=== design 1 ===
==> src/rtl/irq_prio_ctrl_pkg.sv <==
// Shared types and sizing for the 8-source priority interrupt controller.
package irq_pkg;

  localparam int N_SRC = 8;
  localparam int ID_W  = 3;

  typedef enum logic [1:0] {
    IDLE    = 2'd0,
    REQ     = 2'd1,
    SERVICE = 2'd2
  } state_t;

endpackage

==> src/rtl/irq_prio_enc.sv <==
// Combinational priority encoder: the highest set index wins; id is 0 when nothing is set.
module irq_prio_enc
  import irq_pkg::*;
#(
  parameter int N   = N_SRC,
  parameter int IDW = ID_W
) (
  input  logic [N-1:0]   eligible,
  output logic [IDW-1:0] id,
  output logic           valid
);

  // Ascending scan so the last (highest) set bit overwrites lower ones.
  always_comb begin
    id = '0;
    for (int i = 0; i < N; i++) begin
      if (eligible[i]) id = IDW'(i);
    end
  end

  assign valid = |eligible;

endmodule

==> src/rtl/irq_prio_ctrl.sv <==
// Edge-capturing interrupt controller that hands one winning ID at a time
// to a single consumer through a req/ack/eoi handshake.
module irq_prio_ctrl
  import irq_pkg::*;
#(
  parameter int N   = N_SRC,
  parameter int IDW = ID_W
) (
  input  logic           clk,
  input  logic           rst,
  input  logic [N-1:0]   irq,
  input  logic [N-1:0]   mask,
  input  logic           ack,
  input  logic           eoi,
  output logic           int_req,
  output logic [IDW-1:0] int_id,
  output logic           busy,
  output logic [N-1:0]   pending_o
);

  state_t         state_q, state_d;
  logic [N-1:0]   irq_q, irq_d;
  logic [N-1:0]   pending_q, pending_d;
  logic [IDW-1:0] int_id_q, int_id_d;

  logic [N-1:0]   rise;
  logic [N-1:0]   clr;
  logic [N-1:0]   eligible;
  logic [IDW-1:0] win_id;
  logic           win_valid;

  assign rise     = irq & ~irq_q;
  assign eligible = pending_q & mask;

  irq_prio_enc #(
    .N   (N),
    .IDW (IDW)
  ) u_enc (
    .eligible (eligible),
    .id       (win_id),
    .valid    (win_valid)
  );

  // int_id is only updated on the IDLE->REQ step, so an issued request
  // cannot be altered by later mask or pending changes.
  always_comb begin
    state_d  = state_q;
    int_id_d = int_id_q;
    clr      = '0;
    case (state_q)
      IDLE: begin
        if (win_valid) begin
          state_d  = REQ;
          int_id_d = win_id;
        end
      end
      REQ: begin
        if (ack) begin
          clr     = N'(1) << int_id_q;
          state_d = SERVICE;
        end
      end
      SERVICE: begin
        if (eoi) state_d = IDLE;
      end
      default: state_d = IDLE;
    endcase
  end

  // A new rising edge on the bit being acknowledged keeps it pending.
  always_comb begin
    irq_d     = irq;
    pending_d = (pending_q & ~clr) | rise;
  end

  always_ff @(posedge clk or posedge rst) begin
    if (rst) begin
      state_q   <= IDLE;
      irq_q     <= '0;
      pending_q <= '0;
      int_id_q  <= '0;
    end else begin
      state_q   <= state_d;
      irq_q     <= irq_d;
      pending_q <= pending_d;
      int_id_q  <= int_id_d;
    end
  end

  assign int_req   = (state_q == REQ);
  assign busy      = (state_q == SERVICE);
  assign int_id    = int_id_q;
  assign pending_o = pending_q;

endmodule

==> config.mk <==
export PLATFORM = sky130hd
export DESIGN_NAME = irq_prio_ctrl
export DESIGN_NICKNAME = d
export VERILOG_FILES = /design/src/rtl/irq_prio_ctrl_pkg.sv /design/src/rtl/irq_prio_enc.sv /design/src/rtl/irq_prio_ctrl.sv
export SDC_FILE = /design/constraint.sdc
export NUM_CORES = 1
export LEC_CHECK = 0
export CAP_MARGIN = 20
export CORE_UTILIZATION = 45
export CTS_CLUSTER_DIAMETER = 30
export DETAILED_ROUTE_END_ITERATION = 6
export GPL_TIMING_DRIVEN = 0
export PLACE_DENSITY_LB_ADDON = 0.12
export SYNTH_ARGS = -nofsm -noshare
export SYNTH_HDL_FRONTEND = slang
export SYNTH_SLANG_ARGS = --single-unit
export TNS_END_PERCENT = 30
==> constraint.sdc <==
create_clock -name clk -period 3.98 [get_ports clk]
set_input_delay 0.796 -clock clk [delete_from_list [all_inputs] [get_ports clk]]
set_output_delay 0.796 -clock clk [all_outputs]
set_load 0.01 [all_outputs]
=== design 2 ===
## config.mk

```make
export PLATFORM = sky130hd
export DESIGN_NAME = debounce_scheduler
export DESIGN_NICKNAME = d
export VERILOG_FILES = /design/src/rtl/debounce_pkg.sv /design/src/rtl/deb_sync.sv /design/src/rtl/debounce_scheduler.sv
export SDC_FILE = /design/constraint.sdc
export NUM_CORES = 1
export LEC_CHECK = 0
export CORE_ASPECT_RATIO = 1.4
export CORE_UTILIZATION = 35
export DETAILED_ROUTE_END_ITERATION = 8
export PLACE_DENSITY = 0.65
export SETUP_SLACK_MARGIN = 0.15
export SYNTH_ARGS = -nofsm -noshare
export SYNTH_HDL_FRONTEND = slang
export SYNTH_SLANG_ARGS = --single-unit
```

## constraint.sdc

```tcl
create_clock -name clk -period 1.7 [get_ports clk]
set_input_delay 0.17 -clock clk [delete_from_list [all_inputs] [get_ports clk]]
set_output_delay 0.17 -clock clk [all_outputs]
set_load 0.01 [all_outputs]
```

## src/rtl/debounce_pkg.sv

```systemverilog
`default_nettype none
// ============================================================================
//  Module      : debounce_pkg
//  Description : Shared definitions for the debounce scheduler: the FSM
//                state type and the default channel count / counter width.
//  Revision    : 1.0  initial release
// ============================================================================
package debounce_pkg;

    localparam int C_DEFAULT_N     = 4;
    localparam int C_DEFAULT_WIDTH = 4;

    // SCAN   : walk the round-robin pointer looking for a level mismatch
    // COUNT  : shared counter measures how long the owner stays mismatched
    // COMMIT : owner proved stable, waiting for a free event slot
    typedef enum logic [1:0] {
        SCAN   = 2'd0,
        COUNT  = 2'd1,
        COMMIT = 2'd2
    } state_t;

endpackage : debounce_pkg
`default_nettype wire

```

## src/rtl/deb_sync.sv

```systemverilog
`default_nettype none
// ============================================================================
//  Module      : deb_sync
//  Description : Single-bit two-flop synchronizer. Only instantiated by
//                debounce_scheduler when DEB_SYNC_EN is defined.
//  Ports       : clk  - clock, rising edge
//                rst  - asynchronous reset, active low
//                d    - asynchronous input bit
//                q    - synchronized output (2 cycles latency)
//  Revision    : 1.0  initial release
// ============================================================================
module deb_sync (
    input  logic clk,
    input  logic rst,
    input  logic d,
    output logic q
);

    logic r_meta;

    always_ff @(posedge clk or negedge rst) begin
        if (!rst) begin
            r_meta <= 1'b0;
            q      <= 1'b0;
        end else begin
            r_meta <= d;
            q      <= r_meta;
        end
    end

endmodule : deb_sync
`default_nettype wire

```

## src/rtl/debounce_scheduler.sv

```systemverilog
`default_nettype none
// ============================================================================
//  Module      : debounce_scheduler
//  Description : N-channel button debouncer sharing a single WIDTH-bit
//                stability counter. A round-robin pointer picks the next
//                mismatching channel; once it stays mismatched for
//                T = 2^WIDTH-1 counted cycles its clean level toggles and a
//                valid/ready event (channel, new level) is issued.
//  Config      : DEB_SYNC_EN - when defined, each raw input passes through a
//                two-flop synchronizer (deb_sync) before use.
//  Ports       : clk        - clock, rising edge
//                rst        - asynchronous reset, active low
//                noisy_in   - raw bouncing inputs [N]
//                clean_out  - debounced levels [N]
//                evt_valid  - event pending
//                evt_ready  - consumer accepts event
//                evt_ch     - channel of pending event
//                evt_level  - new clean level of that channel
//                busy       - counter owned (COUNT or COMMIT)
//  Revision    : 1.0  initial release
// ============================================================================
module debounce_scheduler
    import debounce_pkg::*;
#(
    parameter int N     = C_DEFAULT_N,
    parameter int WIDTH = C_DEFAULT_WIDTH
) (
    input  logic                 clk,
    input  logic                 rst,
    input  logic [N-1:0]         noisy_in,
    output logic [N-1:0]         clean_out,
    output logic                 evt_valid,
    input  logic                 evt_ready,
    output logic [$clog2(N)-1:0] evt_ch,
    output logic                 evt_level,
    output logic                 busy
);

    localparam int PW = $clog2(N);

    // ------------------------------------------------------------------
    // Input conditioning
    // ------------------------------------------------------------------
    logic [N-1:0] w_s_in;

`ifdef DEB_SYNC_EN
    generate
        for (genvar gi = 0; gi < N; gi++) begin : g_sync
            deb_sync u_deb_sync (
                .clk (clk),
                .rst (rst),
                .d   (noisy_in[gi]),
                .q   (w_s_in[gi])
            );
        end
    endgenerate
`else
    assign w_s_in = noisy_in;
`endif

    // ------------------------------------------------------------------
    // State and datapath registers
    // ------------------------------------------------------------------
    state_t           r_state;
    state_t           w_state_next;
    logic [PW-1:0]    r_ptr;
    logic [PW-1:0]    r_owner;
    logic [WIDTH-1:0] r_cnt;

    logic             w_scan_mis;
    logic             w_own_mis;
    logic             w_cnt_done;
    logic             w_slot_free;
    logic [PW-1:0]    w_ptr_inc;
    logic [PW-1:0]    w_owner_inc;

    assign w_scan_mis  = w_s_in[r_ptr]   != clean_out[r_ptr];
    assign w_own_mis   = w_s_in[r_owner] != clean_out[r_owner];
    assign w_cnt_done  = (r_cnt == {WIDTH{1'b1}});
    // A pending event that is being accepted this cycle frees the slot
    // for a commit in the same cycle.
    assign w_slot_free = !evt_valid || evt_ready;

    // Explicit wrap so non-power-of-two N never visits an invalid index.
    assign w_ptr_inc   = (r_ptr   == PW'(N - 1)) ? '0 : r_ptr   + PW'(1);
    assign w_owner_inc = (r_owner == PW'(N - 1)) ? '0 : r_owner + PW'(1);

    assign busy = (r_state != SCAN);

    // ------------------------------------------------------------------
    // FSM state register
    // ------------------------------------------------------------------
    always_ff @(posedge clk or negedge rst) begin
        if (!rst) begin
            r_state <= SCAN;
        end else begin
            r_state <= w_state_next;
        end
    end

    // ------------------------------------------------------------------
    // FSM next-state logic
    // ------------------------------------------------------------------
    always_comb begin
        w_state_next = r_state;
        case (r_state)
            SCAN: begin
                if (w_scan_mis) begin
                    w_state_next = COUNT;
                end
            end
            COUNT: begin
                if (!w_own_mis) begin
                    w_state_next = SCAN;
                end else if (w_cnt_done) begin
                    w_state_next = COMMIT;
                end
            end
            COMMIT: begin
                if (w_slot_free) begin
                    w_state_next = SCAN;
                end
            end
            default: begin
                w_state_next = SCAN;
            end
        endcase
    end

    // ------------------------------------------------------------------
    // Datapath: pointer, shared counter, clean levels, event slot
    // ------------------------------------------------------------------
    always_ff @(posedge clk or negedge rst) begin
        if (!rst) begin
            r_ptr     <= '0;
            r_owner   <= '0;
            r_cnt     <= '0;
            clean_out <= '0;
            evt_valid <= 1'b0;
            evt_ch    <= '0;
            evt_level <= 1'b0;
        end else begin
            // Accepted event clears; a commit below may reload it.
            if (evt_valid && evt_ready) begin
                evt_valid <= 1'b0;
            end

            case (r_state)
                SCAN: begin
                    if (w_scan_mis) begin
                        r_owner <= r_ptr;
                        r_cnt   <= '0;
                    end else begin
                        r_ptr <= w_ptr_inc;
                    end
                end
                COUNT: begin
                    if (!w_own_mis) begin
                        // Input bounced back: drop this debounce silently.
                        r_cnt <= '0;
                        r_ptr <= w_owner_inc;
                    end else if (!w_cnt_done) begin
                        r_cnt <= r_cnt + WIDTH'(1);
                    end
                end
                COMMIT: begin
                    if (w_slot_free) begin
                        clean_out[r_owner] <= ~clean_out[r_owner];
                        evt_ch             <= r_owner;
                        evt_level          <= ~clean_out[r_owner];
                        evt_valid          <= 1'b1;
                        r_ptr              <= w_owner_inc;
                        r_cnt              <= '0;
                    end
                end
                default: begin
                end
            endcase
        end
    end

endmodule : debounce_scheduler
`default_nettype wire

```

=== design 3 ===
$ cat config.mk
export PLATFORM = sky130hd
export DESIGN_NAME = pipeline_ctrl
export DESIGN_NICKNAME = d
export VERILOG_FILES = /design/src/rtl/pipeline_pkg.sv /design/src/rtl/hazard_detect.sv /design/src/rtl/pipeline_ctrl.sv
export SDC_FILE = /design/constraint.sdc
export NUM_CORES = 1
export LEC_CHECK = 0
export ABC_AREA = 1
export CORE_ASPECT_RATIO = 1.5
export CORE_MARGIN = 4
export CORE_UTILIZATION = 50
export DETAILED_ROUTE_END_ITERATION = 16
export GPL_TIMING_DRIVEN = 0
export PLACE_DENSITY = 0.8
export SETUP_SLACK_MARGIN = 0.2
export SLEW_MARGIN = 40
export SYNTH_ARGS = -nofsm -noshare
export SYNTH_HDL_FRONTEND = slang
export SYNTH_HIERARCHICAL = 1
export SYNTH_SLANG_ARGS = --single-unit
$ cat constraint.sdc
create_clock -name clk -period 2 [get_ports clk]
set_input_delay 0.2 -clock clk [delete_from_list [all_inputs] [get_ports clk]]
set_output_delay 0.2 -clock clk [all_outputs]
set_load 0.1 [all_outputs]
$ cat src/rtl/pipeline_pkg.sv
// Shared definitions for the pipeline control slice.
package pipeline_pkg;

    localparam int unsigned REG_ADDR_W = 5;

    typedef enum logic [1:0] {
        ST_RUN  = 2'd0,
        ST_BUSY = 2'd1,
        ST_HALT = 2'd2
    } state_t;

endpackage

$ cat src/rtl/hazard_detect.sv
// Load-use hazard detection between the instruction in ID and a load in EX.
module hazard_detect
    import pipeline_pkg::*;
(
    input  logic [REG_ADDR_W-1:0] i_id_rs,
    input  logic [REG_ADDR_W-1:0] i_id_rt,
    input  logic                  i_id_uses_rs,
    input  logic                  i_id_uses_rt,
    input  logic                  i_ex_is_load,
    input  logic [REG_ADDR_W-1:0] i_ex_rd,
    output logic                  o_load_use
);

    logic w_rs_hit;
    logic w_rt_hit;

    // Register 0 is hard-wired, so a load targeting it never creates a dependency.
    always_comb begin
        w_rs_hit   = i_id_uses_rs && (i_id_rs == i_ex_rd);
        w_rt_hit   = i_id_uses_rt && (i_id_rt == i_ex_rd);
        o_load_use = i_ex_is_load && (i_ex_rd != '0) && (w_rs_hit || w_rt_hit);
    end

endmodule

$ cat src/rtl/pipeline_ctrl.sv
// Pipeline stall/flush controller: load-use interlock, branch flush,
// multi-cycle multiply/divide freeze and halt/resume handling.
module pipeline_ctrl
    import pipeline_pkg::*;
#(
    parameter int unsigned MD_LATENCY = 4,
    parameter int unsigned CNT_WIDTH  = 32
) (
    input  logic                  clk,
    input  logic                  rst,
    input  logic [REG_ADDR_W-1:0] id_rs,
    input  logic [REG_ADDR_W-1:0] id_rt,
    input  logic                  id_uses_rs,
    input  logic                  id_uses_rt,
    input  logic                  ex_is_load,
    input  logic [REG_ADDR_W-1:0] ex_rd,
    input  logic                  branch_taken,
    input  logic                  md_start,
    input  logic                  halt_req,
    input  logic                  resume,
    output logic                  pc_we,
    output logic                  ifid_we,
    output logic                  ifid_flush,
    output logic                  idex_we,
    output logic                  idex_flush,
    output logic                  exmem_flush,
    output logic                  md_busy,
    output logic                  halted,
    output logic [CNT_WIDTH-1:0]  stall_cycles
);

    // The md_start cycle is the first freeze cycle, so BUSY lasts MD_LATENCY-1.
    localparam logic [3:0] MD_LOAD = 4'(MD_LATENCY - 1);

    state_t               r_state;
    state_t               w_state_next;
    logic [3:0]           r_md_cnt;
    logic [3:0]           w_md_cnt_next;
    logic [CNT_WIDTH-1:0] r_stall;
    logic                 w_load_use;

    hazard_detect u_hazard_detect (
        .i_id_rs      (id_rs),
        .i_id_rt      (id_rt),
        .i_id_uses_rs (id_uses_rs),
        .i_id_uses_rt (id_uses_rt),
        .i_ex_is_load (ex_is_load),
        .i_ex_rd      (ex_rd),
        .o_load_use   (w_load_use)
    );

    // State, latency counter and stall statistic registers.
    always_ff @(posedge clk) begin
        if (rst) begin
            r_state  <= ST_RUN;
            r_md_cnt <= '0;
            r_stall  <= '0;
        end else begin
            r_state  <= w_state_next;
            r_md_cnt <= w_md_cnt_next;
            if (!pc_we && (r_stall != '1)) begin
                r_stall <= r_stall + CNT_WIDTH'(1);
            end
        end
    end

    // Next-state and pipeline enable/flush decode; everything is forced low during reset.
    always_comb begin
        w_state_next  = r_state;
        w_md_cnt_next = r_md_cnt;
        pc_we         = 1'b0;
        ifid_we       = 1'b0;
        ifid_flush    = 1'b0;
        idex_we       = 1'b0;
        idex_flush    = 1'b0;
        exmem_flush   = 1'b0;
        if (!rst) begin
            unique case (r_state)
                ST_RUN: begin
                    pc_we   = 1'b1;
                    ifid_we = 1'b1;
                    idex_we = 1'b1;
                    if (halt_req) begin
                        pc_we        = 1'b0;
                        ifid_we      = 1'b0;
                        idex_we      = 1'b0;
                        exmem_flush  = 1'b1;
                        w_state_next = ST_HALT;
                    end else if (md_start) begin
                        pc_we         = 1'b0;
                        ifid_we       = 1'b0;
                        idex_we       = 1'b0;
                        exmem_flush   = 1'b1;
                        w_state_next  = ST_BUSY;
                        w_md_cnt_next = MD_LOAD;
                    end else if (branch_taken) begin
                        ifid_flush = 1'b1;
                        idex_flush = 1'b1;
                    end else if (w_load_use) begin
                        pc_we      = 1'b0;
                        ifid_we    = 1'b0;
                        idex_flush = 1'b1;
                    end
                end
                ST_BUSY: begin
                    exmem_flush = 1'b1;
                    if (r_md_cnt == 4'd1) begin
                        w_state_next = ST_RUN;
                    end else begin
                        w_md_cnt_next = r_md_cnt - 4'd1;
                    end
                end
                ST_HALT: begin
                    exmem_flush = 1'b1;
                    if (resume) begin
                        w_state_next = ST_RUN;
                    end
                end
                default: begin
                    w_state_next = ST_RUN;
                end
            endcase
        end
    end

    // Status flags track the state register but read as idle while reset is held.
    always_comb begin
        md_busy      = !rst && (r_state == ST_BUSY);
        halted       = !rst && (r_state == ST_HALT);
        stall_cycles = r_stall;
    end

endmodule

=== design 4 ===
`src/rtl/ledm_pkg.sv`:
```
// rtl/ledm_pkg.sv - shared constants and scan state type for the LED matrix scan driver
package ledm_pkg;
    localparam int DEF_COLS = 5;
    localparam int DEF_ROWS = 8;
    localparam int COL_W    = 3;

    typedef enum logic {
        BLANK = 1'b0,
        DRIVE = 1'b1
    } scan_state_t;
endpackage

```
`src/rtl/ledm_framebuf.sv`:
```
// rtl/ledm_framebuf.sv - back/front pattern buffers with write port, copy-on-swap and front read port
module ledm_framebuf
    import ledm_pkg::*;
#(
    parameter int COLS = DEF_COLS,
    parameter int ROWS = DEF_ROWS
) (
    input  logic             clk,
    input  logic             rst_n,
    input  logic             wr_en,
    input  logic [COL_W-1:0] wr_col,
    input  logic [ROWS-1:0]  wr_data,
    input  logic             copy,
    input  logic [COL_W-1:0] rd_col,
    output logic [ROWS-1:0]  rd_data
);
    logic [ROWS-1:0] back  [COLS];
    logic [ROWS-1:0] front [COLS];

    // Copy and write share an edge: front takes back's value from before the write.
    always_ff @(posedge clk or negedge rst_n) begin
        if (!rst_n) begin
            for (int i = 0; i < COLS; i++) begin
                back[i]  <= '0;
                front[i] <= '0;
            end
        end else begin
            if (copy) begin
                for (int i = 0; i < COLS; i++) begin
                    front[i] <= back[i];
                end
            end
            if (wr_en && (int'(wr_col) < COLS)) begin
                back[wr_col] <= wr_data;
            end
        end
    end

    assign rd_data = (int'(rd_col) < COLS) ? front[rd_col] : '0;
endmodule

```
`src/rtl/ledm_scan.sv`:
```
// rtl/ledm_scan.sv - multiplexed column scan of a double-buffered LED matrix with blanking gaps
module ledm_scan
    import ledm_pkg::*;
#(
    parameter int COLS         = DEF_COLS,
    parameter int ROWS         = DEF_ROWS,
    parameter int DWELL_CYCLES = 50000,
    parameter int BLANK_CYCLES = 500
) (
    input  logic             clock_50MHz,
    input  logic             reset_n,
    input  logic             wr_en,
    input  logic [COL_W-1:0] wr_col,
    input  logic [ROWS-1:0]  wr_data,
    input  logic             swap_req,
    output logic             swap_pending,
    output logic             frame_done,
    output logic [COLS-1:0]  LEDM_C,
    output logic [ROWS-1:0]  LEDM_R
);
    localparam int MAX_CYC = (DWELL_CYCLES > BLANK_CYCLES) ? DWELL_CYCLES : BLANK_CYCLES;
    localparam int CNT_W   = (MAX_CYC > 1) ? $clog2(MAX_CYC) : 1;

    scan_state_t      state;
    logic [CNT_W-1:0] cnt;
    logic [COL_W-1:0] col;
    logic [ROWS-1:0]  front_col;
    logic             blank_done;
    logic             dwell_done;
    logic             last_col;
    logic             wrap;
    logic             copy;

    assign blank_done = (cnt == CNT_W'(BLANK_CYCLES - 1));
    assign dwell_done = (cnt == CNT_W'(DWELL_CYCLES - 1));
    assign last_col   = (col == COL_W'(COLS - 1));
    assign wrap       = (state == DRIVE) && dwell_done && last_col;
    // Swap only at the frame boundary so a displayed frame never mixes old and new patterns.
    assign copy       = wrap && swap_pending;

    ledm_framebuf #(
        .COLS (COLS),
        .ROWS (ROWS)
    ) u_framebuf (
        .clk     (clock_50MHz),
        .rst_n   (reset_n),
        .wr_en   (wr_en),
        .wr_col  (wr_col),
        .wr_data (wr_data),
        .copy    (copy),
        .rd_col  (col),
        .rd_data (front_col)
    );

    always_ff @(posedge clock_50MHz or negedge reset_n) begin
        if (!reset_n) begin
            state        <= BLANK;
            cnt          <= '0;
            col          <= '0;
            swap_pending <= 1'b0;
            frame_done   <= 1'b0;
            LEDM_C       <= '1;
            LEDM_R       <= '1;
        end else begin
            frame_done <= 1'b0;
            // A request landing on the wrap edge survives the clear and waits for the next wrap.
            if (swap_req) begin
                swap_pending <= 1'b1;
            end else if (copy) begin
                swap_pending <= 1'b0;
            end

            case (state)
                BLANK: begin
                    if (blank_done) begin
                        state  <= DRIVE;
                        cnt    <= '0;
                        LEDM_C <= ~(COLS'(1) << col);
                        LEDM_R <= ~front_col;
                    end else begin
                        cnt <= cnt + 1'b1;
                    end
                end
                DRIVE: begin
                    if (dwell_done) begin
                        state      <= BLANK;
                        cnt        <= '0;
                        LEDM_C     <= '1;
                        LEDM_R     <= '1;
                        col        <= last_col ? '0 : col + 1'b1;
                        frame_done <= last_col;
                    end else begin
                        cnt <= cnt + 1'b1;
                    end
                end
                default: begin
                    state <= BLANK;
                    cnt   <= '0;
                end
            endcase
        end
    end
endmodule

```
`config.mk`:
```
export PLATFORM = sky130hd
export DESIGN_NAME = ledm_scan
export DESIGN_NICKNAME = d
export VERILOG_FILES = /design/src/rtl/ledm_pkg.sv /design/src/rtl/ledm_framebuf.sv /design/src/rtl/ledm_scan.sv
export SDC_FILE = /design/constraint.sdc
export NUM_CORES = 1
export LEC_CHECK = 0
export ABC_AREA = 1
export CAP_MARGIN = 40
export CELL_PAD_IN_SITES_DETAIL_PLACEMENT = 0
export CELL_PAD_IN_SITES_GLOBAL_PLACEMENT = 1
export CORE_MARGIN = 4
export CORE_UTILIZATION = 46
export CTS_CLUSTER_SIZE = 30
export DETAILED_ROUTE_END_ITERATION = 16
export MAX_ROUTING_LAYER = met4
export PLACE_DENSITY_LB_ADDON = 0.1
export SLEW_MARGIN = 20
export SYNTH_ARGS = -nofsm -noshare
export SYNTH_HDL_FRONTEND = slang
export SYNTH_HIERARCHICAL = 1
export SYNTH_SLANG_ARGS = --single-unit
```
`constraint.sdc`:
```
create_clock -name clock_50MHz -period 2.2 [get_ports clock_50MHz]
set_input_delay 0.22 -clock clock_50MHz [delete_from_list [all_inputs] [get_ports clock_50MHz]]
set_output_delay 0.22 -clock clock_50MHz [all_outputs]
set_load 0.05 [all_outputs]
```

## Gallery

Placement by cell class.
panel A
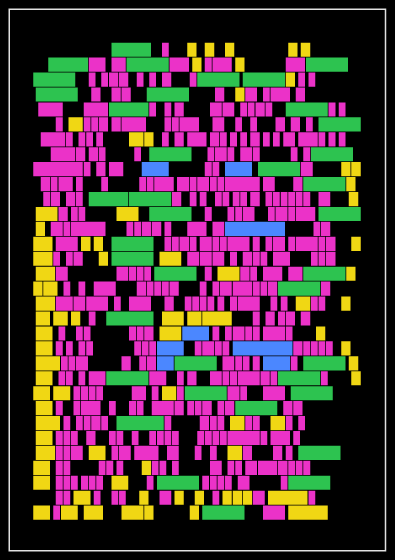
panel B
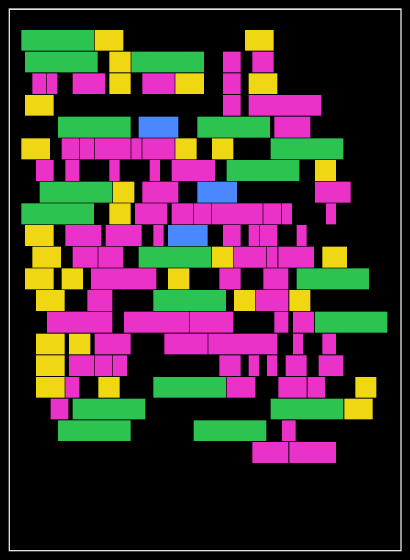
panel C
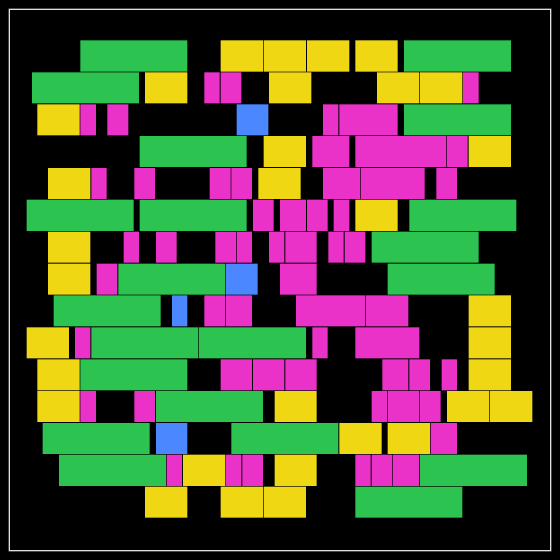
panel D
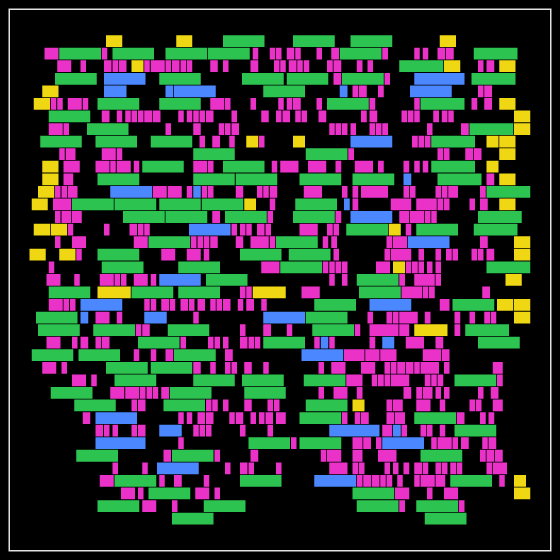
Of these, fewest cells: panel C
Of these, most cells: panel D
panel B: design 2
panel A: design 3
panel D: design 4
panel C: design 1

Key to panel C:
| class | colour | cells |
|---|---|---|
| remaining logic cells | magenta | 56 |
| registers | green | 21 |
| remaining buffers and delay cells | yellow | 32 |
| clock drivers and dummy loads | blue | 4 |

Design 1, metal layers overlaid:
Scale bar: 10 um.
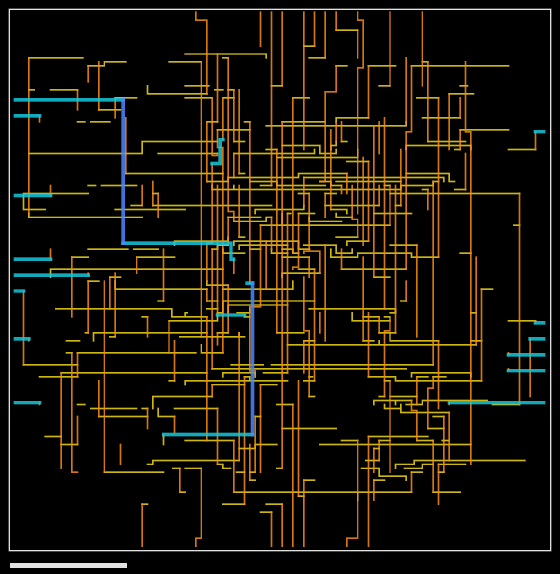
| layer | colour | wire length |
|---|---|---|
| M4 | blue | 25.2 um |
| M1 | yellow | 795 um |
| M2 | orange | 956 um |
| M3 | cyan | 67.8 um |

==> run_results.csv, design 1 <==
group,metric,value,unit
clock_network,cts_buffers,3,
sta,fin_skew,3.10,ps
clock_network,clock_latency,300,ps
critical_path,reg2reg_depth,4,
sta,rsz0062_at_grt,"false",
critical_path,crit_path_end,"int_req",
logic_synthesis,ys_seq_frac,0.601,
finish,n_antenna_cell,0,
finish,seq_cells,21,
finish,area_growth,43.2,%
logic_synthesis,async_flop_share,1.00,
floorplanning,die-area,2120,um^2
power,vdd_drop_max,0.350,mV
critical_path,worstSetupPathType,"reg2out",
routing,dr.pass1.iters,4,
finish,instances_no_fill,138,
placement,gp_congestion,0.785,
status,outcome,"finished, final reports clean",
clock_network,holdBufCountCts,0,
critical_path,ff2ff_setup_slack,2500,ps
floorplanning,core_area,1780,um^2
logic_synthesis,common_cells,"21 x dfrtp_1, 18 x o21ai_0, 11 x inv_1",
floorplanning,io_pins,33,
logic_synthesis,edf_count,0,
routing,post_drt_via_cell_ratio,5.09,
sta,setup_viol,0,
design 1: layer usage:
layer / routed length (um) / global-route usage
met4: 25 / 0.112
met3: 67 / 0.0392
met5: 0 / 0
met2: 955 / 0.352
met1: 794 / 0.232
design 1: power by group:
part	internal, mW	leakage, nW	switching [mW]
logic	0.171	0.303	0.120
clock network	0.0391	0.0150	0.0647
registers	0.264	0.224	0.0632
total	0.474	0.542	0.248
design 1: through the flow:
| step | cell area, um^2 | utilization | setup slack (ps) | hold slack (ps) | power, mW |
|---|---|---|---|---|---|
| after floorplan | 875 | - | 2230 | 400 | 0.471 |
| after detailed placement | 1230 | 0.688 | 1720 | 414 | 0.621 |
| after global routing | 1250 | 0.702 | 1610 | 440 | 0.771 |
| after CTS | 1250 | 0.702 | 1700 | 430 | 0.727 |
| after global placement | 1230 | 0.688 | 1740 | 401 | 0.611 |
| final | 1250 | 0.702 | 1710 | 425 | 0.722 |
design 1: registers in the layout, indices dropped and copies added (netlist names):
signal     cells
pending_o      8
state_q        2
int_id         3
irq_q          8
design 1: worst register-to-register path, stage by stage, from the launching register on:
cell and delay (ps):
dfrtp_1 440, a22o_1 260, nand2b_4 160, o21ai_4 210, mux2_4 320
Design 3, clock network drawn from the DEF:
Scale bar: 20 um.
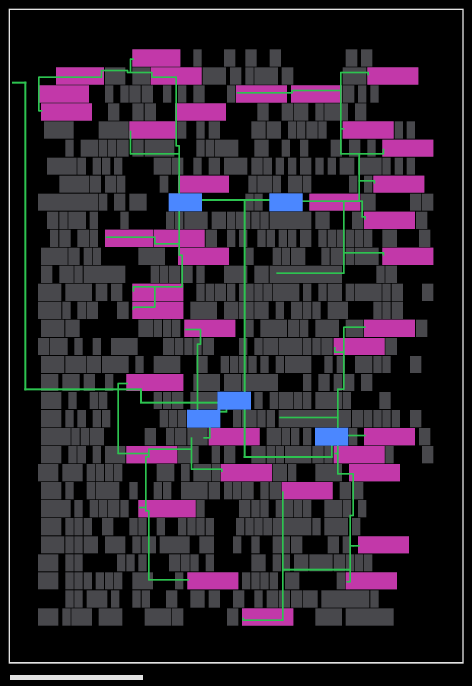
[flip-flops] magenta | count: 38
[clock-net drivers] blue | count: 5
[clock wires] green | length: 543 um
routed clock nets: 6
Clock group: 0.799 mW
clk latency late pin: 300 ps
clk_skew: 4.97 ps
Clk pwr share: 0.308

Design 3, routing congestion:
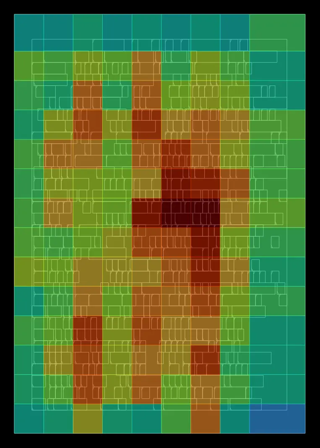
most crowded layer after global routing: met2
Routed WL per cell: 12.5 um
met3 GRT Util: 0.0472

==> run_results.csv, design 3 <==
group,metric,value,unit
placement,place_area,3320,um^2
finish,fillers,476,
clock_network,clk_pin_slew_worst_paths,80,ps
run,warning_count,33,
floorplanning,io_pins,64,
run,cap_violations,0,
logic_synthesis,ys_ff,38,
placement,dp_slack,-434,ps
finish,fin_util,0.697,
finish,logic_gates,338,
critical_path,path_cells,"inv_2 > ha_4 > nand3_4 > nor2_4 > buf_12 > buf_12",
finish,sh_comb_area,0.492,
power,fin_total_pwr,2.59,mW
placement,post-place-cells,571,
critical_path,reg2reg_depth,9,
power,p_seq,0.870,mW
sta,layout_min_cycle_time,1750,ps
critical_path,worstReg2RegEnd,"stall_cycles[8]",
logic_synthesis,yosysTopAreaCell,"dfxtp_1",
global_routing,grt_pass1_wl,11.5,mm
critical_path,worstPathRequired,1800,ps
global_routing,grt_max_degree,14,
logic_synthesis,ys_warn_count,6,
floorplanning,die-area,6710,um^2
global_routing,first_global_vias,2738,
status,outcome,"finished, final reports clean",
logic_synthesis,yosys_cells,441,
logic_synthesis,avgSynthCellArea,6.17,um^2
global_routing,overflow,0,
sta,fin_ws,251,ps
routing,ant_nets,0,
finish,final_layout_size_suffix_gt1_frac,0.334,
power,vdd_drop_max,0.746,mV
routing,drtIter0Drc,149,
sta,slew_headroom,0.674,
routing,finalWirelength,7.34,mm
power,p_switching,0.973,mW
floorplanning,die_w,68.2,um
finish,buffers,79,
==> design 3: layout by cell type (no fill, tap or decap), drive strengths merged, types with 9 or more instances in the layout <==
cell,count
nand2,126
nor2,107
buf,57
inv,55
nand3,39
dfxtp,38
a21oi,30
dlygate4sd2,14
nand4,9
==> design 3: per-layer routing <==
| layer | up-vias | share of wire | GRT usage | wire [um] |
|---|---|---|---|---|
| met4 | 0 | 0.034 | 0.110 | 251 |
| met3 | 19 | 0.048 | 0.0472 | 351 |
| met5 | - | 0 | 0 | 0 |
| met2 | 90 | 0.53 | 0.397 | 3910 |
| li1 | 1539 | - | - | - |
| met1 | 1359 | 0.38 | 0.230 | 2820 |
==> design 3: flip-flops by register name, indices dropped and copies added, names as in the netlist <==
signal,count
stall_cycles,32
r_md_cnt,4
r_state,2
==> design 3: kinds of logic after synthesis <==
logic type,after synthesis,share of synthesized area
adders and majority gates,7,0.0322
DFF,38,0.280
buffers and inverters,65,0.111
xor gates and xnor gates,2,0.00644
and+or+nand+nor,290,0.497
AOI/OAI and AO/OA,39,0.0736
==> design 3: critical path: cells and delay by family, from the launching register on <==
family	cells	cell delay [ps]
buffers and inverters	3	380
and+or+nand+nor	2	350
DFF	1	340
adders and majority gates	1	170
Design 4, power grid:
Pins as bars on the die edge. Tap cells in grey.
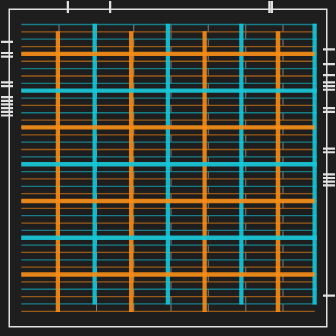
| net | colour |
|---|---|
| VDD | cyan |
| VSS | orange |
met5 straps: 7
tap cells: 143
met1 rails: 40
rows: 39
Max VDD drop: 0.571 mV
core area: 11,500 um^2
Die W: 117 um
Die H: 117 um

==> run_results.csv, design 4 <==
group,metric,value,unit
status,outcome,"finished, final reports clean",
logic_synthesis,area_leaders,"dfrtp_1 47%, nand2_1 14%, dfstp_2 6.3%",
logic_synthesis,synth_area,5450,um^2
critical_path,worstSetupPathType,"reg2reg",
critical_path,cp_num_cells,7,
logic_synthesis,avgSynthCellArea,8.87,um^2
logic_synthesis,ys_area,5450,um^2
sta,fmax,505,MHz
logic_synthesis,async_flop_share,1.00,
routing,drtIter0Drc,268,
run,cap_violations,0,
finish,fin_nets,675,
logic_synthesis,yosys_cells,615,
finish,fin_util,0.564,
global_routing,grt_max_degree,57,
placement,dp_slack,103,ps
critical_path,endpoint_kind,"flop",
power,swShare,0.217,
placement,post-place-cells,776,
power,intPower,4.23,mW
logic_synthesis,most_common_cell,"nand2_1",
critical_path,slowest_delay,380,ps
logic_synthesis,ys_sh_mux,0.0165,
sta,hold_violations,0,
clock_network,clock-sinks,115,
global_routing,overflow,0,
routing,vias,3963,
power,cellPowerDensity,831,nW/um^2
routing,finalWirelength,11.5,mm
finish,n_antenna_cell,0,
sta,fin_skew,6.07,ps
global_routing,grt_pass1_wl,19.7,mm
logic_synthesis,syn_inst,615,
floorplanning,io_pins,30,
finish,design_area,6490,um^2
power,fin_total_pwr,5.40,mW
routing,ant_nets,0,
placement,port_buffers,29,
==> design 4: path summary, 6_finish.rpt <==
path / start / to / slack (ps)
max: cnt[0] / u_framebuf/front[6] / 220
min: reset_n / cnt[10] / 350
min reg2reg: LEDM_R[1] / LEDM_R[1] / 480
max in group asynchronous: reset_n / state / 1160
max reg2reg: cnt[0] / u_framebuf/front[6] / 220
min in group clock_50MHz: swap_req / swap_pending / 350
==> design 4: routing by layer <==
layer / global-route usage / share of wire / vias up / wire length [um]
li1: - / - / 2023 / -
met1: 0.260 / 0.49 / 1858 / 5610
met2: 0.287 / 0.46 / 70 / 5270
met3: 0.0540 / 0.038 / 12 / 437
met4: 0.0719 / 0.011 / 0 / 129
met5: - / 0 / - / 0
==> design 4: state kept, by name (all words and copies together) (netlist names) <==
register          cells
state                 1
frame_done            1
cnt                  16
LEDM_R                8
LEDM_C                5
col                   3
swap_pending          1
u_framebuf/back      40
u_framebuf/front     40
==> design 4: cell type report <==
type	count	area share
inverters	69	0.0403
clock buffers	21	0.0725
flip-flops and latches	115	0.446
well taps	143	0.0276
repair buffers	42	0.0655
multi-input cells	409	0.328
clock inverters	11	0.0204
Design 2, clock network drawn from the DEF:
Scale bar: 10 um.
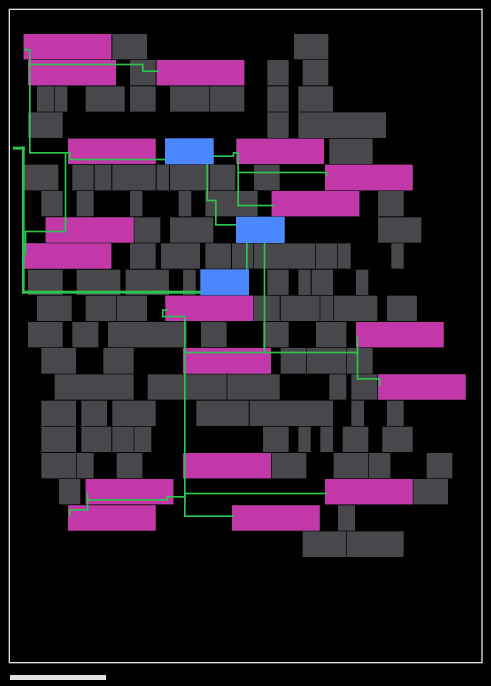
[clock-net drivers] blue | count: 3
[flip-flops] magenta | count: 18
[clock wires] green | length: 238 um
routed clock nets: 4
flops lie: spread over the die

Design 2, power grid:
Pins as bars on the die edge. Tap cells in grey.
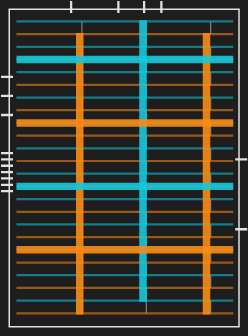
| net | colour |
|---|---|
| VSS | orange |
| VDD | cyan |
met1 rails: 24
rows: 23
signal pins: 16
met4 straps: 3
tap cells: 37

==> run_results.csv, design 2 <==
group,metric,value,unit
status,violations,"setup timing",
logic_synthesis,netlist.area_leader.share,0.417,
power,pwr-share-clk,0.148,
critical_path,crit_path_end,"r_ptr[0]",
global_routing,antenna_found_initial,0,
finish,fin_nets,142,
critical_path,reg2reg_depth,5,
worst_hold_path,hold_class,"in2async",
floorplanning,core_area,2910,um^2
clock_network,cts_buffers,3,
placement,hpwl,1.73,mm
power,cellPowerDensity,1360,nW/um^2
status,outcome,"finished with violations",
power,swShare,0.349,
finish,final_layout_size_suffix_gt1_frac,0.309,
logic_synthesis,fp_nets,108,
finish,lay_top_count,"dfrtp_1",
power,seqPwrFrac,0.298,
power,top_power_group,"combinational logic",
sta,fin_ws,-127,ps
clock_network,holdBufCountCts,0,
routing,finalWirelength,2.28,mm
logic_synthesis,ys_warn_count,0,
power,combPwrFrac,0.554,
logic_synthesis,synth.distinct_cells,31,
global_routing,overflow,0,
critical_path,worstPathRequired,1830,ps
routing,post_drt_via_cell_ratio,5.26,
sta,report.final.slew_viol_count,0,
logic_synthesis,synth_area,1080,um^2
critical_path,endpoint_kind,"flop",
power,p_switching,0.691,mW
sta,setup_viol,6,
clock_network,ctsRootBufferMaster,"clkbuf_8",
critical_path,path_delay_family,"multiplexers",
logic_synthesis,yosys_cells,91,
logic_synthesis,ys_area,1080,um^2
design 2: synthesized netlist by cell type, types with 2 or more instances:
cell type	instances
dfrtp_1	18
ha_1	10
a21oi_1	8
a31oi_1	6
inv_1	6
mux2_2	5
nand2_1	4
xor2_1	4
nand2b_1	3
nor2_1	3
mux2_1	2
mux4_2	2
o211ai_1	2
design 2: timing repair:
action	CTS	global route
gates resized	4	3
pin swaps	3	2
setup buffers	1	1
setup endpoints to repair	11	12
design 2: final cells by class:
cell class	count	area (um^2)
fill	281	1450
tap	37	46.3
sequential	18	450
multi-input combinational	66	634
timing repair buffer	30	262
inverter	6	22.5
clock buffer	3	41.3
design 2: metal layers:
layer	up-vias	wire length [um]	GRT usage
met5	-	0	0
met4	0	30	0.0551
met3	4	47	0.0225
met2	14	1210	0.286
met1	415	986	0.191
li1	409	-	-
design 2: kinds of logic after synthesis:
group | count (synthesis)
muxes | 10
xor gates and xnor gates | 4
DFF | 18
buffers and inverters | 7
adders and majority gates | 10
and+or+nand+nor | 19
AOI/OAI and AO/OA | 23
design 2: flip-flops by register name, summed over array words and instances (netlist names):
signal	count
evt_ch	2
clean_out	4
evt_level	1
r_state	2
evt_valid	1
r_owner	2
r_cnt	4
r_ptr	2

=== design 5 ===
[config.mk]
export PLATFORM = sky130hd
export DESIGN_NAME = adder_share_arb
export DESIGN_NICKNAME = d
export VERILOG_FILES = /design/src/rtl/adder_share_pkg.sv /design/src/rtl/adder_generic.sv /design/src/rtl/rr_arbiter.sv /design/src/rtl/adder_share_arb.sv
export SDC_FILE = /design/constraint.sdc
export NUM_CORES = 1
export LEC_CHECK = 0
export CORE_ASPECT_RATIO = 1.1
export CORE_MARGIN = 2
export CORE_UTILIZATION = 39
export DETAILED_ROUTE_END_ITERATION = 7
export GPL_ROUTABILITY_DRIVEN = 0
export PLACE_DENSITY_LB_ADDON = 0.2
export SETUP_SLACK_MARGIN = 0.4
export SYNTH_ARGS = -nofsm -noshare
export SYNTH_HDL_FRONTEND = slang
export SYNTH_SLANG_ARGS = --single-unit
[constraint.sdc]
create_clock -name clk -period 4.35 [get_ports clk]
set_input_delay 0.435 -clock clk [delete_from_list [all_inputs] [get_ports clk]]
set_output_delay 0.435 -clock clk [all_outputs]
set_load 0.005 [all_outputs]
[src/rtl/adder_share_pkg.sv]
// rtl/adder_share_pkg.sv - shared types and helpers for the shared-adder arbiter
package adder_share_pkg;

    // Arbiter pointer and grant index width; covers up to 8 requesters.
    localparam int PTR_W   = 3;
    // Field widths of the response record at the default configuration.
    localparam int RSP_N   = 32;
    localparam int RSP_IDW = 3;

    typedef enum logic {
        EMPTY = 1'b0,
        FULL  = 1'b1
    } state_t;

    typedef struct packed {
        logic [RSP_IDW-1:0] id;
        logic [RSP_N-1:0]   y;
        logic               cout;
        logic               ovf;
    } rsp_t;

    // Index idx positions after ptr, wrapping modulo nreq (ptr, idx < nreq).
    function automatic logic [PTR_W-1:0] rr_next(input logic [PTR_W-1:0] ptr,
                                                 input logic [PTR_W-1:0] idx,
                                                 input int nreq);
        int s;
        s = int'(ptr) + int'(idx);
        if (s >= nreq) s = s - nreq;
        return s[PTR_W-1:0];
    endfunction

endpackage

[src/rtl/adder_generic.sv]
// rtl/adder_generic.sv - N-bit adder with carry-in, carry-out and signed overflow
module adder_generic #(
    parameter int N = 32
) (
    input  logic [N-1:0] a,
    input  logic [N-1:0] b,
    input  logic         cin,
    output logic [N-1:0] y,
    output logic         cout,
    output logic         ovf
);

    assign {cout, y} = {1'b0, a} + {1'b0, b} + {{N{1'b0}}, cin};
    assign ovf = (a[N-1] & b[N-1] & ~y[N-1]) | (~a[N-1] & ~b[N-1] & y[N-1]);

endmodule

[src/rtl/rr_arbiter.sv]
// rtl/rr_arbiter.sv - round-robin one-hot arbiter scanning upward from ptr
module rr_arbiter
    import adder_share_pkg::*;
#(
    parameter int NREQ = 2
) (
    input  logic [NREQ-1:0]  req,
    input  logic             en,
    input  logic [PTR_W-1:0] ptr,
    output logic [NREQ-1:0]  gnt,
    output logic [PTR_W-1:0] gnt_idx
);

    logic [PTR_W-1:0] cand;
    logic             found;

    // Scan candidates ptr, ptr+1, ... and grant the first valid one.
    always_comb begin
        gnt     = '0;
        gnt_idx = '0;
        found   = 1'b0;
        cand    = '0;
        for (int k = 0; k < NREQ; k++) begin
            cand = rr_next(ptr, PTR_W'(k), NREQ);
            for (int j = 0; j < NREQ; j++) begin
                if (en && !found && cand == PTR_W'(j) && req[j]) begin
                    gnt[j]  = 1'b1;
                    gnt_idx = cand;
                    found   = 1'b1;
                end
            end
        end
    end

endmodule

[src/rtl/adder_share_arb.sv]
// rtl/adder_share_arb.sv - one adder shared by NREQ requesters; option ADDER_SHARE_OVF_STICKY_EN
module adder_share_arb
    import adder_share_pkg::*;
#(
    parameter int N    = 32,
    parameter int NREQ = 2,
    parameter int IDW  = 3
) (
    input  logic            clk,
    input  logic            rst,
    input  logic [NREQ-1:0]   req_valid,
    output logic [NREQ-1:0]   req_ready,
    input  logic [NREQ*N-1:0] req_a,
    input  logic [NREQ*N-1:0] req_b,
    input  logic [NREQ-1:0]   req_cin,
    output logic            rsp_valid,
    input  logic            rsp_ready,
    output logic [IDW-1:0]  rsp_id,
    output logic [N-1:0]    rsp_y,
    output logic            rsp_cout,
    output logic            rsp_ovf
`ifdef ADDER_SHARE_OVF_STICKY_EN
    ,
    input  logic            ovf_clr,
    output logic [NREQ-1:0] ovf_sticky
`endif
);

    state_t           state;
    state_t           state_nxt;
    logic [PTR_W-1:0] ptr;
    logic [PTR_W-1:0] gnt_idx;
    logic             can_accept;
    logic             req_xfer;
    logic             rsp_xfer;
    logic [N-1:0]     add_a;
    logic [N-1:0]     add_b;
    logic             add_cin;
    logic [N-1:0]     sum_y;
    logic             sum_cout;
    logic             sum_ovf;

    assign rsp_valid  = (state == FULL);
    assign can_accept = !rsp_valid || rsp_ready;
    assign req_xfer   = |req_ready;
    assign rsp_xfer   = rsp_valid && rsp_ready;

    rr_arbiter #(.NREQ(NREQ)) u_arb (
        .req     (req_valid),
        .en      (can_accept),
        .ptr     (ptr),
        .gnt     (req_ready),
        .gnt_idx (gnt_idx)
    );

    // Route the granted operands to the adder; zeros when idle to avoid toggling.
    always_comb begin
        add_a   = '0;
        add_b   = '0;
        add_cin = 1'b0;
        for (int i = 0; i < NREQ; i++) begin
            if (req_ready[i]) begin
                add_a   = req_a[i*N +: N];
                add_b   = req_b[i*N +: N];
                add_cin = req_cin[i];
            end
        end
    end

    adder_generic #(.N(N)) u_add (
        .a    (add_a),
        .b    (add_b),
        .cin  (add_cin),
        .y    (sum_y),
        .cout (sum_cout),
        .ovf  (sum_ovf)
    );

    // Output state register.
    always_ff @(posedge clk or posedge rst) begin
        if (rst) state <= EMPTY;
        else     state <= state_nxt;
    end

    // Next state: fill on grant, drain on consume without a refill.
    always_comb begin
        state_nxt = state;
        case (state)
            EMPTY:   if (req_xfer) state_nxt = FULL;
            FULL:    if (rsp_xfer && !req_xfer) state_nxt = EMPTY;
            default: state_nxt = EMPTY;
        endcase
    end

    // Capture the result with its owner tag; hold otherwise for stable outputs.
    always_ff @(posedge clk or posedge rst) begin
        if (rst) begin
            rsp_id   <= '0;
            rsp_y    <= '0;
            rsp_cout <= 1'b0;
            rsp_ovf  <= 1'b0;
        end else if (req_xfer) begin
            rsp_id   <= IDW'(gnt_idx);
            rsp_y    <= sum_y;
            rsp_cout <= sum_cout;
            rsp_ovf  <= sum_ovf;
        end
    end

    // Advance the round-robin pointer past the requester just served.
    always_ff @(posedge clk or posedge rst) begin
        if (rst)           ptr <= '0;
        else if (req_xfer) ptr <= rr_next(gnt_idx, PTR_W'(1), NREQ);
    end

`ifdef ADDER_SHARE_OVF_STICKY_EN
    logic [NREQ-1:0] sticky_nxt;

    // Clear first, then OR in the new overflow so a same-cycle set wins.
    always_comb begin
        sticky_nxt = ovf_clr ? '0 : ovf_sticky;
        for (int j = 0; j < NREQ; j++) begin
            if (rsp_xfer && rsp_ovf && rsp_id == IDW'(j)) sticky_nxt[j] = 1'b1;
        end
    end

    // Per-requester sticky overflow flags.
    always_ff @(posedge clk or posedge rst) begin
        if (rst) ovf_sticky <= '0;
        else     ovf_sticky <= sticky_nxt;
    end
`endif

endmodule

=== design 6 ===
$ cat config.mk
export PLATFORM = sky130hd
export DESIGN_NAME = fp_align_pipe
export DESIGN_NICKNAME = d
export VERILOG_FILES = /design/src/rtl/fp_pkg.sv /design/src/rtl/fp_sticky_shifter.sv /design/src/rtl/fp_align_pipe.sv
export SDC_FILE = /design/constraint.sdc
export NUM_CORES = 1
export LEC_CHECK = 0
export CAP_MARGIN = 20
export CORE_MARGIN = 5
export CORE_UTILIZATION = 55
export CTS_CLUSTER_SIZE = 30
export DETAILED_ROUTE_END_ITERATION = 16
export PLACE_DENSITY_LB_ADDON = 0.2
export SLEW_MARGIN = 10
export SYNTH_ARGS = -nofsm -noshare
export SYNTH_HDL_FRONTEND = slang
export SYNTH_HIERARCHICAL = 1
export SYNTH_SLANG_ARGS = --single-unit
export TNS_END_PERCENT = 5
$ cat constraint.sdc
create_clock -name clk -period 4.4 [get_ports clk]
set_clock_uncertainty 0.05 [all_clocks]
set_input_delay 0.66 -clock clk [delete_from_list [all_inputs] [get_ports clk]]
set_output_delay 0.66 -clock clk [all_outputs]
set_load 0.05 [all_outputs]
$ cat src/rtl/fp_pkg.sv
// Shared floating-point definitions: operand class codes, extended-mantissa geometry.
// Latency: n/a (constants and pure functions only).
// Backpressure: n/a.
package fp_pkg;

    // Operand class codes produced by the classifier
    localparam logic [2:0] TYPE_ZERO = 3'd0;
    localparam logic [2:0] TYPE_SUB  = 3'd1;
    localparam logic [2:0] TYPE_NORM = 3'd2;
    localparam logic [2:0] TYPE_INF  = 3'd3;
    localparam logic [2:0] TYPE_NAN  = 3'd4;

    // Guard/round/sticky bits appended below the fraction
    localparam int GRS_W      = 3;
    localparam int STICKY_POS = 0;
    localparam int ROUND_POS  = 1;
    localparam int GUARD_POS  = 2;

    // Overflow + hidden bit above the fraction, GRS below it
    localparam int EXT_OVH = 2 + GRS_W;

    function automatic int ext_width(input int man_w);
        return man_w + EXT_OVH;
    endfunction

    function automatic int hidden_pos(input int man_w);
        return man_w + GRS_W;
    endfunction

endpackage

$ cat src/rtl/fp_sticky_shifter.sv
// Logical right shifter that folds every shifted-out bit into the sticky (LSB) position.
// Latency: combinational.
// Backpressure: none (pure function of its inputs).
// Ports: din (W) value to shift, shamt (SH_W) shift distance, dout (W) shifted value.
// Shifts of W or more saturate to a lone sticky bit carrying the OR of the whole input.
module fp_sticky_shifter
    import fp_pkg::*;
#(
    parameter int W    = 28,
    parameter int SH_W = 8
) (
    input  logic [W-1:0]    din,
    input  logic [SH_W-1:0] shamt,
    output logic [W-1:0]    dout
);

    logic [W-1:0] lost_mask;
    logic         sticky;

    always_comb begin
        // Bits below the shift distance fall off; bit 0 always contributes to sticky
        lost_mask    = ~({W{1'b1}} << shamt);
        lost_mask[0] = 1'b1;
        sticky       = |(din & lost_mask);
        dout         = '0;
        if (32'(shamt) >= W) begin
            dout[STICKY_POS] = |din;
        end else begin
            dout             = din >> shamt;
            dout[STICKY_POS] = dout[STICKY_POS] | sticky;
        end
    end

endmodule

$ cat src/rtl/fp_align_pipe.sv
// Two-stage operand alignment for the FP adder: extend, exponent-compare, sticky shift, order by magnitude.
// Latency: 2 cycles from accepted input to out_valid; 1 pair/cycle throughput.
// Backpressure: valid/ready both sides; each stage advances when its successor is empty or draining.
// Ports: clk/rst (sync active-high); in_valid/in_ready with sign_*, exp_*, man_*, type_*, tag_in;
//        out_valid/out_ready with sign_great/small, exp_out, man_great/small, type_great/small, eq_mag, tag_out.
module fp_align_pipe
    import fp_pkg::*;
#(
    parameter  int EXP_W = 8,
    parameter  int MAN_W = 23,
    parameter  int TAG_W = 4,
    localparam int EXT_W = ext_width(MAN_W)
) (
    input  logic             clk,
    input  logic             rst,
    input  logic             in_valid,
    output logic             in_ready,
    input  logic             sign_a,
    input  logic             sign_b,
    input  logic [EXP_W-1:0] exp_a,
    input  logic [EXP_W-1:0] exp_b,
    input  logic [MAN_W-1:0] man_a,
    input  logic [MAN_W-1:0] man_b,
    input  logic [2:0]       type_a,
    input  logic [2:0]       type_b,
    input  logic [TAG_W-1:0] tag_in,
    output logic             out_valid,
    input  logic             out_ready,
    output logic             sign_great,
    output logic             sign_small,
    output logic [EXP_W-1:0] exp_out,
    output logic [EXT_W-1:0] man_great,
    output logic [EXT_W-1:0] man_small,
    output logic [2:0]       type_great,
    output logic [2:0]       type_small,
    output logic             eq_mag,
    output logic [TAG_W-1:0] tag_out
);

    function automatic logic [EXT_W-1:0] extend(input logic [2:0] t, input logic [MAN_W-1:0] m);
        logic [EXT_W-1:0] r;
        case (t)
            TYPE_ZERO: r = '0;
            TYPE_SUB:  r = {2'b00, m, {GRS_W{1'b0}}};
            TYPE_NORM, TYPE_INF, TYPE_NAN: r = {2'b01, m, {GRS_W{1'b0}}};
            default:   r = {2'b01, m, {GRS_W{1'b0}}};
        endcase
        return r;
    endfunction

    // ---------------- stage 1: extend, compare exponents, route ----------------
    // x = larger-exponent operand (no shift), y = smaller-exponent operand (shifted)
    logic             s1_valid;
    logic [EXP_W-1:0] s1_exp;
    logic [EXP_W-1:0] s1_diff;
    logic             s1_b_big;
    logic [EXT_W-1:0] s1_man_x;
    logic [EXT_W-1:0] s1_man_y;
    logic             s1_sign_a;
    logic             s1_sign_b;
    logic [2:0]       s1_type_a;
    logic [2:0]       s1_type_b;
    logic [TAG_W-1:0] s1_tag;

    logic [EXP_W-1:0] eff_a;
    logic [EXP_W-1:0] eff_b;
    logic [EXT_W-1:0] ext_a;
    logic [EXT_W-1:0] ext_b;
    logic             b_big;
    logic             s2_take;

    always_comb begin
        eff_a = (type_a == TYPE_SUB) ? EXP_W'(1) : exp_a;
        eff_b = (type_b == TYPE_SUB) ? EXP_W'(1) : exp_b;
        ext_a = extend(type_a, man_a);
        ext_b = extend(type_b, man_b);
        b_big = eff_b > eff_a;          // A keeps the exponent tie
    end

    // Output register can take new data when empty or being drained this cycle
    assign s2_take  = !out_valid || out_ready;
    assign in_ready = !s1_valid || s2_take;

    always_ff @(posedge clk) begin
        if (rst) begin
            s1_valid  <= 1'b0;
            s1_exp    <= '0;
            s1_diff   <= '0;
            s1_b_big  <= 1'b0;
            s1_man_x  <= '0;
            s1_man_y  <= '0;
            s1_sign_a <= 1'b0;
            s1_sign_b <= 1'b0;
            s1_type_a <= '0;
            s1_type_b <= '0;
            s1_tag    <= '0;
        end else if (in_ready) begin
            s1_valid <= in_valid;
            if (in_valid) begin
                s1_b_big  <= b_big;
                s1_exp    <= b_big ? eff_b : eff_a;
                s1_diff   <= b_big ? (eff_b - eff_a) : (eff_a - eff_b);
                s1_man_x  <= b_big ? ext_b : ext_a;
                s1_man_y  <= b_big ? ext_a : ext_b;
                s1_sign_a <= sign_a;
                s1_sign_b <= sign_b;
                s1_type_a <= type_a;
                s1_type_b <= type_b;
                s1_tag    <= tag_in;
            end
        end
    end

    // ---------------- stage 2: align, compare magnitudes, order ----------------
    logic [EXT_W-1:0] man_y_al;
    logic             y_wins;
    logic             sel_b;

    fp_sticky_shifter #(
        .W    (EXT_W),
        .SH_W (EXP_W)
    ) u_shift (
        .din   (s1_man_y),
        .shamt (s1_diff),
        .dout  (man_y_al)
    );

    always_comb begin
        // On equal magnitudes the A operand must win: y is A exactly when B had the larger exponent
        y_wins = s1_b_big ? (man_y_al >= s1_man_x) : (man_y_al > s1_man_x);
        sel_b  = s1_b_big ^ y_wins;    // 1: B is the larger magnitude
    end

    always_ff @(posedge clk) begin
        if (rst) begin
            out_valid  <= 1'b0;
            sign_great <= 1'b0;
            sign_small <= 1'b0;
            exp_out    <= '0;
            man_great  <= '0;
            man_small  <= '0;
            type_great <= '0;
            type_small <= '0;
            eq_mag     <= 1'b0;
            tag_out    <= '0;
        end else if (s2_take) begin
            out_valid <= s1_valid;
            if (s1_valid) begin
                sign_great <= sel_b ? s1_sign_b : s1_sign_a;
                sign_small <= sel_b ? s1_sign_a : s1_sign_b;
                type_great <= sel_b ? s1_type_b : s1_type_a;
                type_small <= sel_b ? s1_type_a : s1_type_b;
                man_great  <= y_wins ? man_y_al : s1_man_x;
                man_small  <= y_wins ? s1_man_x : man_y_al;
                eq_mag     <= (man_y_al == s1_man_x);
                exp_out    <= s1_exp;
                tag_out    <= s1_tag;
            end
        end
    end

endmodule

=== design 7 ===
[src/rtl/control_sequencer_pkg.sv]
`default_nettype none
// +--------------------------------------------------------------------+
// | Package : cpu_pkg                                                  |
// | Opcodes, ALU codes, IR field positions, sequencer states and the   |
// | opcode classifier shared by the CPU control unit.                  |
// | Revision: 1.0  initial release                                     |
// +--------------------------------------------------------------------+
package cpu_pkg;

   // Opcode field position inside the instruction register
   localparam int IR_OP_MSB = 31;
   localparam int IR_OP_LSB = 27;
   localparam int OP_W      = IR_OP_MSB - IR_OP_LSB + 1;

   // Opcodes
   localparam logic [OP_W-1:0] OP_LD   = 5'b00000;
   localparam logic [OP_W-1:0] OP_LDI  = 5'b00001;
   localparam logic [OP_W-1:0] OP_ST   = 5'b00010;
   localparam logic [OP_W-1:0] OP_ADD  = 5'b00011;
   localparam logic [OP_W-1:0] OP_SUB  = 5'b00100;
   localparam logic [OP_W-1:0] OP_AND  = 5'b01001;
   localparam logic [OP_W-1:0] OP_OR   = 5'b01010;
   localparam logic [OP_W-1:0] OP_ADDI = 5'b01011;
   localparam logic [OP_W-1:0] OP_ANDI = 5'b01100;
   localparam logic [OP_W-1:0] OP_ORI  = 5'b01101;
   localparam logic [OP_W-1:0] OP_NOP  = 5'b11001;
   localparam logic [OP_W-1:0] OP_HALT = 5'b11010;

   // ALU function codes reuse the reg-reg opcode values
   localparam logic [OP_W-1:0] ALU_ADD = OP_ADD;
   localparam logic [OP_W-1:0] ALU_AND = OP_AND;
   localparam logic [OP_W-1:0] ALU_OR  = OP_OR;

   typedef enum logic [3:0] {
      ST_RST  = 4'd0,
      ST_T0   = 4'd1,
      ST_T1   = 4'd2,
      ST_T2   = 4'd3,
      ST_T3   = 4'd4,
      ST_T4   = 4'd5,
      ST_T5   = 4'd6,
      ST_T6   = 4'd7,
      ST_T7   = 4'd8,
      ST_HALT = 4'd9
   } state_t;

   typedef enum logic [2:0] {
      CL_REGREG  = 3'd0,
      CL_IMM     = 3'd1,
      CL_LDI     = 3'd2,
      CL_LD      = 3'd3,
      CL_ST      = 3'd4,
      CL_NOP     = 3'd5,
      CL_HALT    = 3'd6,
      CL_ILLEGAL = 3'd7
   } op_class_t;

   // Map an opcode onto the execute-phase sequence it follows
   function automatic op_class_t decode_class(input logic [OP_W-1:0] op);
      op_class_t cls;
      case (op)
         OP_ADD, OP_SUB, OP_AND, OP_OR: cls = CL_REGREG;
         OP_ADDI, OP_ANDI, OP_ORI:      cls = CL_IMM;
         OP_LDI:                        cls = CL_LDI;
         OP_LD:                         cls = CL_LD;
         OP_ST:                         cls = CL_ST;
         OP_NOP:                        cls = CL_NOP;
         OP_HALT:                       cls = CL_HALT;
         default:                       cls = CL_ILLEGAL;
      endcase
      return cls;
   endfunction

   // ALU function used by the immediate forms
   function automatic logic [OP_W-1:0] imm_alu_op(input logic [OP_W-1:0] op);
      logic [OP_W-1:0] f;
      case (op)
         OP_ANDI: f = ALU_AND;
         OP_ORI:  f = ALU_OR;
         default: f = ALU_ADD;
      endcase
      return f;
   endfunction

endpackage
`default_nettype wire

[src/rtl/control_sequencer.sv]
`default_nettype none
// +--------------------------------------------------------------------+
// | Module  : control_sequencer                                        |
// | Moore control unit for the multi-cycle register-bus CPU: fetch     |
// | (T0-T2), decode at T3, per-class execute, memory handshake.        |
// | Revision: 1.0  initial release                                     |
// +--------------------------------------------------------------------+
module control_sequencer
   import cpu_pkg::*;
#(
   parameter int OPW  = 5,
   parameter int ALUW = 5
) (
   input  logic            clk,
   input  logic            rst_n,
   input  logic [31:0]     ir,
   input  logic            mem_ready,
   output logic            Gra,
   output logic            Grb,
   output logic            Grc,
   output logic            Rin,
   output logic            Rout,
   output logic            BAout,
   output logic            PCout,
   output logic            PCin,
   output logic            IncPC,
   output logic            MARin,
   output logic            MDRin,
   output logic            MDRout,
   output logic            Read,
   output logic            Write,
   output logic            IRin,
   output logic            Yin,
   output logic            Zin,
   output logic            Zlowout,
   output logic            Cout,
   output logic [ALUW-1:0] alu_op,
   output logic            run,
   output logic            illegal
);

   state_t          state;
   state_t          next_state;
   logic            t1_waiting;   // set on every T1 cycle after the entry cycle
   logic [OPW-1:0]  opc;
   op_class_t       cls;
   logic            mem_class;
   logic            unused_ir_bits;

   assign opc            = ir[IR_OP_MSB -: OPW];
   assign cls            = decode_class(opc);
   assign mem_class      = (cls == CL_LD) || (cls == CL_ST);
   assign unused_ir_bits = ^ir[IR_OP_LSB-1:0];

   // State register with synchronous active-low reset
   always_ff @(posedge clk) begin
      if (!rst_n) begin
         state      <= ST_RST;
         t1_waiting <= 1'b0;
      end else begin
         state      <= next_state;
         t1_waiting <= (state == ST_T1) && !mem_ready;
      end
   end

   // Next-state selection
   always_comb begin
      next_state = state;
      case (state)
         ST_RST:  next_state = ST_T0;
         ST_T0:   next_state = ST_T1;
         ST_T1:   next_state = mem_ready ? ST_T2 : ST_T1;
         ST_T2:   next_state = ST_T3;
         ST_T3: begin
            case (cls)
               CL_HALT:            next_state = ST_HALT;
               CL_NOP, CL_ILLEGAL: next_state = ST_T0;
               default:            next_state = ST_T4;
            endcase
         end
         ST_T4:   next_state = ST_T5;
         ST_T5:   next_state = mem_class ? ST_T6 : ST_T0;
         ST_T6: begin
            if (cls == CL_ST)    next_state = ST_T7;
            else if (mem_ready)  next_state = ST_T7;
            else                 next_state = ST_T6;
         end
         ST_T7: begin
            if (cls == CL_LD)    next_state = ST_T0;
            else if (mem_ready)  next_state = ST_T0;
            else                 next_state = ST_T7;
         end
         ST_HALT: next_state = ST_HALT;
         default: next_state = ST_RST;
      endcase
   end

   // Moore outputs decoded from state and opcode class
   always_comb begin
      Gra = 1'b0; Grb = 1'b0; Grc = 1'b0;
      Rin = 1'b0; Rout = 1'b0; BAout = 1'b0;
      PCout = 1'b0; PCin = 1'b0; IncPC = 1'b0;
      MARin = 1'b0; MDRin = 1'b0; MDRout = 1'b0;
      Read = 1'b0; Write = 1'b0;
      IRin = 1'b0; Yin = 1'b0; Zin = 1'b0; Zlowout = 1'b0; Cout = 1'b0;
      alu_op  = '0;
      illegal = 1'b0;
      run     = (state != ST_RST) && (state != ST_HALT);
      case (state)
         ST_T0: begin
            // PC increment runs through the ALU as an add
            PCout = 1'b1; MARin = 1'b1; IncPC = 1'b1; Zin = 1'b1;
            alu_op = ALUW'(ALU_ADD);
         end
         ST_T1: begin
            Zlowout = 1'b1; Read = 1'b1; MDRin = 1'b1;
            PCin    = !t1_waiting;
         end
         ST_T2: begin
            MDRout = 1'b1; IRin = 1'b1;
         end
         ST_T3: begin
            case (cls)
               CL_REGREG, CL_IMM: begin Grb = 1'b1; Rout  = 1'b1; Yin = 1'b1; end
               CL_LDI, CL_LD, CL_ST: begin Grb = 1'b1; BAout = 1'b1; Yin = 1'b1; end
               CL_ILLEGAL:        illegal = 1'b1;
               default: ;
            endcase
         end
         ST_T4: begin
            Zin = 1'b1;
            if (cls == CL_REGREG) begin
               Grc = 1'b1; Rout = 1'b1;
               alu_op = ALUW'(opc);
            end else if (cls == CL_IMM) begin
               Cout = 1'b1;
               alu_op = ALUW'(imm_alu_op(opc));
            end else begin
               Cout = 1'b1;
               alu_op = ALUW'(ALU_ADD);
            end
         end
         ST_T5: begin
            Zlowout = 1'b1;
            if (mem_class) MARin = 1'b1;
            else begin Gra = 1'b1; Rin = 1'b1; end
         end
         ST_T6: begin
            MDRin = 1'b1;
            if (cls == CL_ST) begin Gra = 1'b1; Rout = 1'b1; end
            else Read = 1'b1;
         end
         ST_T7: begin
            if (cls == CL_ST) Write = 1'b1;
            else begin MDRout = 1'b1; Gra = 1'b1; Rin = 1'b1; end
         end
         default: ;
      endcase
   end

endmodule
`default_nettype wire

[config.mk]
export PLATFORM = sky130hd
export DESIGN_NAME = control_sequencer
export DESIGN_NICKNAME = d
export VERILOG_FILES = /design/src/rtl/control_sequencer_pkg.sv /design/src/rtl/control_sequencer.sv
export SDC_FILE = /design/constraint.sdc
export NUM_CORES = 1
export LEC_CHECK = 0
export CAP_MARGIN = 20
export CORE_MARGIN = 2
export CORE_UTILIZATION = 30
export DETAILED_ROUTE_END_ITERATION = 12
export GPL_ROUTABILITY_DRIVEN = 0
export PLACE_DENSITY = 0.69
export SLEW_MARGIN = 5
export SYNTH_ARGS = -nofsm -noshare
export SYNTH_HDL_FRONTEND = slang
export SYNTH_SLANG_ARGS = --single-unit
[constraint.sdc]
create_clock -name clk -period 4.1 [get_ports clk]
set_input_delay 0.41 -clock clk [delete_from_list [all_inputs] [get_ports clk]]
set_output_delay 0.41 -clock clk [all_outputs]
set_load 0.01 [all_outputs]
=== design 8 ===
==> config.mk <==
export PLATFORM = sky130hd
export DESIGN_NAME = ultrasonic_ranger
export DESIGN_NICKNAME = d
export VERILOG_FILES = /design/src/rtl/ultrasonic_ranger.sv
export SDC_FILE = /design/constraint.sdc
export NUM_CORES = 1
export LEC_CHECK = 0
export CORE_MARGIN = 1.5
export CORE_UTILIZATION = 50
export CTS_CLUSTER_DIAMETER = 120
export CTS_CLUSTER_SIZE = 10
export DETAILED_ROUTE_END_ITERATION = 10
export PLACE_DENSITY = 0.76
export SYNTH_ARGS = -nofsm -noshare
export SYNTH_HDL_FRONTEND = slang
export SYNTH_SLANG_ARGS = --single-unit
==> constraint.sdc <==
create_clock -name clk -period 5.85 [get_ports clk]
set_input_delay 0.8775 -clock clk [delete_from_list [all_inputs] [get_ports clk]]
set_output_delay 0.8775 -clock clk [all_outputs]
set_load 0.005 [all_outputs]
==> src/rtl/ultrasonic_ranger.sv <==
// Ultrasonic ranger: fires a trigger pulse, times the sensor echo and reports the
// distance in centimetres, or 1023 with timeout=1 when the echo never rises or never falls.
module ultrasonic_ranger #(
    parameter int TRIG_CYCLES    = 1000,
    parameter int CYCLES_PER_CM  = 5800,
    parameter int TIMEOUT_CYCLES = 3000000,
    parameter int HOLDOFF_CYCLES = 6000000
) (
    input  logic       clk,
    input  logic       reset,
    input  logic       start_ultra,
    input  logic       echo,
    output logic       trig,
    output logic [9:0] distance_cm,
    output logic       timeout,
    output logic       ultrasonic_valid,
    output logic       busy,
    output logic [2:0] state_dbg
);

    // start_ultra is a one-cycle request taken only in IDLE (never queued);
    // ultrasonic_valid is a one-cycle strobe with no backpressure.
    localparam int MAX_TT    = (TRIG_CYCLES > TIMEOUT_CYCLES) ? TRIG_CYCLES : TIMEOUT_CYCLES;
    localparam int PHASE_MAX = (MAX_TT > HOLDOFF_CYCLES) ? MAX_TT : HOLDOFF_CYCLES;
    localparam int PHASE_W   = $clog2(PHASE_MAX + 1);
    localparam int SUB_W     = $clog2(CYCLES_PER_CM + 1);

    localparam logic [PHASE_W-1:0] TRIG_LAST    = PHASE_W'(TRIG_CYCLES - 1);
    localparam logic [PHASE_W-1:0] TIMEOUT_LAST = PHASE_W'(TIMEOUT_CYCLES - 1);
    localparam logic [PHASE_W-1:0] HOLDOFF_LAST = PHASE_W'(HOLDOFF_CYCLES - 1);
    localparam logic [SUB_W-1:0]   SUB_LAST     = SUB_W'(CYCLES_PER_CM - 1);
    localparam logic [9:0]         CM_MAX       = 10'd1023;

    typedef enum logic [2:0] {
        IDLE      = 3'd0,
        TRIG      = 3'd1,
        WAIT_RISE = 3'd2,
        MEASURE   = 3'd3,
        HOLDOFF   = 3'd4
    } state_t;

    state_t             state, state_next;
    logic               echo_meta, echo_s;
    logic [PHASE_W-1:0] phase_cnt, phase_next;
    logic [SUB_W-1:0]   sub_cnt, sub_next, sub_inc;
    logic [9:0]         cm_cnt, cm_next, cm_inc;
    logic               result_load, result_timeout;

    assign state_dbg = state;

    always_ff @(posedge clk or negedge reset) begin
        if (!reset) begin
            echo_meta <= 1'b0;
            echo_s    <= 1'b0;
        end else begin
            echo_meta <= echo;
            echo_s    <= echo_meta;
        end
    end

    always_ff @(posedge clk or negedge reset) begin
        if (!reset) state <= IDLE;
        else        state <= state_next;
    end

    // One echo-high cycle worth of counting; cm saturates rather than wrapping.
    always_comb begin
        sub_inc = sub_cnt + SUB_W'(1);
        cm_inc  = cm_cnt;
        if (sub_cnt == SUB_LAST) begin
            sub_inc = '0;
            if (cm_cnt != CM_MAX) cm_inc = cm_cnt + 10'd1;
        end
    end

    always_comb begin
        state_next     = state;
        phase_next     = phase_cnt;
        sub_next       = sub_cnt;
        cm_next        = cm_cnt;
        result_load    = 1'b0;
        result_timeout = 1'b0;
        case (state)
            IDLE: begin
                if (start_ultra) begin
                    state_next = TRIG;
                    phase_next = '0;
                    sub_next   = '0;
                    cm_next    = '0;
                end
            end
            TRIG: begin
                if (phase_cnt == TRIG_LAST) begin
                    state_next = WAIT_RISE;
                    phase_next = '0;
                end else begin
                    phase_next = phase_cnt + PHASE_W'(1);
                end
            end
            WAIT_RISE: begin
                // The rise cycle itself is echo-high time, so it is counted here.
                if (echo_s) begin
                    state_next = MEASURE;
                    phase_next = '0;
                    sub_next   = sub_inc;
                    cm_next    = cm_inc;
                end else if (phase_cnt == TIMEOUT_LAST) begin
                    state_next     = HOLDOFF;
                    phase_next     = '0;
                    result_load    = 1'b1;
                    result_timeout = 1'b1;
                end else begin
                    phase_next = phase_cnt + PHASE_W'(1);
                end
            end
            MEASURE: begin
                if (!echo_s) begin
                    state_next  = HOLDOFF;
                    phase_next  = '0;
                    result_load = 1'b1;
                end else if (phase_cnt == TIMEOUT_LAST) begin
                    state_next     = HOLDOFF;
                    phase_next     = '0;
                    result_load    = 1'b1;
                    result_timeout = 1'b1;
                end else begin
                    phase_next = phase_cnt + PHASE_W'(1);
                    sub_next   = sub_inc;
                    cm_next    = cm_inc;
                end
            end
            HOLDOFF: begin
                if (phase_cnt == HOLDOFF_LAST) begin
                    state_next = IDLE;
                    phase_next = '0;
                end else begin
                    phase_next = phase_cnt + PHASE_W'(1);
                end
            end
            default: begin
                state_next = IDLE;
                phase_next = '0;
            end
        endcase
    end

    // Outputs are registered from the next-state decode so they change on the transition edge.
    always_ff @(posedge clk or negedge reset) begin
        if (!reset) begin
            phase_cnt        <= '0;
            sub_cnt          <= '0;
            cm_cnt           <= '0;
            trig             <= 1'b0;
            busy             <= 1'b0;
            ultrasonic_valid <= 1'b0;
            distance_cm      <= '0;
            timeout          <= 1'b0;
        end else begin
            phase_cnt        <= phase_next;
            sub_cnt          <= sub_next;
            cm_cnt           <= cm_next;
            trig             <= (state_next == TRIG);
            busy             <= (state_next != IDLE);
            ultrasonic_valid <= result_load;
            if (result_load) begin
                distance_cm <= result_timeout ? CM_MAX : cm_cnt;
                timeout     <= result_timeout;
            end
        end
    end

endmodule

Design 6, clock network drawn from the DEF:
Scale bar: 50 um.
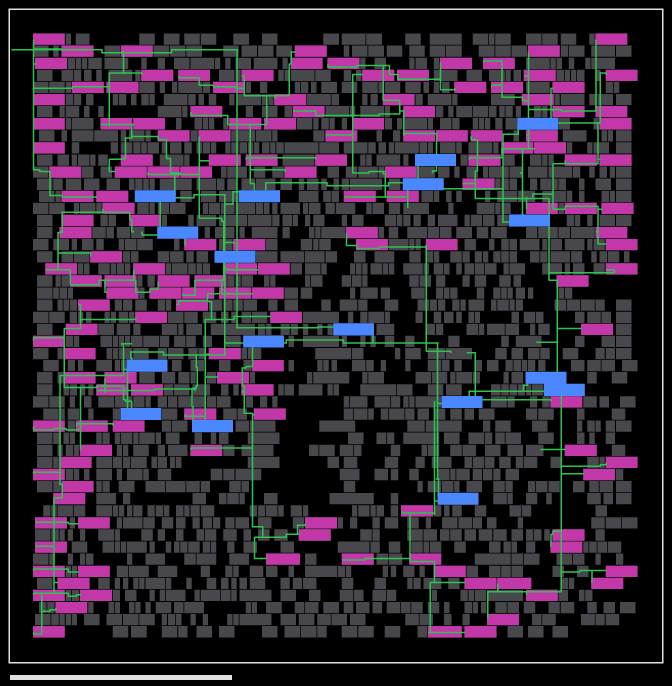
[clock-net drivers] blue | count: 17
[clock wires] green | length: 2,150 um
[flip-flops] magenta | count: 156
routed clock nets: 18
Clk pwr share: 0.285
clk latency late pin: 440 ps

==> run_results.csv, design 6 <==
group,metric,value,unit
status,outcome,"finished, final reports clean",
critical_path,cp-start-kind,"flop",
power,pg_comb,2.19,mW
sta,rsz0062_at_grt,"true",
logic_synthesis,synth_area,10300,um^2
critical_path,worstReg2RegEnd,"man_small[12]",
logic_synthesis,ys_area,10300,um^2
run,cap_violations,0,
finish,lay_top_count,"nor2_1",
power,seqPwrFrac,0.309,
routing,post_drt_via_cell_ratio,6.28,
floorplanning,die-area,21500,um^2
power,p_switching,2.21,mW
routing,ant_nets,0,
finish,design_area,13200,um^2
clock_network,ctsRootBufferMaster,"clkbuf_16",
power,vdd_drop_max,0.303,mV
logic_synthesis,syn_inst,1309,
finish,fin_util,0.712,
global_routing,grt_max_degree,108,
floorplanning,num_rows,50,
logic_synthesis,yosys_cells,1309,
global_routing,grt_pass1_wl,56.2,mm
finish,n_antenna_cell,0,
logic_synthesis,most_common_cell,"nor2_1",
sta,hold_violations,0,
logic_synthesis,synth.distinct_cells,79,
floorplanning,core_area,18500,um^2
power,leakage,5.12,nW
finish,area_growth,28.4,%
global_routing,antenna_found_initial,1,
critical_path,path_cells,"or3b_1 > buf_4 > o22a_1 > a211oi_1 > o21ai_1 > a21oi_1 > ha_1 > nand4_1 > a211oi_1 > a2111oi_2 > o211ai_2 > o21ai_4 > buf_12 > nor3_1 > a2111oi_2",
critical_path,crit_arrival,4550,ps
power,p_clk,1.53,mW
critical_path,slowest_delay,520,ps
clock_network,cts_buffers,17,
critical_path,r2r-start,"s1_diff[6]",
critical_path,worstSetupPathType,"reg2reg",
critical_path,cp_max_fo,44,
logic_synthesis,yosysTopAreaCell,"dfxtp_1",
routing,wl_per_cell,20.5,um
design 6: what timing repair did:
item | CTS | global route
hold buffers | 0 | 0
gates resized | 2 | 16
setup endpoints to repair | 1 | 57
setup buffers | 0 | 0
design 6: state kept, by name, indices dropped and copies added, names as in the netlist, 4 cells and up:
register and cells:
s1_diff 8, s1_man_x 24, man_small 28, s1_man_y 24, s1_exp 8, exp_out 8
s1_tag 4, tag_out 4, man_great 28
design 6: cell families after synthesis:
logic type,Yosys count,share of synthesized area
mux,51,0.0630
flops,156,0.304
buf+inv,176,0.0734
simple gates,547,0.247
other cells,1,0.000365
fa+ha+maj,42,0.0524
xor+xnor,5,0.00427
compound gates,331,0.256
design 6: area by class of cell:
type / count / area [um^2]
clock inverters: 15 / 183
well taps: 234 / 293
inverters: 51 / 191
flip-flops and latches: 156 / 3130
clock buffers: 17 / 425
fillers: 1515 / 5330
multi-input cells: 993 / 6550
repair buffers: 252 / 2420
design 6: layer usage:
layer  global-route usage  part of all wire
met5                    0           0.00037
met4               0.0978             0.032
met3               0.0838             0.085
met2                0.523              0.46
met1                0.419              0.42
design 6: tightest hold or removal path, cell delays in order, from the launching register on:
cell and delay, ps:
dfxtp_1 310, nand2_1 50, a21oi_1 50
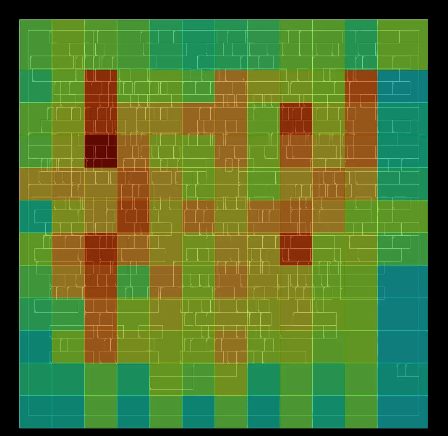
Design 8: routing congestion
most crowded layer after global routing: met2
Final Util: 0.584
Routed WL per cell: 15.6 um
routing usage on met2: 0.340
met3 GRT Util: 0.0543

Design 8, clock network drawn from the DEF:
Scale bar: 20 um.
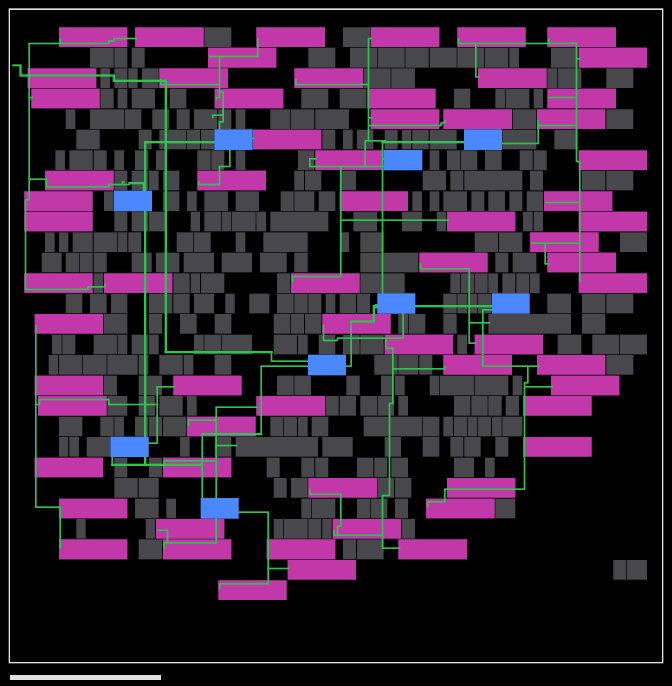
[clock-net drivers] blue | count: 9
[flip-flops] magenta | count: 65
[clock wires] green | length: 851 um
flops lie: spread over the die

==> run_results.csv, design 8 <==
group,metric,value,unit
status,outcome,"finished, final reports clean",
clock_network,cts_resized,0,
run,cap_violations,0,
worst_hold_path,hold_depth,0,
routing,post_drt_via_cell_ratio,6.00,
global_routing,antenna_found_initial,0,
power,p_clk,0.421,mW
routing,finalWirelength,7.25,mm
clock_network,cts_buffers,9,
logic_synthesis,yosys_cells,359,
logic_synthesis,synth.distinct_cells,59,
placement,post-place-cells,450,
logic_synthesis,syn_inst,359,
sta,slew_headroom,0.224,
global_routing,overflow,0,
routing,vias,2794,
routing,drcViolationCount,0,
sta,layout_min_cycle_time,3000,ps
power,combPwrFrac,0.054,
placement,gp_congestion,0.817,
sta,post-route-period-util,0.513,
power,intPower,0.736,mW
placement,place_area,3720,um^2
critical_path,path_cells,"clkdlybuf4s50_1 > or3b_2 > a21oi_2 > o21ai_4 > nor4_4 > a21oi_1 > a31o_2",
global_routing,grt_pass1_wl,12.3,mm
sta,fin_skew,9.63,ps
logic_synthesis,synth_area,3490,um^2
sta,tns,0,ps
clock_network,clock-sinks,65,
routing,ant_nets,0,
global_routing,globalRouteTotalUtil,0.209,
routing,dr.pass1.iters,5,
finish,n_antenna_cell,0,
critical_path,ff2ff_setup_slack,3060,ps
floorplanning,fp_util,0.517,
logic_synthesis,ys_sh_xor,0.0527,
floorplanning,die_y,86.6,um
sta,fmax,333,MHz
logic_synthesis,async_flop_share,1.00,
worst_hold_path,min_to,"echo_s",
sta,report.final.slew_viol_count,0,
logic_synthesis,ys_area,3490,um^2
finish,area_growth,12.9,%
==> design 8: worst max-delay path, delay by kind of cell <==
kind | cells | cell delay (ps)
buffers and inverters | 1 | 540
AND-OR/OR-AND | 4 | 970
AND/OR/NAND/NOR | 2 | 860
==> design 8: logic make-up (layout without fill, tap and decap cells) <==
family | after synthesis | in the layout
simple gates | 181 | 181
compound gates | 70 | 70
flops | 65 | 65
xor+xnor | 21 | 21
buf+inv | 18 | 45
fa+ha+maj | 3 | 3
mux | 1 | 1
==> design 8: layer usage <==
metal	up-vias	global-route usage	routed length [um]
met5	-	0	0
met2	59	0.340	3590
met3	5	0.0543	260
met4	0	0.0630	78
met1	1375	0.275	3320
li1	1355	-	-
==> design 8: state kept, by name (all words and copies together), names as in the netlist <==
signal and cells:
busy 1, cm_cnt 10, echo_meta 1, sub_cnt 13, timeout 1, state_dbg 3, phase_cnt 23, trig 1
echo_s 1, ultrasonic_valid 1, distance_cm 10
==> design 8: area by class of cell <==
cell class	count	area, um^2	area share
multi-input combinational	276	1760	0.446
sequential	65	1630	0.412
timing repair buffer	23	218	0.0552
clock buffer	9	124	0.0314
tap	80	100	0.0254
clock inverter	7	95.1	0.0241
inverter	6	22.5	0.00571
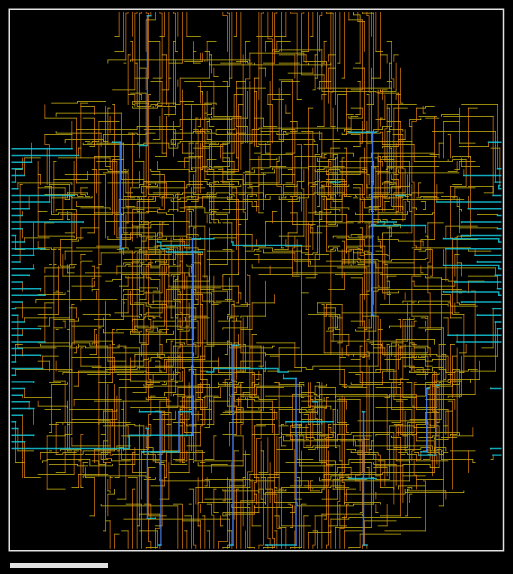
Design 5: metal layers overlaid
Scale bar: 20 um.
| layer | colour | wire length |
|---|---|---|
| M1 | yellow | 5,450 um |
| M3 | cyan | 514 um |
| M4 | blue | 309 um |
| M2 | orange | 6,890 um |
Routed WL per cell: 16.4 um
Tot GR Track Use: 0.224

Design 5, routing congestion:
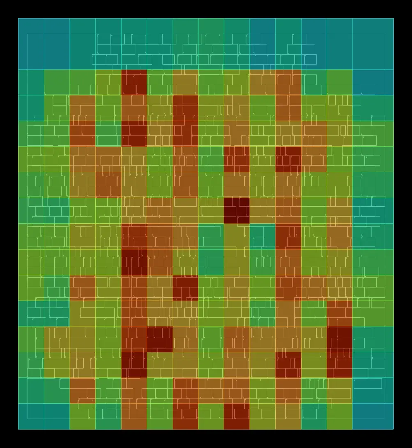
Final Util: 0.671
most crowded layer after global routing: met2
routing usage on met2: 0.425
grt met1 use: 0.260

==> run_results.csv, design 5 <==
group,metric,value,unit
finish,design_area,6670,um^2
power,top_power_group,"combinational logic",
critical_path,reg2reg_depth,16,
sta,slew_headroom,0.383,
floorplanning,num_rows,38,
run,cap_violations,0,
finish,logic_gates,404,
placement,place_area,6070,um^2
power,pg_comb,2.86,mW
routing,vias,4534,
finish,combGateArea,3220,um^2
power,pwr-share-clk,0.086,
clock_network,cts_buffer_depth,2,
logic_synthesis,ys_sh_mux,0.00656,
global_routing,grt_max_degree,43,
finish,regArea,1030,um^2
logic_synthesis,ys_sh_xor,0.0612,
placement,post-place-cells,779,
sta,fmax,253,MHz
logic_synthesis,edf_count,0,
finish,clock_area_frac,0.0175,
logic_synthesis,synthTopLogicFamily,"AND-OR/OR-AND gates",
placement,hpwl,9.78,mm
status,outcome,"finished, final reports clean",
design 5: synth_stat cells (3+ instances only):
cell      instances  area (um^2)
o21ai_0          29          145
a22oi_1           5         37.5
ha_1             39          488
a21oi_1          47          235
and3_1            3         18.8
inv_1            17         63.8
a21o_1            8         60.1
o22ai_1           5         31.3
a211oi_1          5         37.5
dfrtp_1          41         1030
nand2_1          44          165
xnor2_1          19          166
a22o_1           61          534
clkbuf_1         24         90.1
nor2b_1           5         31.3
o31ai_1           7         52.6
nand2b_1          9         56.3
nand4_1           5         31.3
o21bai_1          5         37.5
xor2_1            9         78.8
nand3_1           7         35.0
nor2_1           43          161
nor3_1           10         50.1
or3_1             4         25.0
design 5: routing by layer:
layer | up-vias | track usage | wire (um)
met2 | 126 | 0.425 | 6890
met5 | - | 0 | 0
met3 | 24 | 0.0353 | 514
met1 | 2168 | 0.260 | 5450
li1 | 2216 | - | -
met4 | 0 | 0.0568 | 308
design 5: flip-flops by register name, summed over array words and instances, names as in the netlist:
| signal | flops |
|---|---|
| rsp_ovf | 1 |
| rsp_y | 32 |
| rsp_cout | 1 |
| rsp_id | 3 |
| rsp_valid | 1 |
| ptr | 3 |
Design 7, routing congestion:
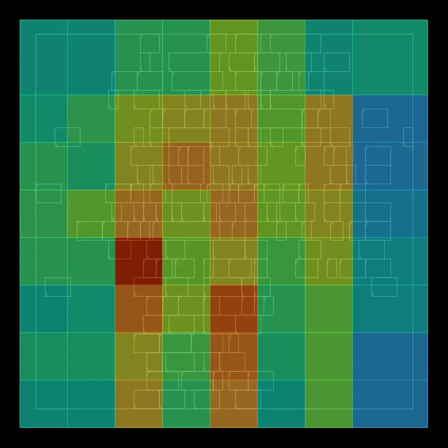
routing usage on met2: 0.229
Routed WL per cell: 12.5 um
most crowded layer after global routing: met2
met3 GRT Util: 0.0415
Final Util: 0.427

==> run_results.csv, design 7 <==
group,metric,value,unit
global_routing,grt_util_met1,0.187,
finish,lay_top_count,"clkdlybuf4s50_1",
power,combPwrFrac,0.516,
logic_synthesis,yosys_cells,127,
status,outcome,"finished, final reports clean",
clock_network,cts_buffer_depth,2,
power,cellPowerDensity,200,nW/um^2
global_routing,grt_pass1_wl,3.84,mm
sta,tns,0,ps
routing,drtIter0Drc,17,
critical_path,worstSetupPathType,"in2out",
power,fin_total_pwr,0.254,mW
logic_synthesis,netlist.area_leader.share,0.110,
logic_synthesis,yosys.area_share.simple,0.392,
finish,design_area,1270,um^2
routing,vias,1031,
clock_network,cts_tree,"yes",
finish,most-common-layout-cells,"32 x clkdlybuf4s50_1, 12 x nor2_1, 9 x nand2_1",
run,warning_count,56,
clock_network,holdBufCountCts,0,
logic_synthesis,syn_inst,127,
placement,post-place-cells,186,
power,top_power_group,"combinational logic",
sta,fin_skew,5.89,ps
logic_synthesis,ys_ff,5,
sta,fin_hold_ws,734,ps
clock_network,clk_pin_slew_worst_paths,50,ps
[design 7: final timing paths]
path            start  slack [ps]  cells after the start          to
max            ir[27]         360                     10         Gra
min             rst_n         730                      3  t1_waiting
max reg2reg  state[3]        2310                      5    state[2]
min reg2reg  state[0]         750                      2    state[2]
[design 7: layer usage]
| metal | routed length [um] | share of wire |
|---|---|---|
| met3 | 134 | 0.056 |
| met2 | 1100 | 0.46 |
| met4 | 0 | 0 |
| met1 | 1150 | 0.48 |
| met5 | 0 | 0 |
[design 7: area by class of cell]
cell class              instances  area (um^2)
repair buffers                 36          350
multi-input cells             105          727
flip-flops and latches          5          100
well taps                      33         41.3
fillers                       312         1710
clock buffers                   4         26.3
inverters                       7         26.3
[design 7: worst max-delay path: stages]
cell	delay, ps
clkdlybuf4s50_1	550
inv_1	110
ha_1	280
mux2i_1	150
o32ai_1	120
or3_1	480
nor3_4	370
nand4_1	180
o21ai_1	130
clkdlybuf4s50_1	550
[design 7: flip-flops by register name, indices dropped and copies added (netlist names)]
| name | count |
|---|---|
| t1_waiting | 1 |
| state | 4 |

=== design 9 ===
Design 9, metal layers overlaid:
Scale bar: 20 um.
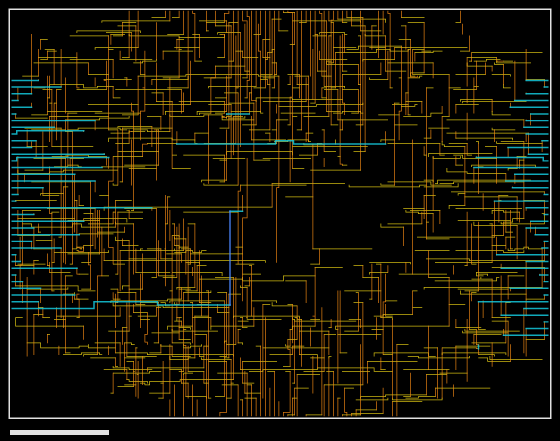

`src/rtl/mmu_feed_ctrl.sv`:
```
// rtl/mmu_feed_ctrl.sv - sequencer that clears, feeds and drains a 2x2 systolic array, then holds its results
module mmu_feed_ctrl #(
    parameter int DRAIN_CYCLES = 2,
    parameter int WIDTH        = 8
) (
    input  logic                        clk,
    input  logic                        rst,
    input  logic                        start,
    input  logic                        cfg_transpose,
    input  logic                        cfg_activation,
    output logic                        clear,
    output logic                        data_valid,
    output logic [1:0]                  a0_sel,
    output logic [1:0]                  a1_sel,
    output logic [1:0]                  b0_sel,
    output logic [1:0]                  b1_sel,
    output logic                        transpose,
    output logic                        activation,
    input  logic signed [2*WIDTH-1:0]   c00,
    input  logic signed [2*WIDTH-1:0]   c01,
    input  logic signed [2*WIDTH-1:0]   c10,
    input  logic signed [2*WIDTH-1:0]   c11,
    output logic signed [2*WIDTH-1:0]   res00,
    output logic signed [2*WIDTH-1:0]   res01,
    output logic signed [2*WIDTH-1:0]   res10,
    output logic signed [2*WIDTH-1:0]   res11,
    output logic                        res_valid,
    input  logic                        res_ready,
    output logic                        busy,
    output logic                        done
);

    typedef enum logic [2:0] {
        S_IDLE,
        S_CLEAR,
        S_FEED,
        S_DRAIN,
        S_HOLD
    } state_t;

    localparam logic [1:0] SEL_ZERO   = 2'd2;
    localparam logic [1:0] FEED_LAST  = 2'd2;
    localparam logic [2:0] DRAIN_LAST = 3'(DRAIN_CYCLES - 1);

    state_t     state;
    state_t     state_nxt;
    logic [1:0] feed_cnt;
    logic [2:0] drain_cnt;
    logic       capture;

    assign capture = (state == S_DRAIN) && (drain_cnt == DRAIN_LAST);

    always_ff @(posedge clk or negedge rst) begin
        if (!rst) begin
            state      <= S_IDLE;
            feed_cnt   <= 2'd0;
            drain_cnt  <= 3'd0;
            transpose  <= 1'b0;
            activation <= 1'b0;
            res00      <= '0;
            res01      <= '0;
            res10      <= '0;
            res11      <= '0;
            done       <= 1'b0;
        end else begin
            state     <= state_nxt;
            feed_cnt  <= ((state == S_FEED) && (feed_cnt != FEED_LAST)) ? feed_cnt + 2'd1 : 2'd0;
            drain_cnt <= ((state == S_DRAIN) && !capture) ? drain_cnt + 3'd1 : 3'd0;
            done      <= (state == S_HOLD) && res_ready;
            if ((state == S_IDLE) && start) begin
                transpose  <= cfg_transpose;
                activation <= cfg_activation;
            end
            if (capture) begin
                res00 <= c00;
                res01 <= c01;
                res10 <= c10;
                res11 <= c11;
            end
        end
    end

    always_comb begin
        state_nxt  = state;
        clear      = 1'b0;
        data_valid = 1'b0;
        a0_sel     = SEL_ZERO;
        a1_sel     = SEL_ZERO;
        b0_sel     = SEL_ZERO;
        b1_sel     = SEL_ZERO;
        res_valid  = 1'b0;
        busy       = (state != S_IDLE);
        case (state)
            S_IDLE: begin
                if (start) state_nxt = S_CLEAR;
            end
            S_CLEAR: begin
                clear     = 1'b1;
                state_nxt = S_FEED;
            end
            S_FEED: begin
                data_valid = 1'b1;
                // Skewed wavefront: row/column 1 enters one cycle behind row/column 0.
                case (feed_cnt)
                    2'd0: begin
                        a0_sel = 2'd0; a1_sel = SEL_ZERO; b0_sel = 2'd0; b1_sel = SEL_ZERO;
                    end
                    2'd1: begin
                        a0_sel = 2'd1; a1_sel = 2'd0; b0_sel = 2'd1; b1_sel = 2'd0;
                    end
                    2'd2: begin
                        a0_sel = SEL_ZERO; a1_sel = 2'd1; b0_sel = SEL_ZERO; b1_sel = 2'd1;
                    end
                    default: begin
                        a0_sel = SEL_ZERO; a1_sel = SEL_ZERO; b0_sel = SEL_ZERO; b1_sel = SEL_ZERO;
                    end
                endcase
                if (feed_cnt == FEED_LAST) state_nxt = S_DRAIN;
            end
            S_DRAIN: begin
                if (capture) state_nxt = S_HOLD;
            end
            S_HOLD: begin
                res_valid = 1'b1;
                if (res_ready) state_nxt = S_IDLE;
            end
            default: state_nxt = S_IDLE;
        endcase
    end

endmodule
```
`config.mk`:
```
export PLATFORM = sky130hd
export DESIGN_NAME = mmu_feed_ctrl
export DESIGN_NICKNAME = d
export VERILOG_FILES = /design/src/rtl/mmu_feed_ctrl.sv
export SDC_FILE = /design/constraint.sdc
export NUM_CORES = 1
export LEC_CHECK = 0
export ABC_CLOCK_PERIOD_IN_PS = 1600
export CORE_ASPECT_RATIO = 0.75
export CORE_UTILIZATION = 37
export DETAILED_ROUTE_END_ITERATION = 12
export PLACE_DENSITY = 0.74
export SYNTH_ARGS = -nofsm -noshare
export SYNTH_HDL_FRONTEND = slang
export SYNTH_SLANG_ARGS = --single-unit
```
`constraint.sdc`:
```
create_clock -name clk -period 1.6 [get_ports clk]
set_input_delay 0.32 -clock clk [delete_from_list [all_inputs] [get_ports clk]]
set_output_delay 0.32 -clock clk [all_outputs]
set_load 0.01 [all_outputs]
```
=== design 10 ===
File: config.mk
export PLATFORM = sky130hd
export DESIGN_NAME = wb_stage
export DESIGN_NICKNAME = d
export VERILOG_FILES = /design/src/rtl/wb_stage.sv
export SDC_FILE = /design/constraint.sdc
export NUM_CORES = 1
export LEC_CHECK = 0
export ABC_AREA = 1
export ABC_CLOCK_PERIOD_IN_PS = 2400
export CORE_AREA = 2 2 91 93
export CTS_CLUSTER_SIZE = 24
export DETAILED_ROUTE_END_ITERATION = 6
export DIE_AREA = 0 0 93 95
export DONT_BUFFER_PORTS = 1
export PLACE_DENSITY = 0.67
export SLEW_MARGIN = 20
export SYNTH_ARGS = -nofsm -noshare
export SYNTH_HDL_FRONTEND = slang
export SYNTH_SLANG_ARGS = --single-unit
File: constraint.sdc
create_clock -name clock -period 2.4 [get_ports clock]
set_input_delay 0.24 -clock clock [delete_from_list [all_inputs] [get_ports clock]]
set_output_delay 0.24 -clock clock [all_outputs]
set_load 0.05 [all_outputs]
File: src/rtl/wb_stage.sv
// Write-back stage: MEM/WB register, register-file commit with read bypass,
// forwarding tuple, one-cycle PC redirect and retired-instruction counter.
module wb_stage #(
   parameter int WIDTH = 8
) (
   input  logic             clock,
   input  logic             reset_n,
   input  logic             valid_in,
   input  logic             flush,
   input  logic             stall,
   input  logic             wr_in,
   input  logic             rm_in,
   input  logic [1:0]       rd_in,
   input  logic [WIDTH-1:0] data_in,
   input  logic [WIDTH-1:0] ac_in,
   input  logic             taken_in,
   input  logic [WIDTH-1:0] jump_in,
   input  logic [1:0]       rs_a,
   input  logic [1:0]       rs_b,
   output logic [WIDTH-1:0] ra_val,
   output logic [WIDTH-1:0] rb_val,
   output logic             fwd_valid,
   output logic [1:0]       fwd_rd,
   output logic [WIDTH-1:0] fwd_val,
   output logic             pc_load,
   output logic [WIDTH-1:0] pc_target,
   output logic [7:0]       retired
);

   localparam int NREGS = 4;

   logic             validQ;
   logic             wrQ;
   logic             rmQ;
   logic             takenQ;
   logic [1:0]       rdQ;
   logic [WIDTH-1:0] dataQ;
   logic [WIDTH-1:0] acQ;
   logic [WIDTH-1:0] jumpQ;
   logic [WIDTH-1:0] regs [NREGS];
   logic [7:0]       retiredQ;
   logic [WIDTH-1:0] wbVal;
   logic             wbWrite;

   assign wbVal   = rmQ ? dataQ : acQ;
   assign wbWrite = validQ && wrQ;

   // Flush and stall both leave a bubble; the other fields simply hold.
   always_ff @(posedge clock or negedge reset_n) begin
      if (!reset_n) begin
         validQ <= 1'b0;
         wrQ    <= 1'b0;
         rmQ    <= 1'b0;
         takenQ <= 1'b0;
         rdQ    <= '0;
         dataQ  <= '0;
         acQ    <= '0;
         jumpQ  <= '0;
      end else if (flush || stall) begin
         validQ <= 1'b0;
      end else begin
         validQ <= valid_in;
         wrQ    <= wr_in;
         rmQ    <= rm_in;
         takenQ <= taken_in;
         rdQ    <= rd_in;
         dataQ  <= data_in;
         acQ    <= ac_in;
         jumpQ  <= jump_in;
      end
   end

   always_ff @(posedge clock or negedge reset_n) begin
      if (!reset_n) begin
         for (int i = 0; i < NREGS; i++) begin
            regs[i] <= '0;
         end
      end else if (wbWrite) begin
         regs[rdQ] <= wbVal;
      end
   end

   always_ff @(posedge clock or negedge reset_n) begin
      if (!reset_n) begin
         retiredQ <= 8'd0;
      end else if (validQ) begin
         retiredQ <= retiredQ + 8'd1;
      end
   end

   assign retired = retiredQ;

   assign ra_val = (wbWrite && rs_a == rdQ) ? wbVal : regs[rs_a];
   assign rb_val = (wbWrite && rs_b == rdQ) ? wbVal : regs[rs_b];

   assign fwd_valid = wbWrite;
   assign fwd_rd    = wbWrite ? rdQ : 2'd0;
   assign fwd_val   = wbWrite ? wbVal : '0;

   assign pc_load   = validQ && takenQ;
   assign pc_target = pc_load ? jumpQ : '0;

endmodule

=== design 11 ===
==> src/rtl/mem_stage.sv <==
// Memory-access pipeline stage: drives a req/gnt/rvalid data-memory port and registers the MEM/WB outputs.
// Optional macro MEM_MISALIGN_CHECK_EN suppresses misaligned halfword/word accesses instead of issuing them.
package mem_stage_pkg;
  typedef enum logic [3:0] {
    ALU_ADD, ALU_SUB, ALU_AND, ALU_OR, ALU_XOR, ALU_SLL, ALU_SRL, ALU_SRA,
    ALU_LB, ALU_LH, ALU_LW, ALU_LBU, ALU_LHU, ALU_SB, ALU_SH, ALU_SW
  } alu_ctrl_e;
endpackage

module mem_stage
  import mem_stage_pkg::*;
#(
  parameter int XLEN = 32
) (
  input  logic            clk_i,
  input  logic            rst_i,
  input  logic [XLEN-1:0] pcM_i,
  input  logic [XLEN-1:0] instrM_i,
  input  alu_ctrl_e       operationM_i,
  input  logic [XLEN-1:0] rdM_data_i,
  input  logic [4:0]      rdM_addr_i,
  input  logic            rdM_wr_ena_i,
  input  logic            tb_update_i,
  input  logic            memM_wr_ena_i,
  input  logic [XLEN-1:0] memM_addr_i,
  input  logic [XLEN-1:0] memM_wr_data_i,
  output logic            dmem_req_o,
  output logic            dmem_we_o,
  output logic [3:0]      dmem_be_o,
  output logic [XLEN-1:0] dmem_addr_o,
  output logic [XLEN-1:0] dmem_wdata_o,
  input  logic            dmem_gnt_i,
  input  logic            dmem_rvalid_i,
  input  logic [XLEN-1:0] dmem_rdata_i,
  output logic            stall_o,
  output logic [XLEN-1:0] forwM_data_o,
  output logic [XLEN-1:0] pcW_o,
  output logic [XLEN-1:0] instrW_o,
  output logic [XLEN-1:0] rdW_data_o,
  output logic [4:0]      rdW_addr_o,
  output logic            rdW_wr_ena_o,
  output logic            tb_update_o
);

  typedef enum logic [1:0] {S_IDLE, S_WAIT_GNT, S_WAIT_RVALID} state_e;

  state_e     state_q, state_d;
  logic       is_load, is_store, misaligned, mem_op, req, done;
  logic [1:0] off;

  function automatic logic [3:0] lane_mask(alu_ctrl_e op, logic [1:0] o);
    case (op)
      ALU_LB, ALU_LBU, ALU_SB: lane_mask = 4'b0001 << o;
      ALU_LH, ALU_LHU, ALU_SH: lane_mask = 4'b0011 << o;
      default:                 lane_mask = 4'b1111;
    endcase
  endfunction

  function automatic logic [XLEN-1:0] store_data(alu_ctrl_e op, logic [XLEN-1:0] d);
    case (op)
      ALU_SB:  store_data = {(XLEN/8){d[7:0]}};
      ALU_SH:  store_data = {(XLEN/16){d[15:0]}};
      default: store_data = d;
    endcase
  endfunction

  // Lanes shifted past byte 3 fall off the top, so misaligned halfwords keep only the low byte.
  function automatic logic [XLEN-1:0] load_data(alu_ctrl_e op, logic [1:0] o, logic [XLEN-1:0] rd);
    logic [XLEN-1:0] sh;
    sh = rd >> {o, 3'b000};
    case (op)
      ALU_LB:  load_data = {{(XLEN-8){sh[7]}}, sh[7:0]};
      ALU_LBU: load_data = {{(XLEN-8){1'b0}}, sh[7:0]};
      ALU_LH:  load_data = {{(XLEN-16){sh[15]}}, sh[15:0]};
      ALU_LHU: load_data = {{(XLEN-16){1'b0}}, sh[15:0]};
      default: load_data = rd;
    endcase
  endfunction

  assign off      = memM_addr_i[1:0];
  assign is_load  = operationM_i inside {ALU_LB, ALU_LH, ALU_LW, ALU_LBU, ALU_LHU};
  assign is_store = memM_wr_ena_i && (operationM_i inside {ALU_SB, ALU_SH, ALU_SW});

`ifdef MEM_MISALIGN_CHECK_EN
  always_comb begin
    misaligned = 1'b0;
    case (operationM_i)
      ALU_LH, ALU_LHU, ALU_SH: misaligned = off[0];
      ALU_LW, ALU_SW:          misaligned = |off;
      default:                 misaligned = 1'b0;
    endcase
  end
`else
  assign misaligned = 1'b0;
`endif

  assign mem_op = (is_load || is_store) && !misaligned;

  always_comb begin
    state_d = state_q;
    req     = 1'b0;
    done    = 1'b0;
    case (state_q)
      S_IDLE, S_WAIT_GNT: begin
        if (mem_op) begin
          req = 1'b1;
          if (dmem_gnt_i) begin
            done    = is_store;
            state_d = is_store ? S_IDLE : S_WAIT_RVALID;
          end else begin
            state_d = S_WAIT_GNT;
          end
        end else begin
          state_d = S_IDLE;
        end
      end
      S_WAIT_RVALID: begin
        if (dmem_rvalid_i) begin
          done    = 1'b1;
          state_d = S_IDLE;
        end
      end
      default: state_d = S_IDLE;
    endcase
  end

  always_ff @(posedge clk_i or posedge rst_i) begin
    if (rst_i) state_q <= S_IDLE;
    else       state_q <= state_d;
  end

  // Request side is purely combinational from the held M-stage inputs, so it stays stable while stalled.
  assign dmem_req_o   = req && !rst_i;
  assign dmem_we_o    = req && is_store && !rst_i;
  assign dmem_be_o    = lane_mask(operationM_i, off);
  assign dmem_addr_o  = {memM_addr_i[XLEN-1:2], 2'b00};
  assign dmem_wdata_o = store_data(operationM_i, memM_wr_data_i);
  assign stall_o      = mem_op && !done && !rst_i;
  assign forwM_data_o = rdM_data_i;

  // MEM/WB boundary
  always_ff @(posedge clk_i or posedge rst_i) begin
    if (rst_i) begin
      pcW_o        <= XLEN'(32'h8000_0000);
      instrW_o     <= XLEN'(32'h0000_0013);
      rdW_data_o   <= '0;
      rdW_addr_o   <= '0;
      rdW_wr_ena_o <= 1'b0;
      tb_update_o  <= 1'b0;
    end else if (stall_o) begin
      rdW_wr_ena_o <= 1'b0;
      tb_update_o  <= 1'b0;
    end else begin
      pcW_o        <= pcM_i;
      instrW_o     <= instrM_i;
      rdW_addr_o   <= rdM_addr_i;
      rdW_wr_ena_o <= rdM_wr_ena_i && !misaligned;
      tb_update_o  <= tb_update_i;
      rdW_data_o   <= (is_load && mem_op) ? load_data(operationM_i, off, dmem_rdata_i) : rdM_data_i;
    end
  end

endmodule

==> config.mk <==
export PLATFORM = sky130hd
export DESIGN_NAME = mem_stage
export DESIGN_NICKNAME = d
export VERILOG_FILES = /design/src/rtl/mem_stage.sv
export SDC_FILE = /design/constraint.sdc
export NUM_CORES = 1
export LEC_CHECK = 0
export CORE_AREA = 2 2 162 164
export DETAILED_ROUTE_END_ITERATION = 12
export DIE_AREA = 0 0 164 166
export PLACE_DENSITY_LB_ADDON = 0.25
export SLEW_MARGIN = 20
export SYNTH_ARGS = -nofsm -noshare
export SYNTH_HDL_FRONTEND = slang
export SYNTH_SLANG_ARGS = --single-unit
==> constraint.sdc <==
create_clock -name clk_i -period 5.4 [get_ports clk_i]
set_clock_uncertainty 0.15 [all_clocks]
set_input_delay 0.54 -clock clk_i [delete_from_list [all_inputs] [get_ports clk_i]]
set_output_delay 0.54 -clock clk_i [all_outputs]
set_load 0.05 [all_outputs]
Design 11, metal layers overlaid:
Scale bar: 50 um.
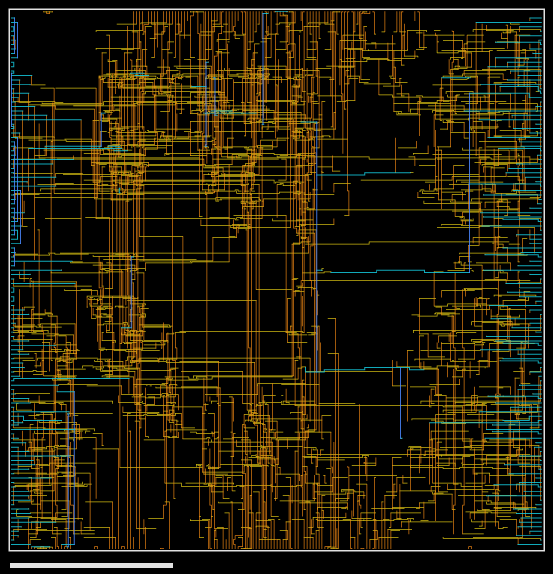
| layer | colour | wire length |
|---|---|---|
| M4 | blue | 458 um |
| M3 | cyan | 1,850 um |
| M1 | yellow | 9,350 um |
| M2 | orange | 11,600 um |

==> run_results.csv, design 11 <==
group,metric,value,unit
critical_path,critPathSlowestCell,"clkdlybuf4s50_1",
sta,fmax,243,MHz
routing,dr.pass1.iters,4,
logic_synthesis,synthAdderAreaFrac,0,
finish,final_layout_size_suffix_gt1_frac,0.169,
clock_network,cts_buffer_depth,2,
floorplanning,io_pins,414,
critical_path,slowest_delay,720,ps
logic_synthesis,yosys.area_share.simple,0.0676,
finish,combGateArea,2880,um^2
global_routing,grt_pass1_wl,34.9,mm
finish,most-common-layout-cells,"350 x clkdlybuf4s50_1, 101 x dfrtp_1, 68 x mux2_4, 45 x a211oi_1, 34 x nor3_1",
global_routing,grt_util_met1,0.201,
run,cap_violations,0,
logic_synthesis,ys_seq_frac,0.417,
logic_synthesis,yosys_cells,539,
logic_synthesis,ys_sh_mux,0.211,
finish,fillers,2520,
critical_path,endpoint_kind,"output port",
routing,wl_per_cell,20.4,um
worst_hold_path,hold_class,"reg2reg",
logic_synthesis,yosysTopAreaCell,"dfrtp_1",
logic_synthesis,avgSynthCellArea,11.7,um^2
sta,slew_headroom,0.447,
finish,inv_count,6,
global_routing,grt_max_degree,72,
finish,area_growth,56.8,%
logic_synthesis,area_leaders,"dfrtp_1 40%, mux2_4 16%, buf_4 9.0%",
critical_path,cp_max_fo,17,
finish,buffers,364,
status,outcome,"finished, final reports clean",
logic_synthesis,async_flop_share,1.00,
floorplanning,fp_util,0.246,
logic_synthesis,ys_sh_xor,0.00139,
clock_network,cts_resized,0,
logic_synthesis,syn_inst,539,
floorplanning,die_w,164,um
logic_synthesis,most_common_cell,"dfrtp_1",
global_routing,antenna_found_initial,0,
finish,regArea,2630,um^2
floorplanning,num_rows,59,
placement,gp_congestion,0.746,
clock_network,clk_pin_slew_worst_paths,80,ps
[design 11: flip-flops by register name, summed over array words and instances (netlist names)]
signal / cells
instrW_o: 32
tb_update_o: 1
rdW_wr_ena_o: 1
pcW_o: 32
rdW_addr_o: 5
state_q: 2
rdW_data_o: 32
[design 11: worst paths after layout]
check / slack, ps / end / cells past startpoint / start
max: 1290 / dmem_wdata_o[19] / 7 / operationM_i[2]
min: 320 / state_q[1] / 1 / state_q[0]
max reg2reg: 2600 / pcW_o[30] / 6 / state_q[1]
min reg2reg: 320 / state_q[1] / 1 / state_q[0]
max in group asynchronous: 3250 / pcW_o[29] / 4 / rst_i
min in group asynchronous: 700 / rdW_data_o[6] / 3 / rst_i
[design 11: power breakdown]
| group | internal [mW] | total [mW] | switching (mW) |
|---|---|---|---|
| clock | 0.325 | 0.652 | 0.326 |
| sequential | 0.868 | 0.911 | 0.0433 |
| combinational | 0.443 | 1.11 | 0.667 |
[design 11: metrics by stage]
stage / cell area (um^2) / setup slack, ps
2_1_floorplan: 6310 / 1030
6_report: 9890 / 1290
3_3_place_gp: 9590 / 1300
4_1_cts: 9890 / 1260
5_1_grt: 9890 / 1110
3_5_place_dp: 9600 / 1260
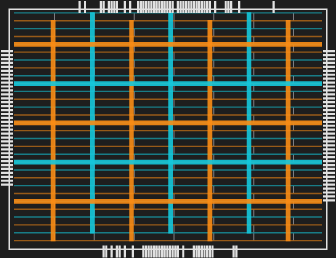
Design 9: power grid
Pins as bars on the die edge. Tap cells in grey.
| net | colour |
|---|---|
| VSS | orange |
| VDD | cyan |
signal pins: 149
met4 straps: 7
met1 rails: 30

Notes on 'metal layers overlaid' of design 9 above:
| layer | colour | wire length |
|---|---|---|
| M3 | cyan | 599 um |
| M1 | yellow | 3,280 um |
| M2 | orange | 3,640 um |
| M4 | blue | 19.0 um |

==> run_results.csv, design 9 <==
group,metric,value,unit
status,outcome,"finished with violations",
status,violations,"setup timing",
sta,setup_viol,72,
finish,fin_util,0.655,
sta,post-route-period-util,1.08,
clock_network,cts_buffer_depth,2,
routing,drcViolationCount,0,
logic_synthesis,yosysTopAreaCell,"dfrtp_1",
logic_synthesis,ys_ff,75,
finish,area_growth,71.9,%
logic_synthesis,synth.distinct_cells,26,
clock_network,clk_pin_slew_worst_paths,60,ps
power,top_power_group,"combinational logic",
logic_synthesis,yosys_cells,187,
global_routing,grt_util_met1,0.208,
worst_hold_path,hold_class,"in2async",
finish,n_antenna_cell,0,
logic_synthesis,most_common_cell,"dfrtp_1",
logic_synthesis,async_flop_share,1.00,
power,seqPwrFrac,0.305,
power,combPwrFrac,0.505,
critical_path,slowest_delay,380,ps
logic_synthesis,ys_sh_aoi,0.00390,
global_routing,grt_pass1_wl,11.2,mm
sta,fin_ws,-130,ps
logic_synthesis,ys.flop_type,"dfrtp_1",
critical_path,worstSetupPathType,"reg2reg",
logic_synthesis,edf_count,0,
routing,finalWirelength,7.54,mm
floorplanning,die-area,9040,um^2
placement,hpwl,5.10,mm
finish,lay_top_count,"clkdlybuf4s50_1",
logic_synthesis,synthAdderAreaFrac,0.0195,
global_routing,globalRouteTotalUtil,0.165,
placement,place_area,4890,um^2
critical_path,crit_arrival,1930,ps
power,swShare,0.284,
finish,final_layout_size_suffix_gt1_frac,0.379,
global_routing,met2_usage,0.264,
power,p_clk,2.09,mW
logic_synthesis,ys_area,3210,um^2
floorplanning,die_w,109,um
critical_path,cp_max_fo,5,
global_routing,use_met3,0.0675,
placement,port_buffers,148,
design 9: logic make-up after synthesis:
| family | Yosys count |
|---|---|
| compound gates | 2 |
| xor+xnor | 1 |
| fa+ha+maj | 5 |
| buf+inv | 16 |
| flops | 75 |
| mux | 66 |
| simple gates | 22 |
design 9: final cells by class:
class / count / share of cell area
tap: 108 / 0.0245
multi-input combinational: 96 / 0.229
clock buffer: 10 / 0.0415
timing repair buffer: 181 / 0.346
sequential: 75 / 0.341
inverter: 5 / 0.00386
clock inverter: 5 / 0.0143
design 9: state kept, by name, indices dropped and copies added (netlist names):
signal / cells
activation: 1
drain_cnt: 3
transpose: 1
done: 1
res01: 16
res11: 16
feed_cnt: 2
res00: 16
state: 3
res10: 16
design 9: path summary, 6_finish.rpt:
check,from,end,slack (ps),depth (start not counted)
max,drain_cnt[1],res00[14],-130,8
min,rst,res10[14],9,2
max reg2reg,drain_cnt[1],res00[14],-130,8
min reg2reg,feed_cnt[0],feed_cnt[0],470,1
max in group asynchronous,rst,feed_cnt[1],1290,2
min in group clk,feed_cnt[0],feed_cnt[0],470,1
design 9: layer usage:
layer,up-vias,routed length [um]
met2,82,3640
met1,1065,3280
li1,1008,-
met5,-,0
met4,0,19
met3,2,599
Design 10, routing congestion:
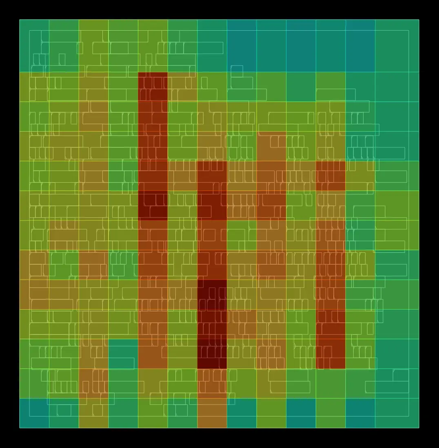
most crowded layer after global routing: met2
met3 GRT Util: 0.0726

Design 10, metal layers overlaid:
Scale bar: 20 um.
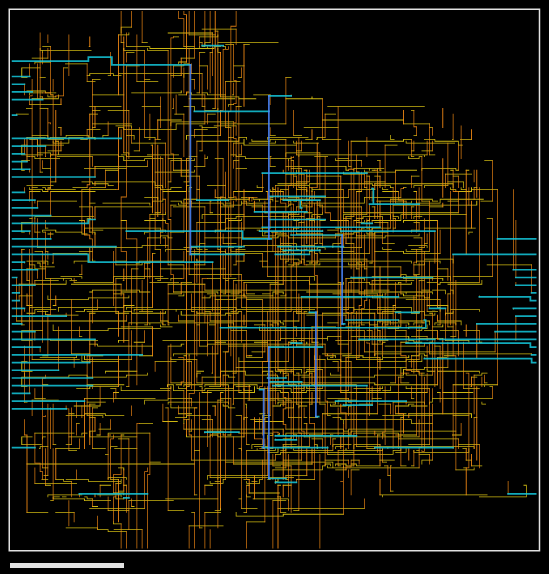
| layer | colour | wire length |
|---|---|---|
| M4 | blue | 126 um |
| M2 | orange | 4,630 um |
| M1 | yellow | 4,220 um |
| M3 | cyan | 921 um |

==> run_results.csv, design 10 <==
group,metric,value,unit
finish,final_layout_size_suffix_gt1_frac,0.149,
critical_path,endpoint_kind,"output port",
critical_path,crit_path_end,"rb_val[5]",
power,pwr-share-clk,0.269,
worst_hold_path,hold_depth,2,
power,top_power_group,"registers",
floorplanning,fp_util,0.480,
logic_synthesis,ys_warn_count,0,
finish,regArea,1750,um^2
clock_network,clk_pin_slew_worst_paths,80,ps
finish,area_growth,17.8,%
sta,fin_hold_ws,9.70,ps
sta,slew_headroom,0.535,
routing,drtIter0Drc,360,
logic_synthesis,ys_sh_xor,0.0158,
status,outcome,"finished, final reports clean",
logic_synthesis,avgSynthCellArea,7.43,um^2
finish,fin_nets,579,
clock_network,htreeDepth,3,
logic_synthesis,ys_sh_mux,0.0355,
clock_network,ctsRootBufferMaster,"clkbuf_8",
finish,fin_util,0.565,
critical_path,slowest_delay,520,ps
sta,fmax,448,MHz
clock_network,clock_latency,350,ps
critical_path,critPathSlowestCell,"dfrtp_1",
finish,design_area,4480,um^2
clock_network,clock-sinks,70,
logic_synthesis,synthAdderAreaFrac,0.00329,
sta,layout_min_cycle_time,2230,ps
critical_path,worstPathRequired,2160,ps
-- design 10: area by class of cell --
class | count | area share
Inverter | 69 | 0.0578
Multi-Input combinational cell | 352 | 0.378
Clock buffer | 9 | 0.0277
Timing Repair Buffer | 38 | 0.0922
Tap cell | 105 | 0.0293
Clock inverter | 7 | 0.0235
Sequential cell | 70 | 0.392
-- design 10: timing repair --
item / CTS / global route
setup buffers: 0 / 0
setup endpoints to repair: 0 / 11
hold buffers: 4 / 0
resized: 0 / 4
hold endpoints to repair: 71 / 0
-- design 10: routing by layer --
layer  vias to the layer above  routed length, um  track usage
li1                       1641                  -            -
met1                      1580               4220        0.312
met2                       157               4630        0.371
met3                        14                920       0.0726
met4                         0                125       0.0699
met5                         -                  0            0
-- design 10: critical path: cells and delay by family (launching register included) --
family	cells	cell delay, ps
and+or+nand+nor	6	970
DFF	1	520
buffers and inverters	1	140
-- design 10: synthesized netlist by cell type (2+ instances only) --
library cell and number:
nand2_1 190, dfrtp_1 70, inv_1 65, nand3_1 49
o21ai_0 46, nor2_1 24, mux2_2 12, o21ai_1 12
buf_2 9, clkbuf_1 6, buf_1 3, inv_2 3
nor3_4 3, xor2_1 3, buf_6 2, nor2_4 2
xnor2_1 2

## Gallery

Placement by cell class.
image #1
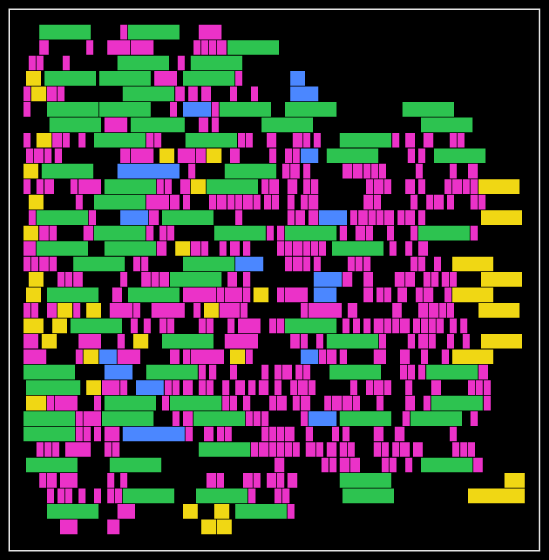
image #2
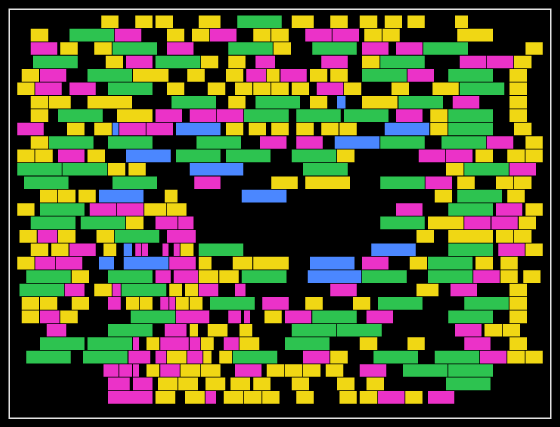
image #3
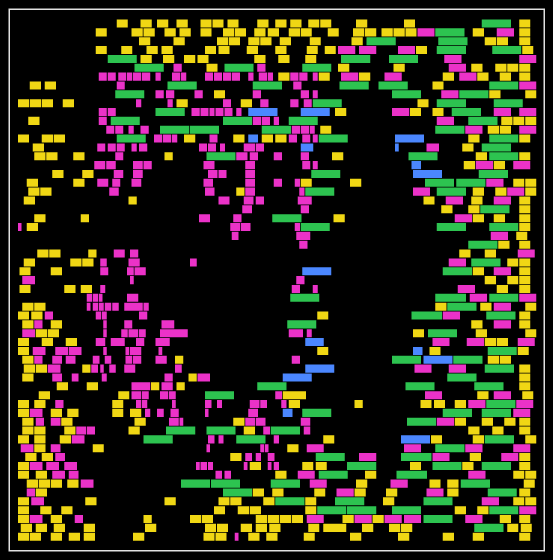
Design 9 is image #2.
Design 10 is image #1.
Design 11 is image #3.

Key to image #2:
| class | colour | cells |
|---|---|---|
| registers | green | 75 |
| remaining buffers and delay cells | yellow | 181 |
| clock drivers and dummy loads | blue | 15 |
| remaining logic cells | magenta | 101 |



==> notes/layouts.md <==
Pictures saved along the way, in no particular order.

Clock network drawn from the DEF.
picture 1
Scale bar: 10 um.
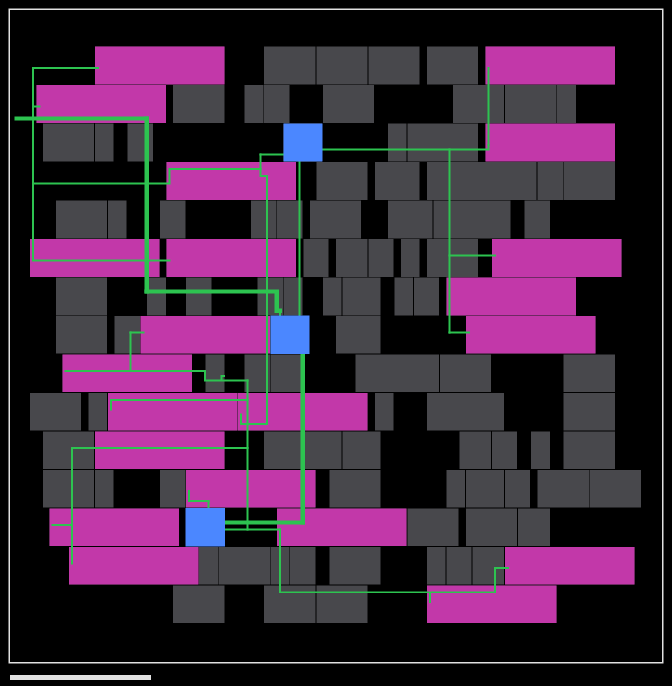
picture 2
Scale bar: 20 um.
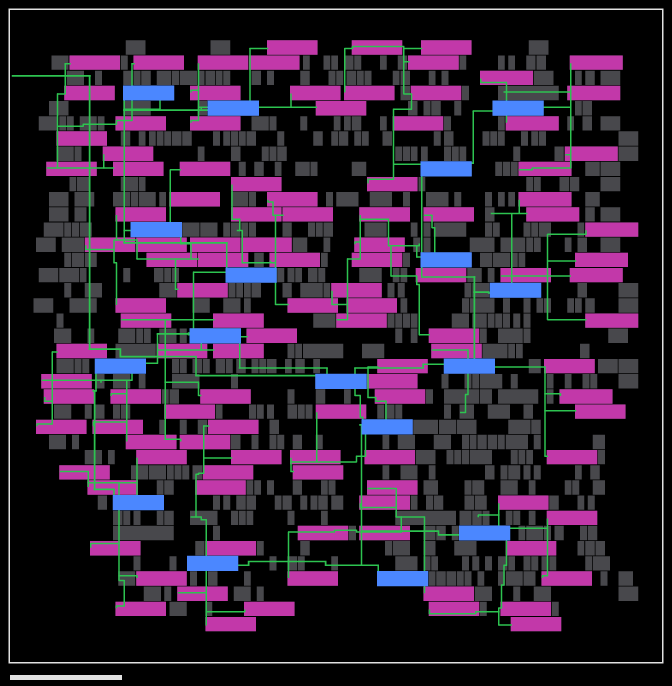
picture 3
Scale bar: 20 um.
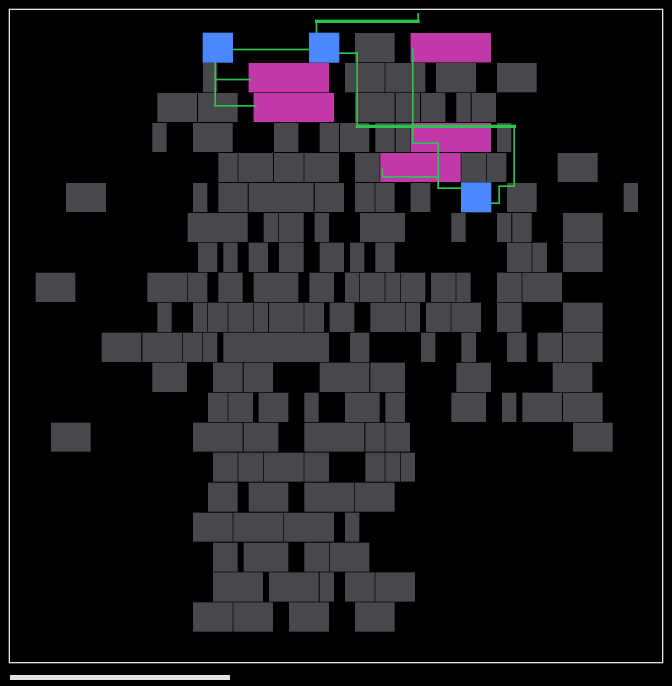
picture 4
Scale bar: 20 um.
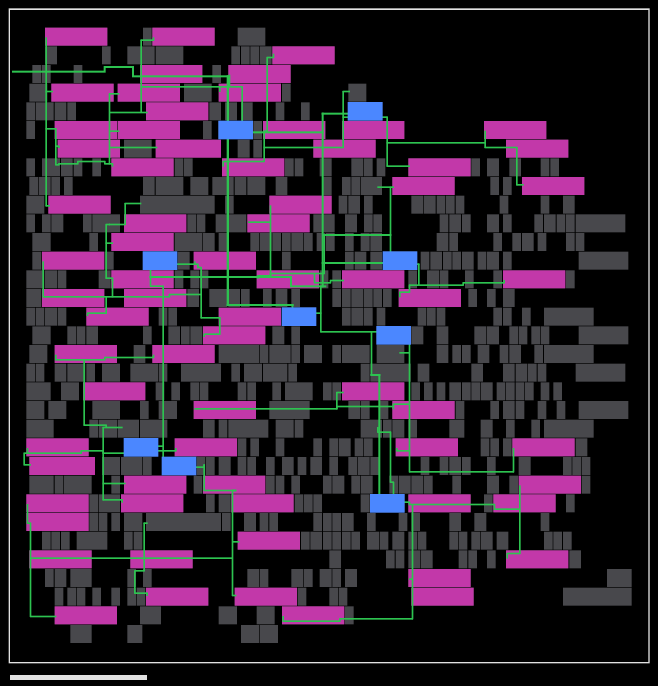
picture 5
Scale bar: 20 um.
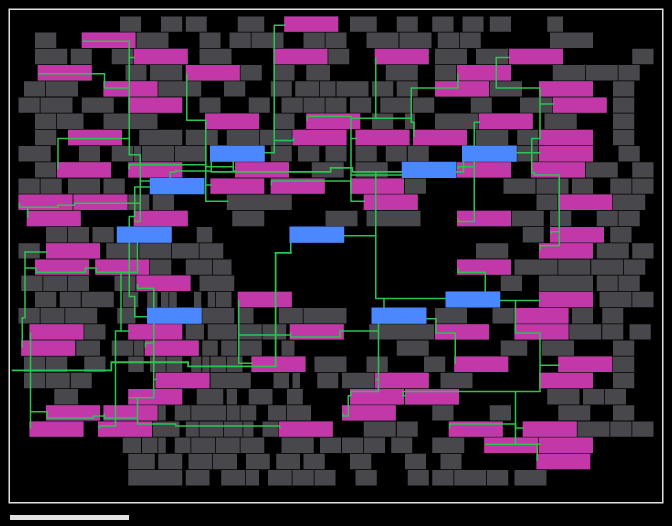
picture 6
Scale bar: 50 um.
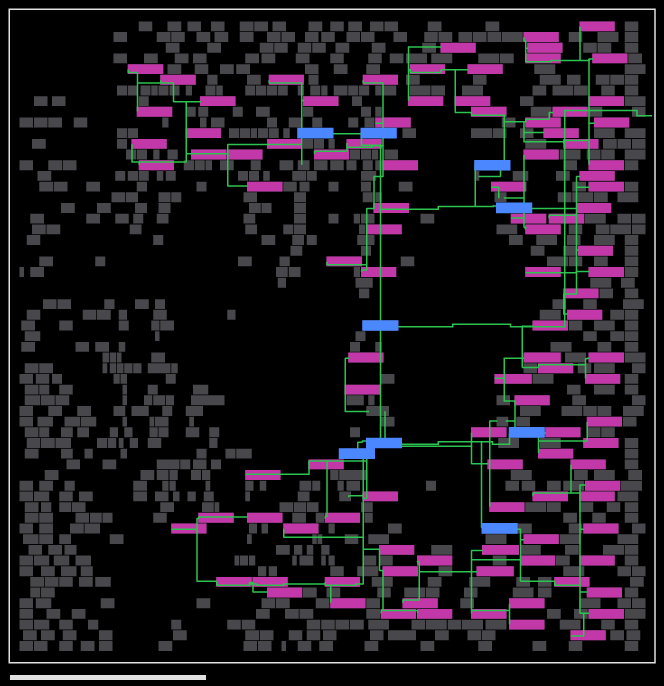
For design 4, see picture 2.
For design 11, see picture 6.
For design 10, see picture 4.
For design 9, see picture 5.
For design 1, see picture 1.
For design 7, see picture 3.

Key to picture 5:
[clock-net drivers] blue | count: 9
[clock wires] green | length: 936 um
[flip-flops] magenta | count: 75
routed clock nets: 10


==> screenshots <==
Routing congestion.
(a)
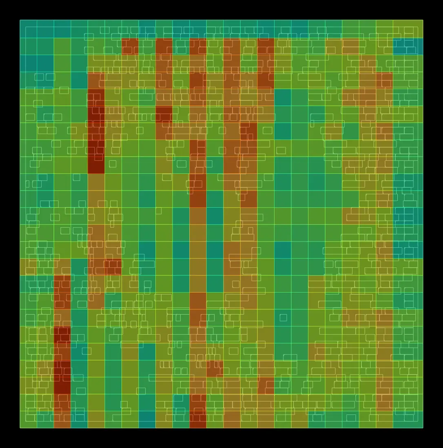
(b)
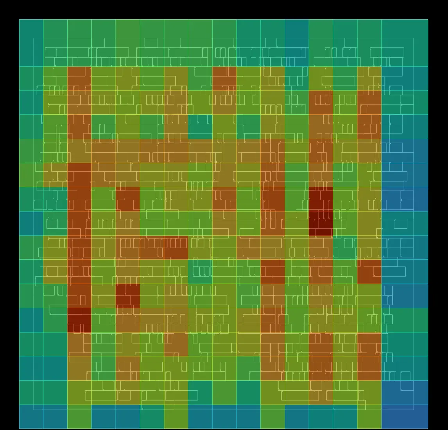
(c)
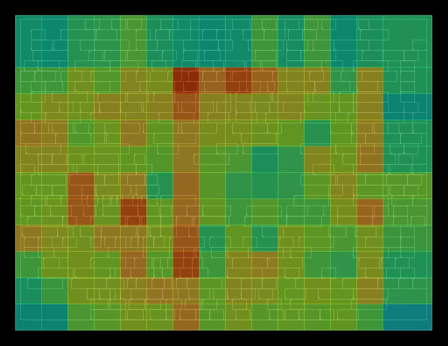
(d)
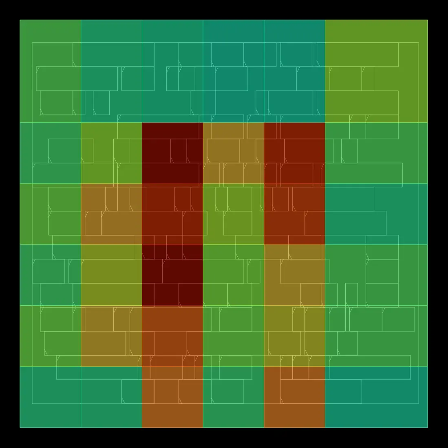
(e)
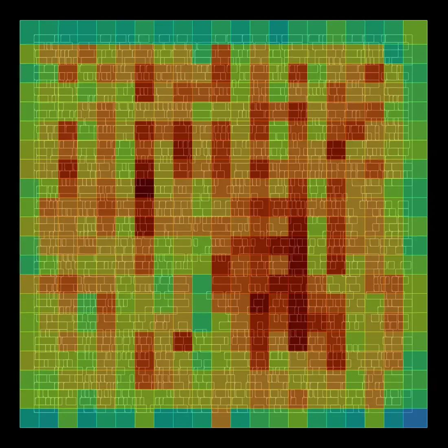
- design 9 = (c)
- design 4 = (b)
- design 11 = (a)
- design 1 = (d)
- design 6 = (e)

No activity file was given, so power comes from the tool's default toggle rates.
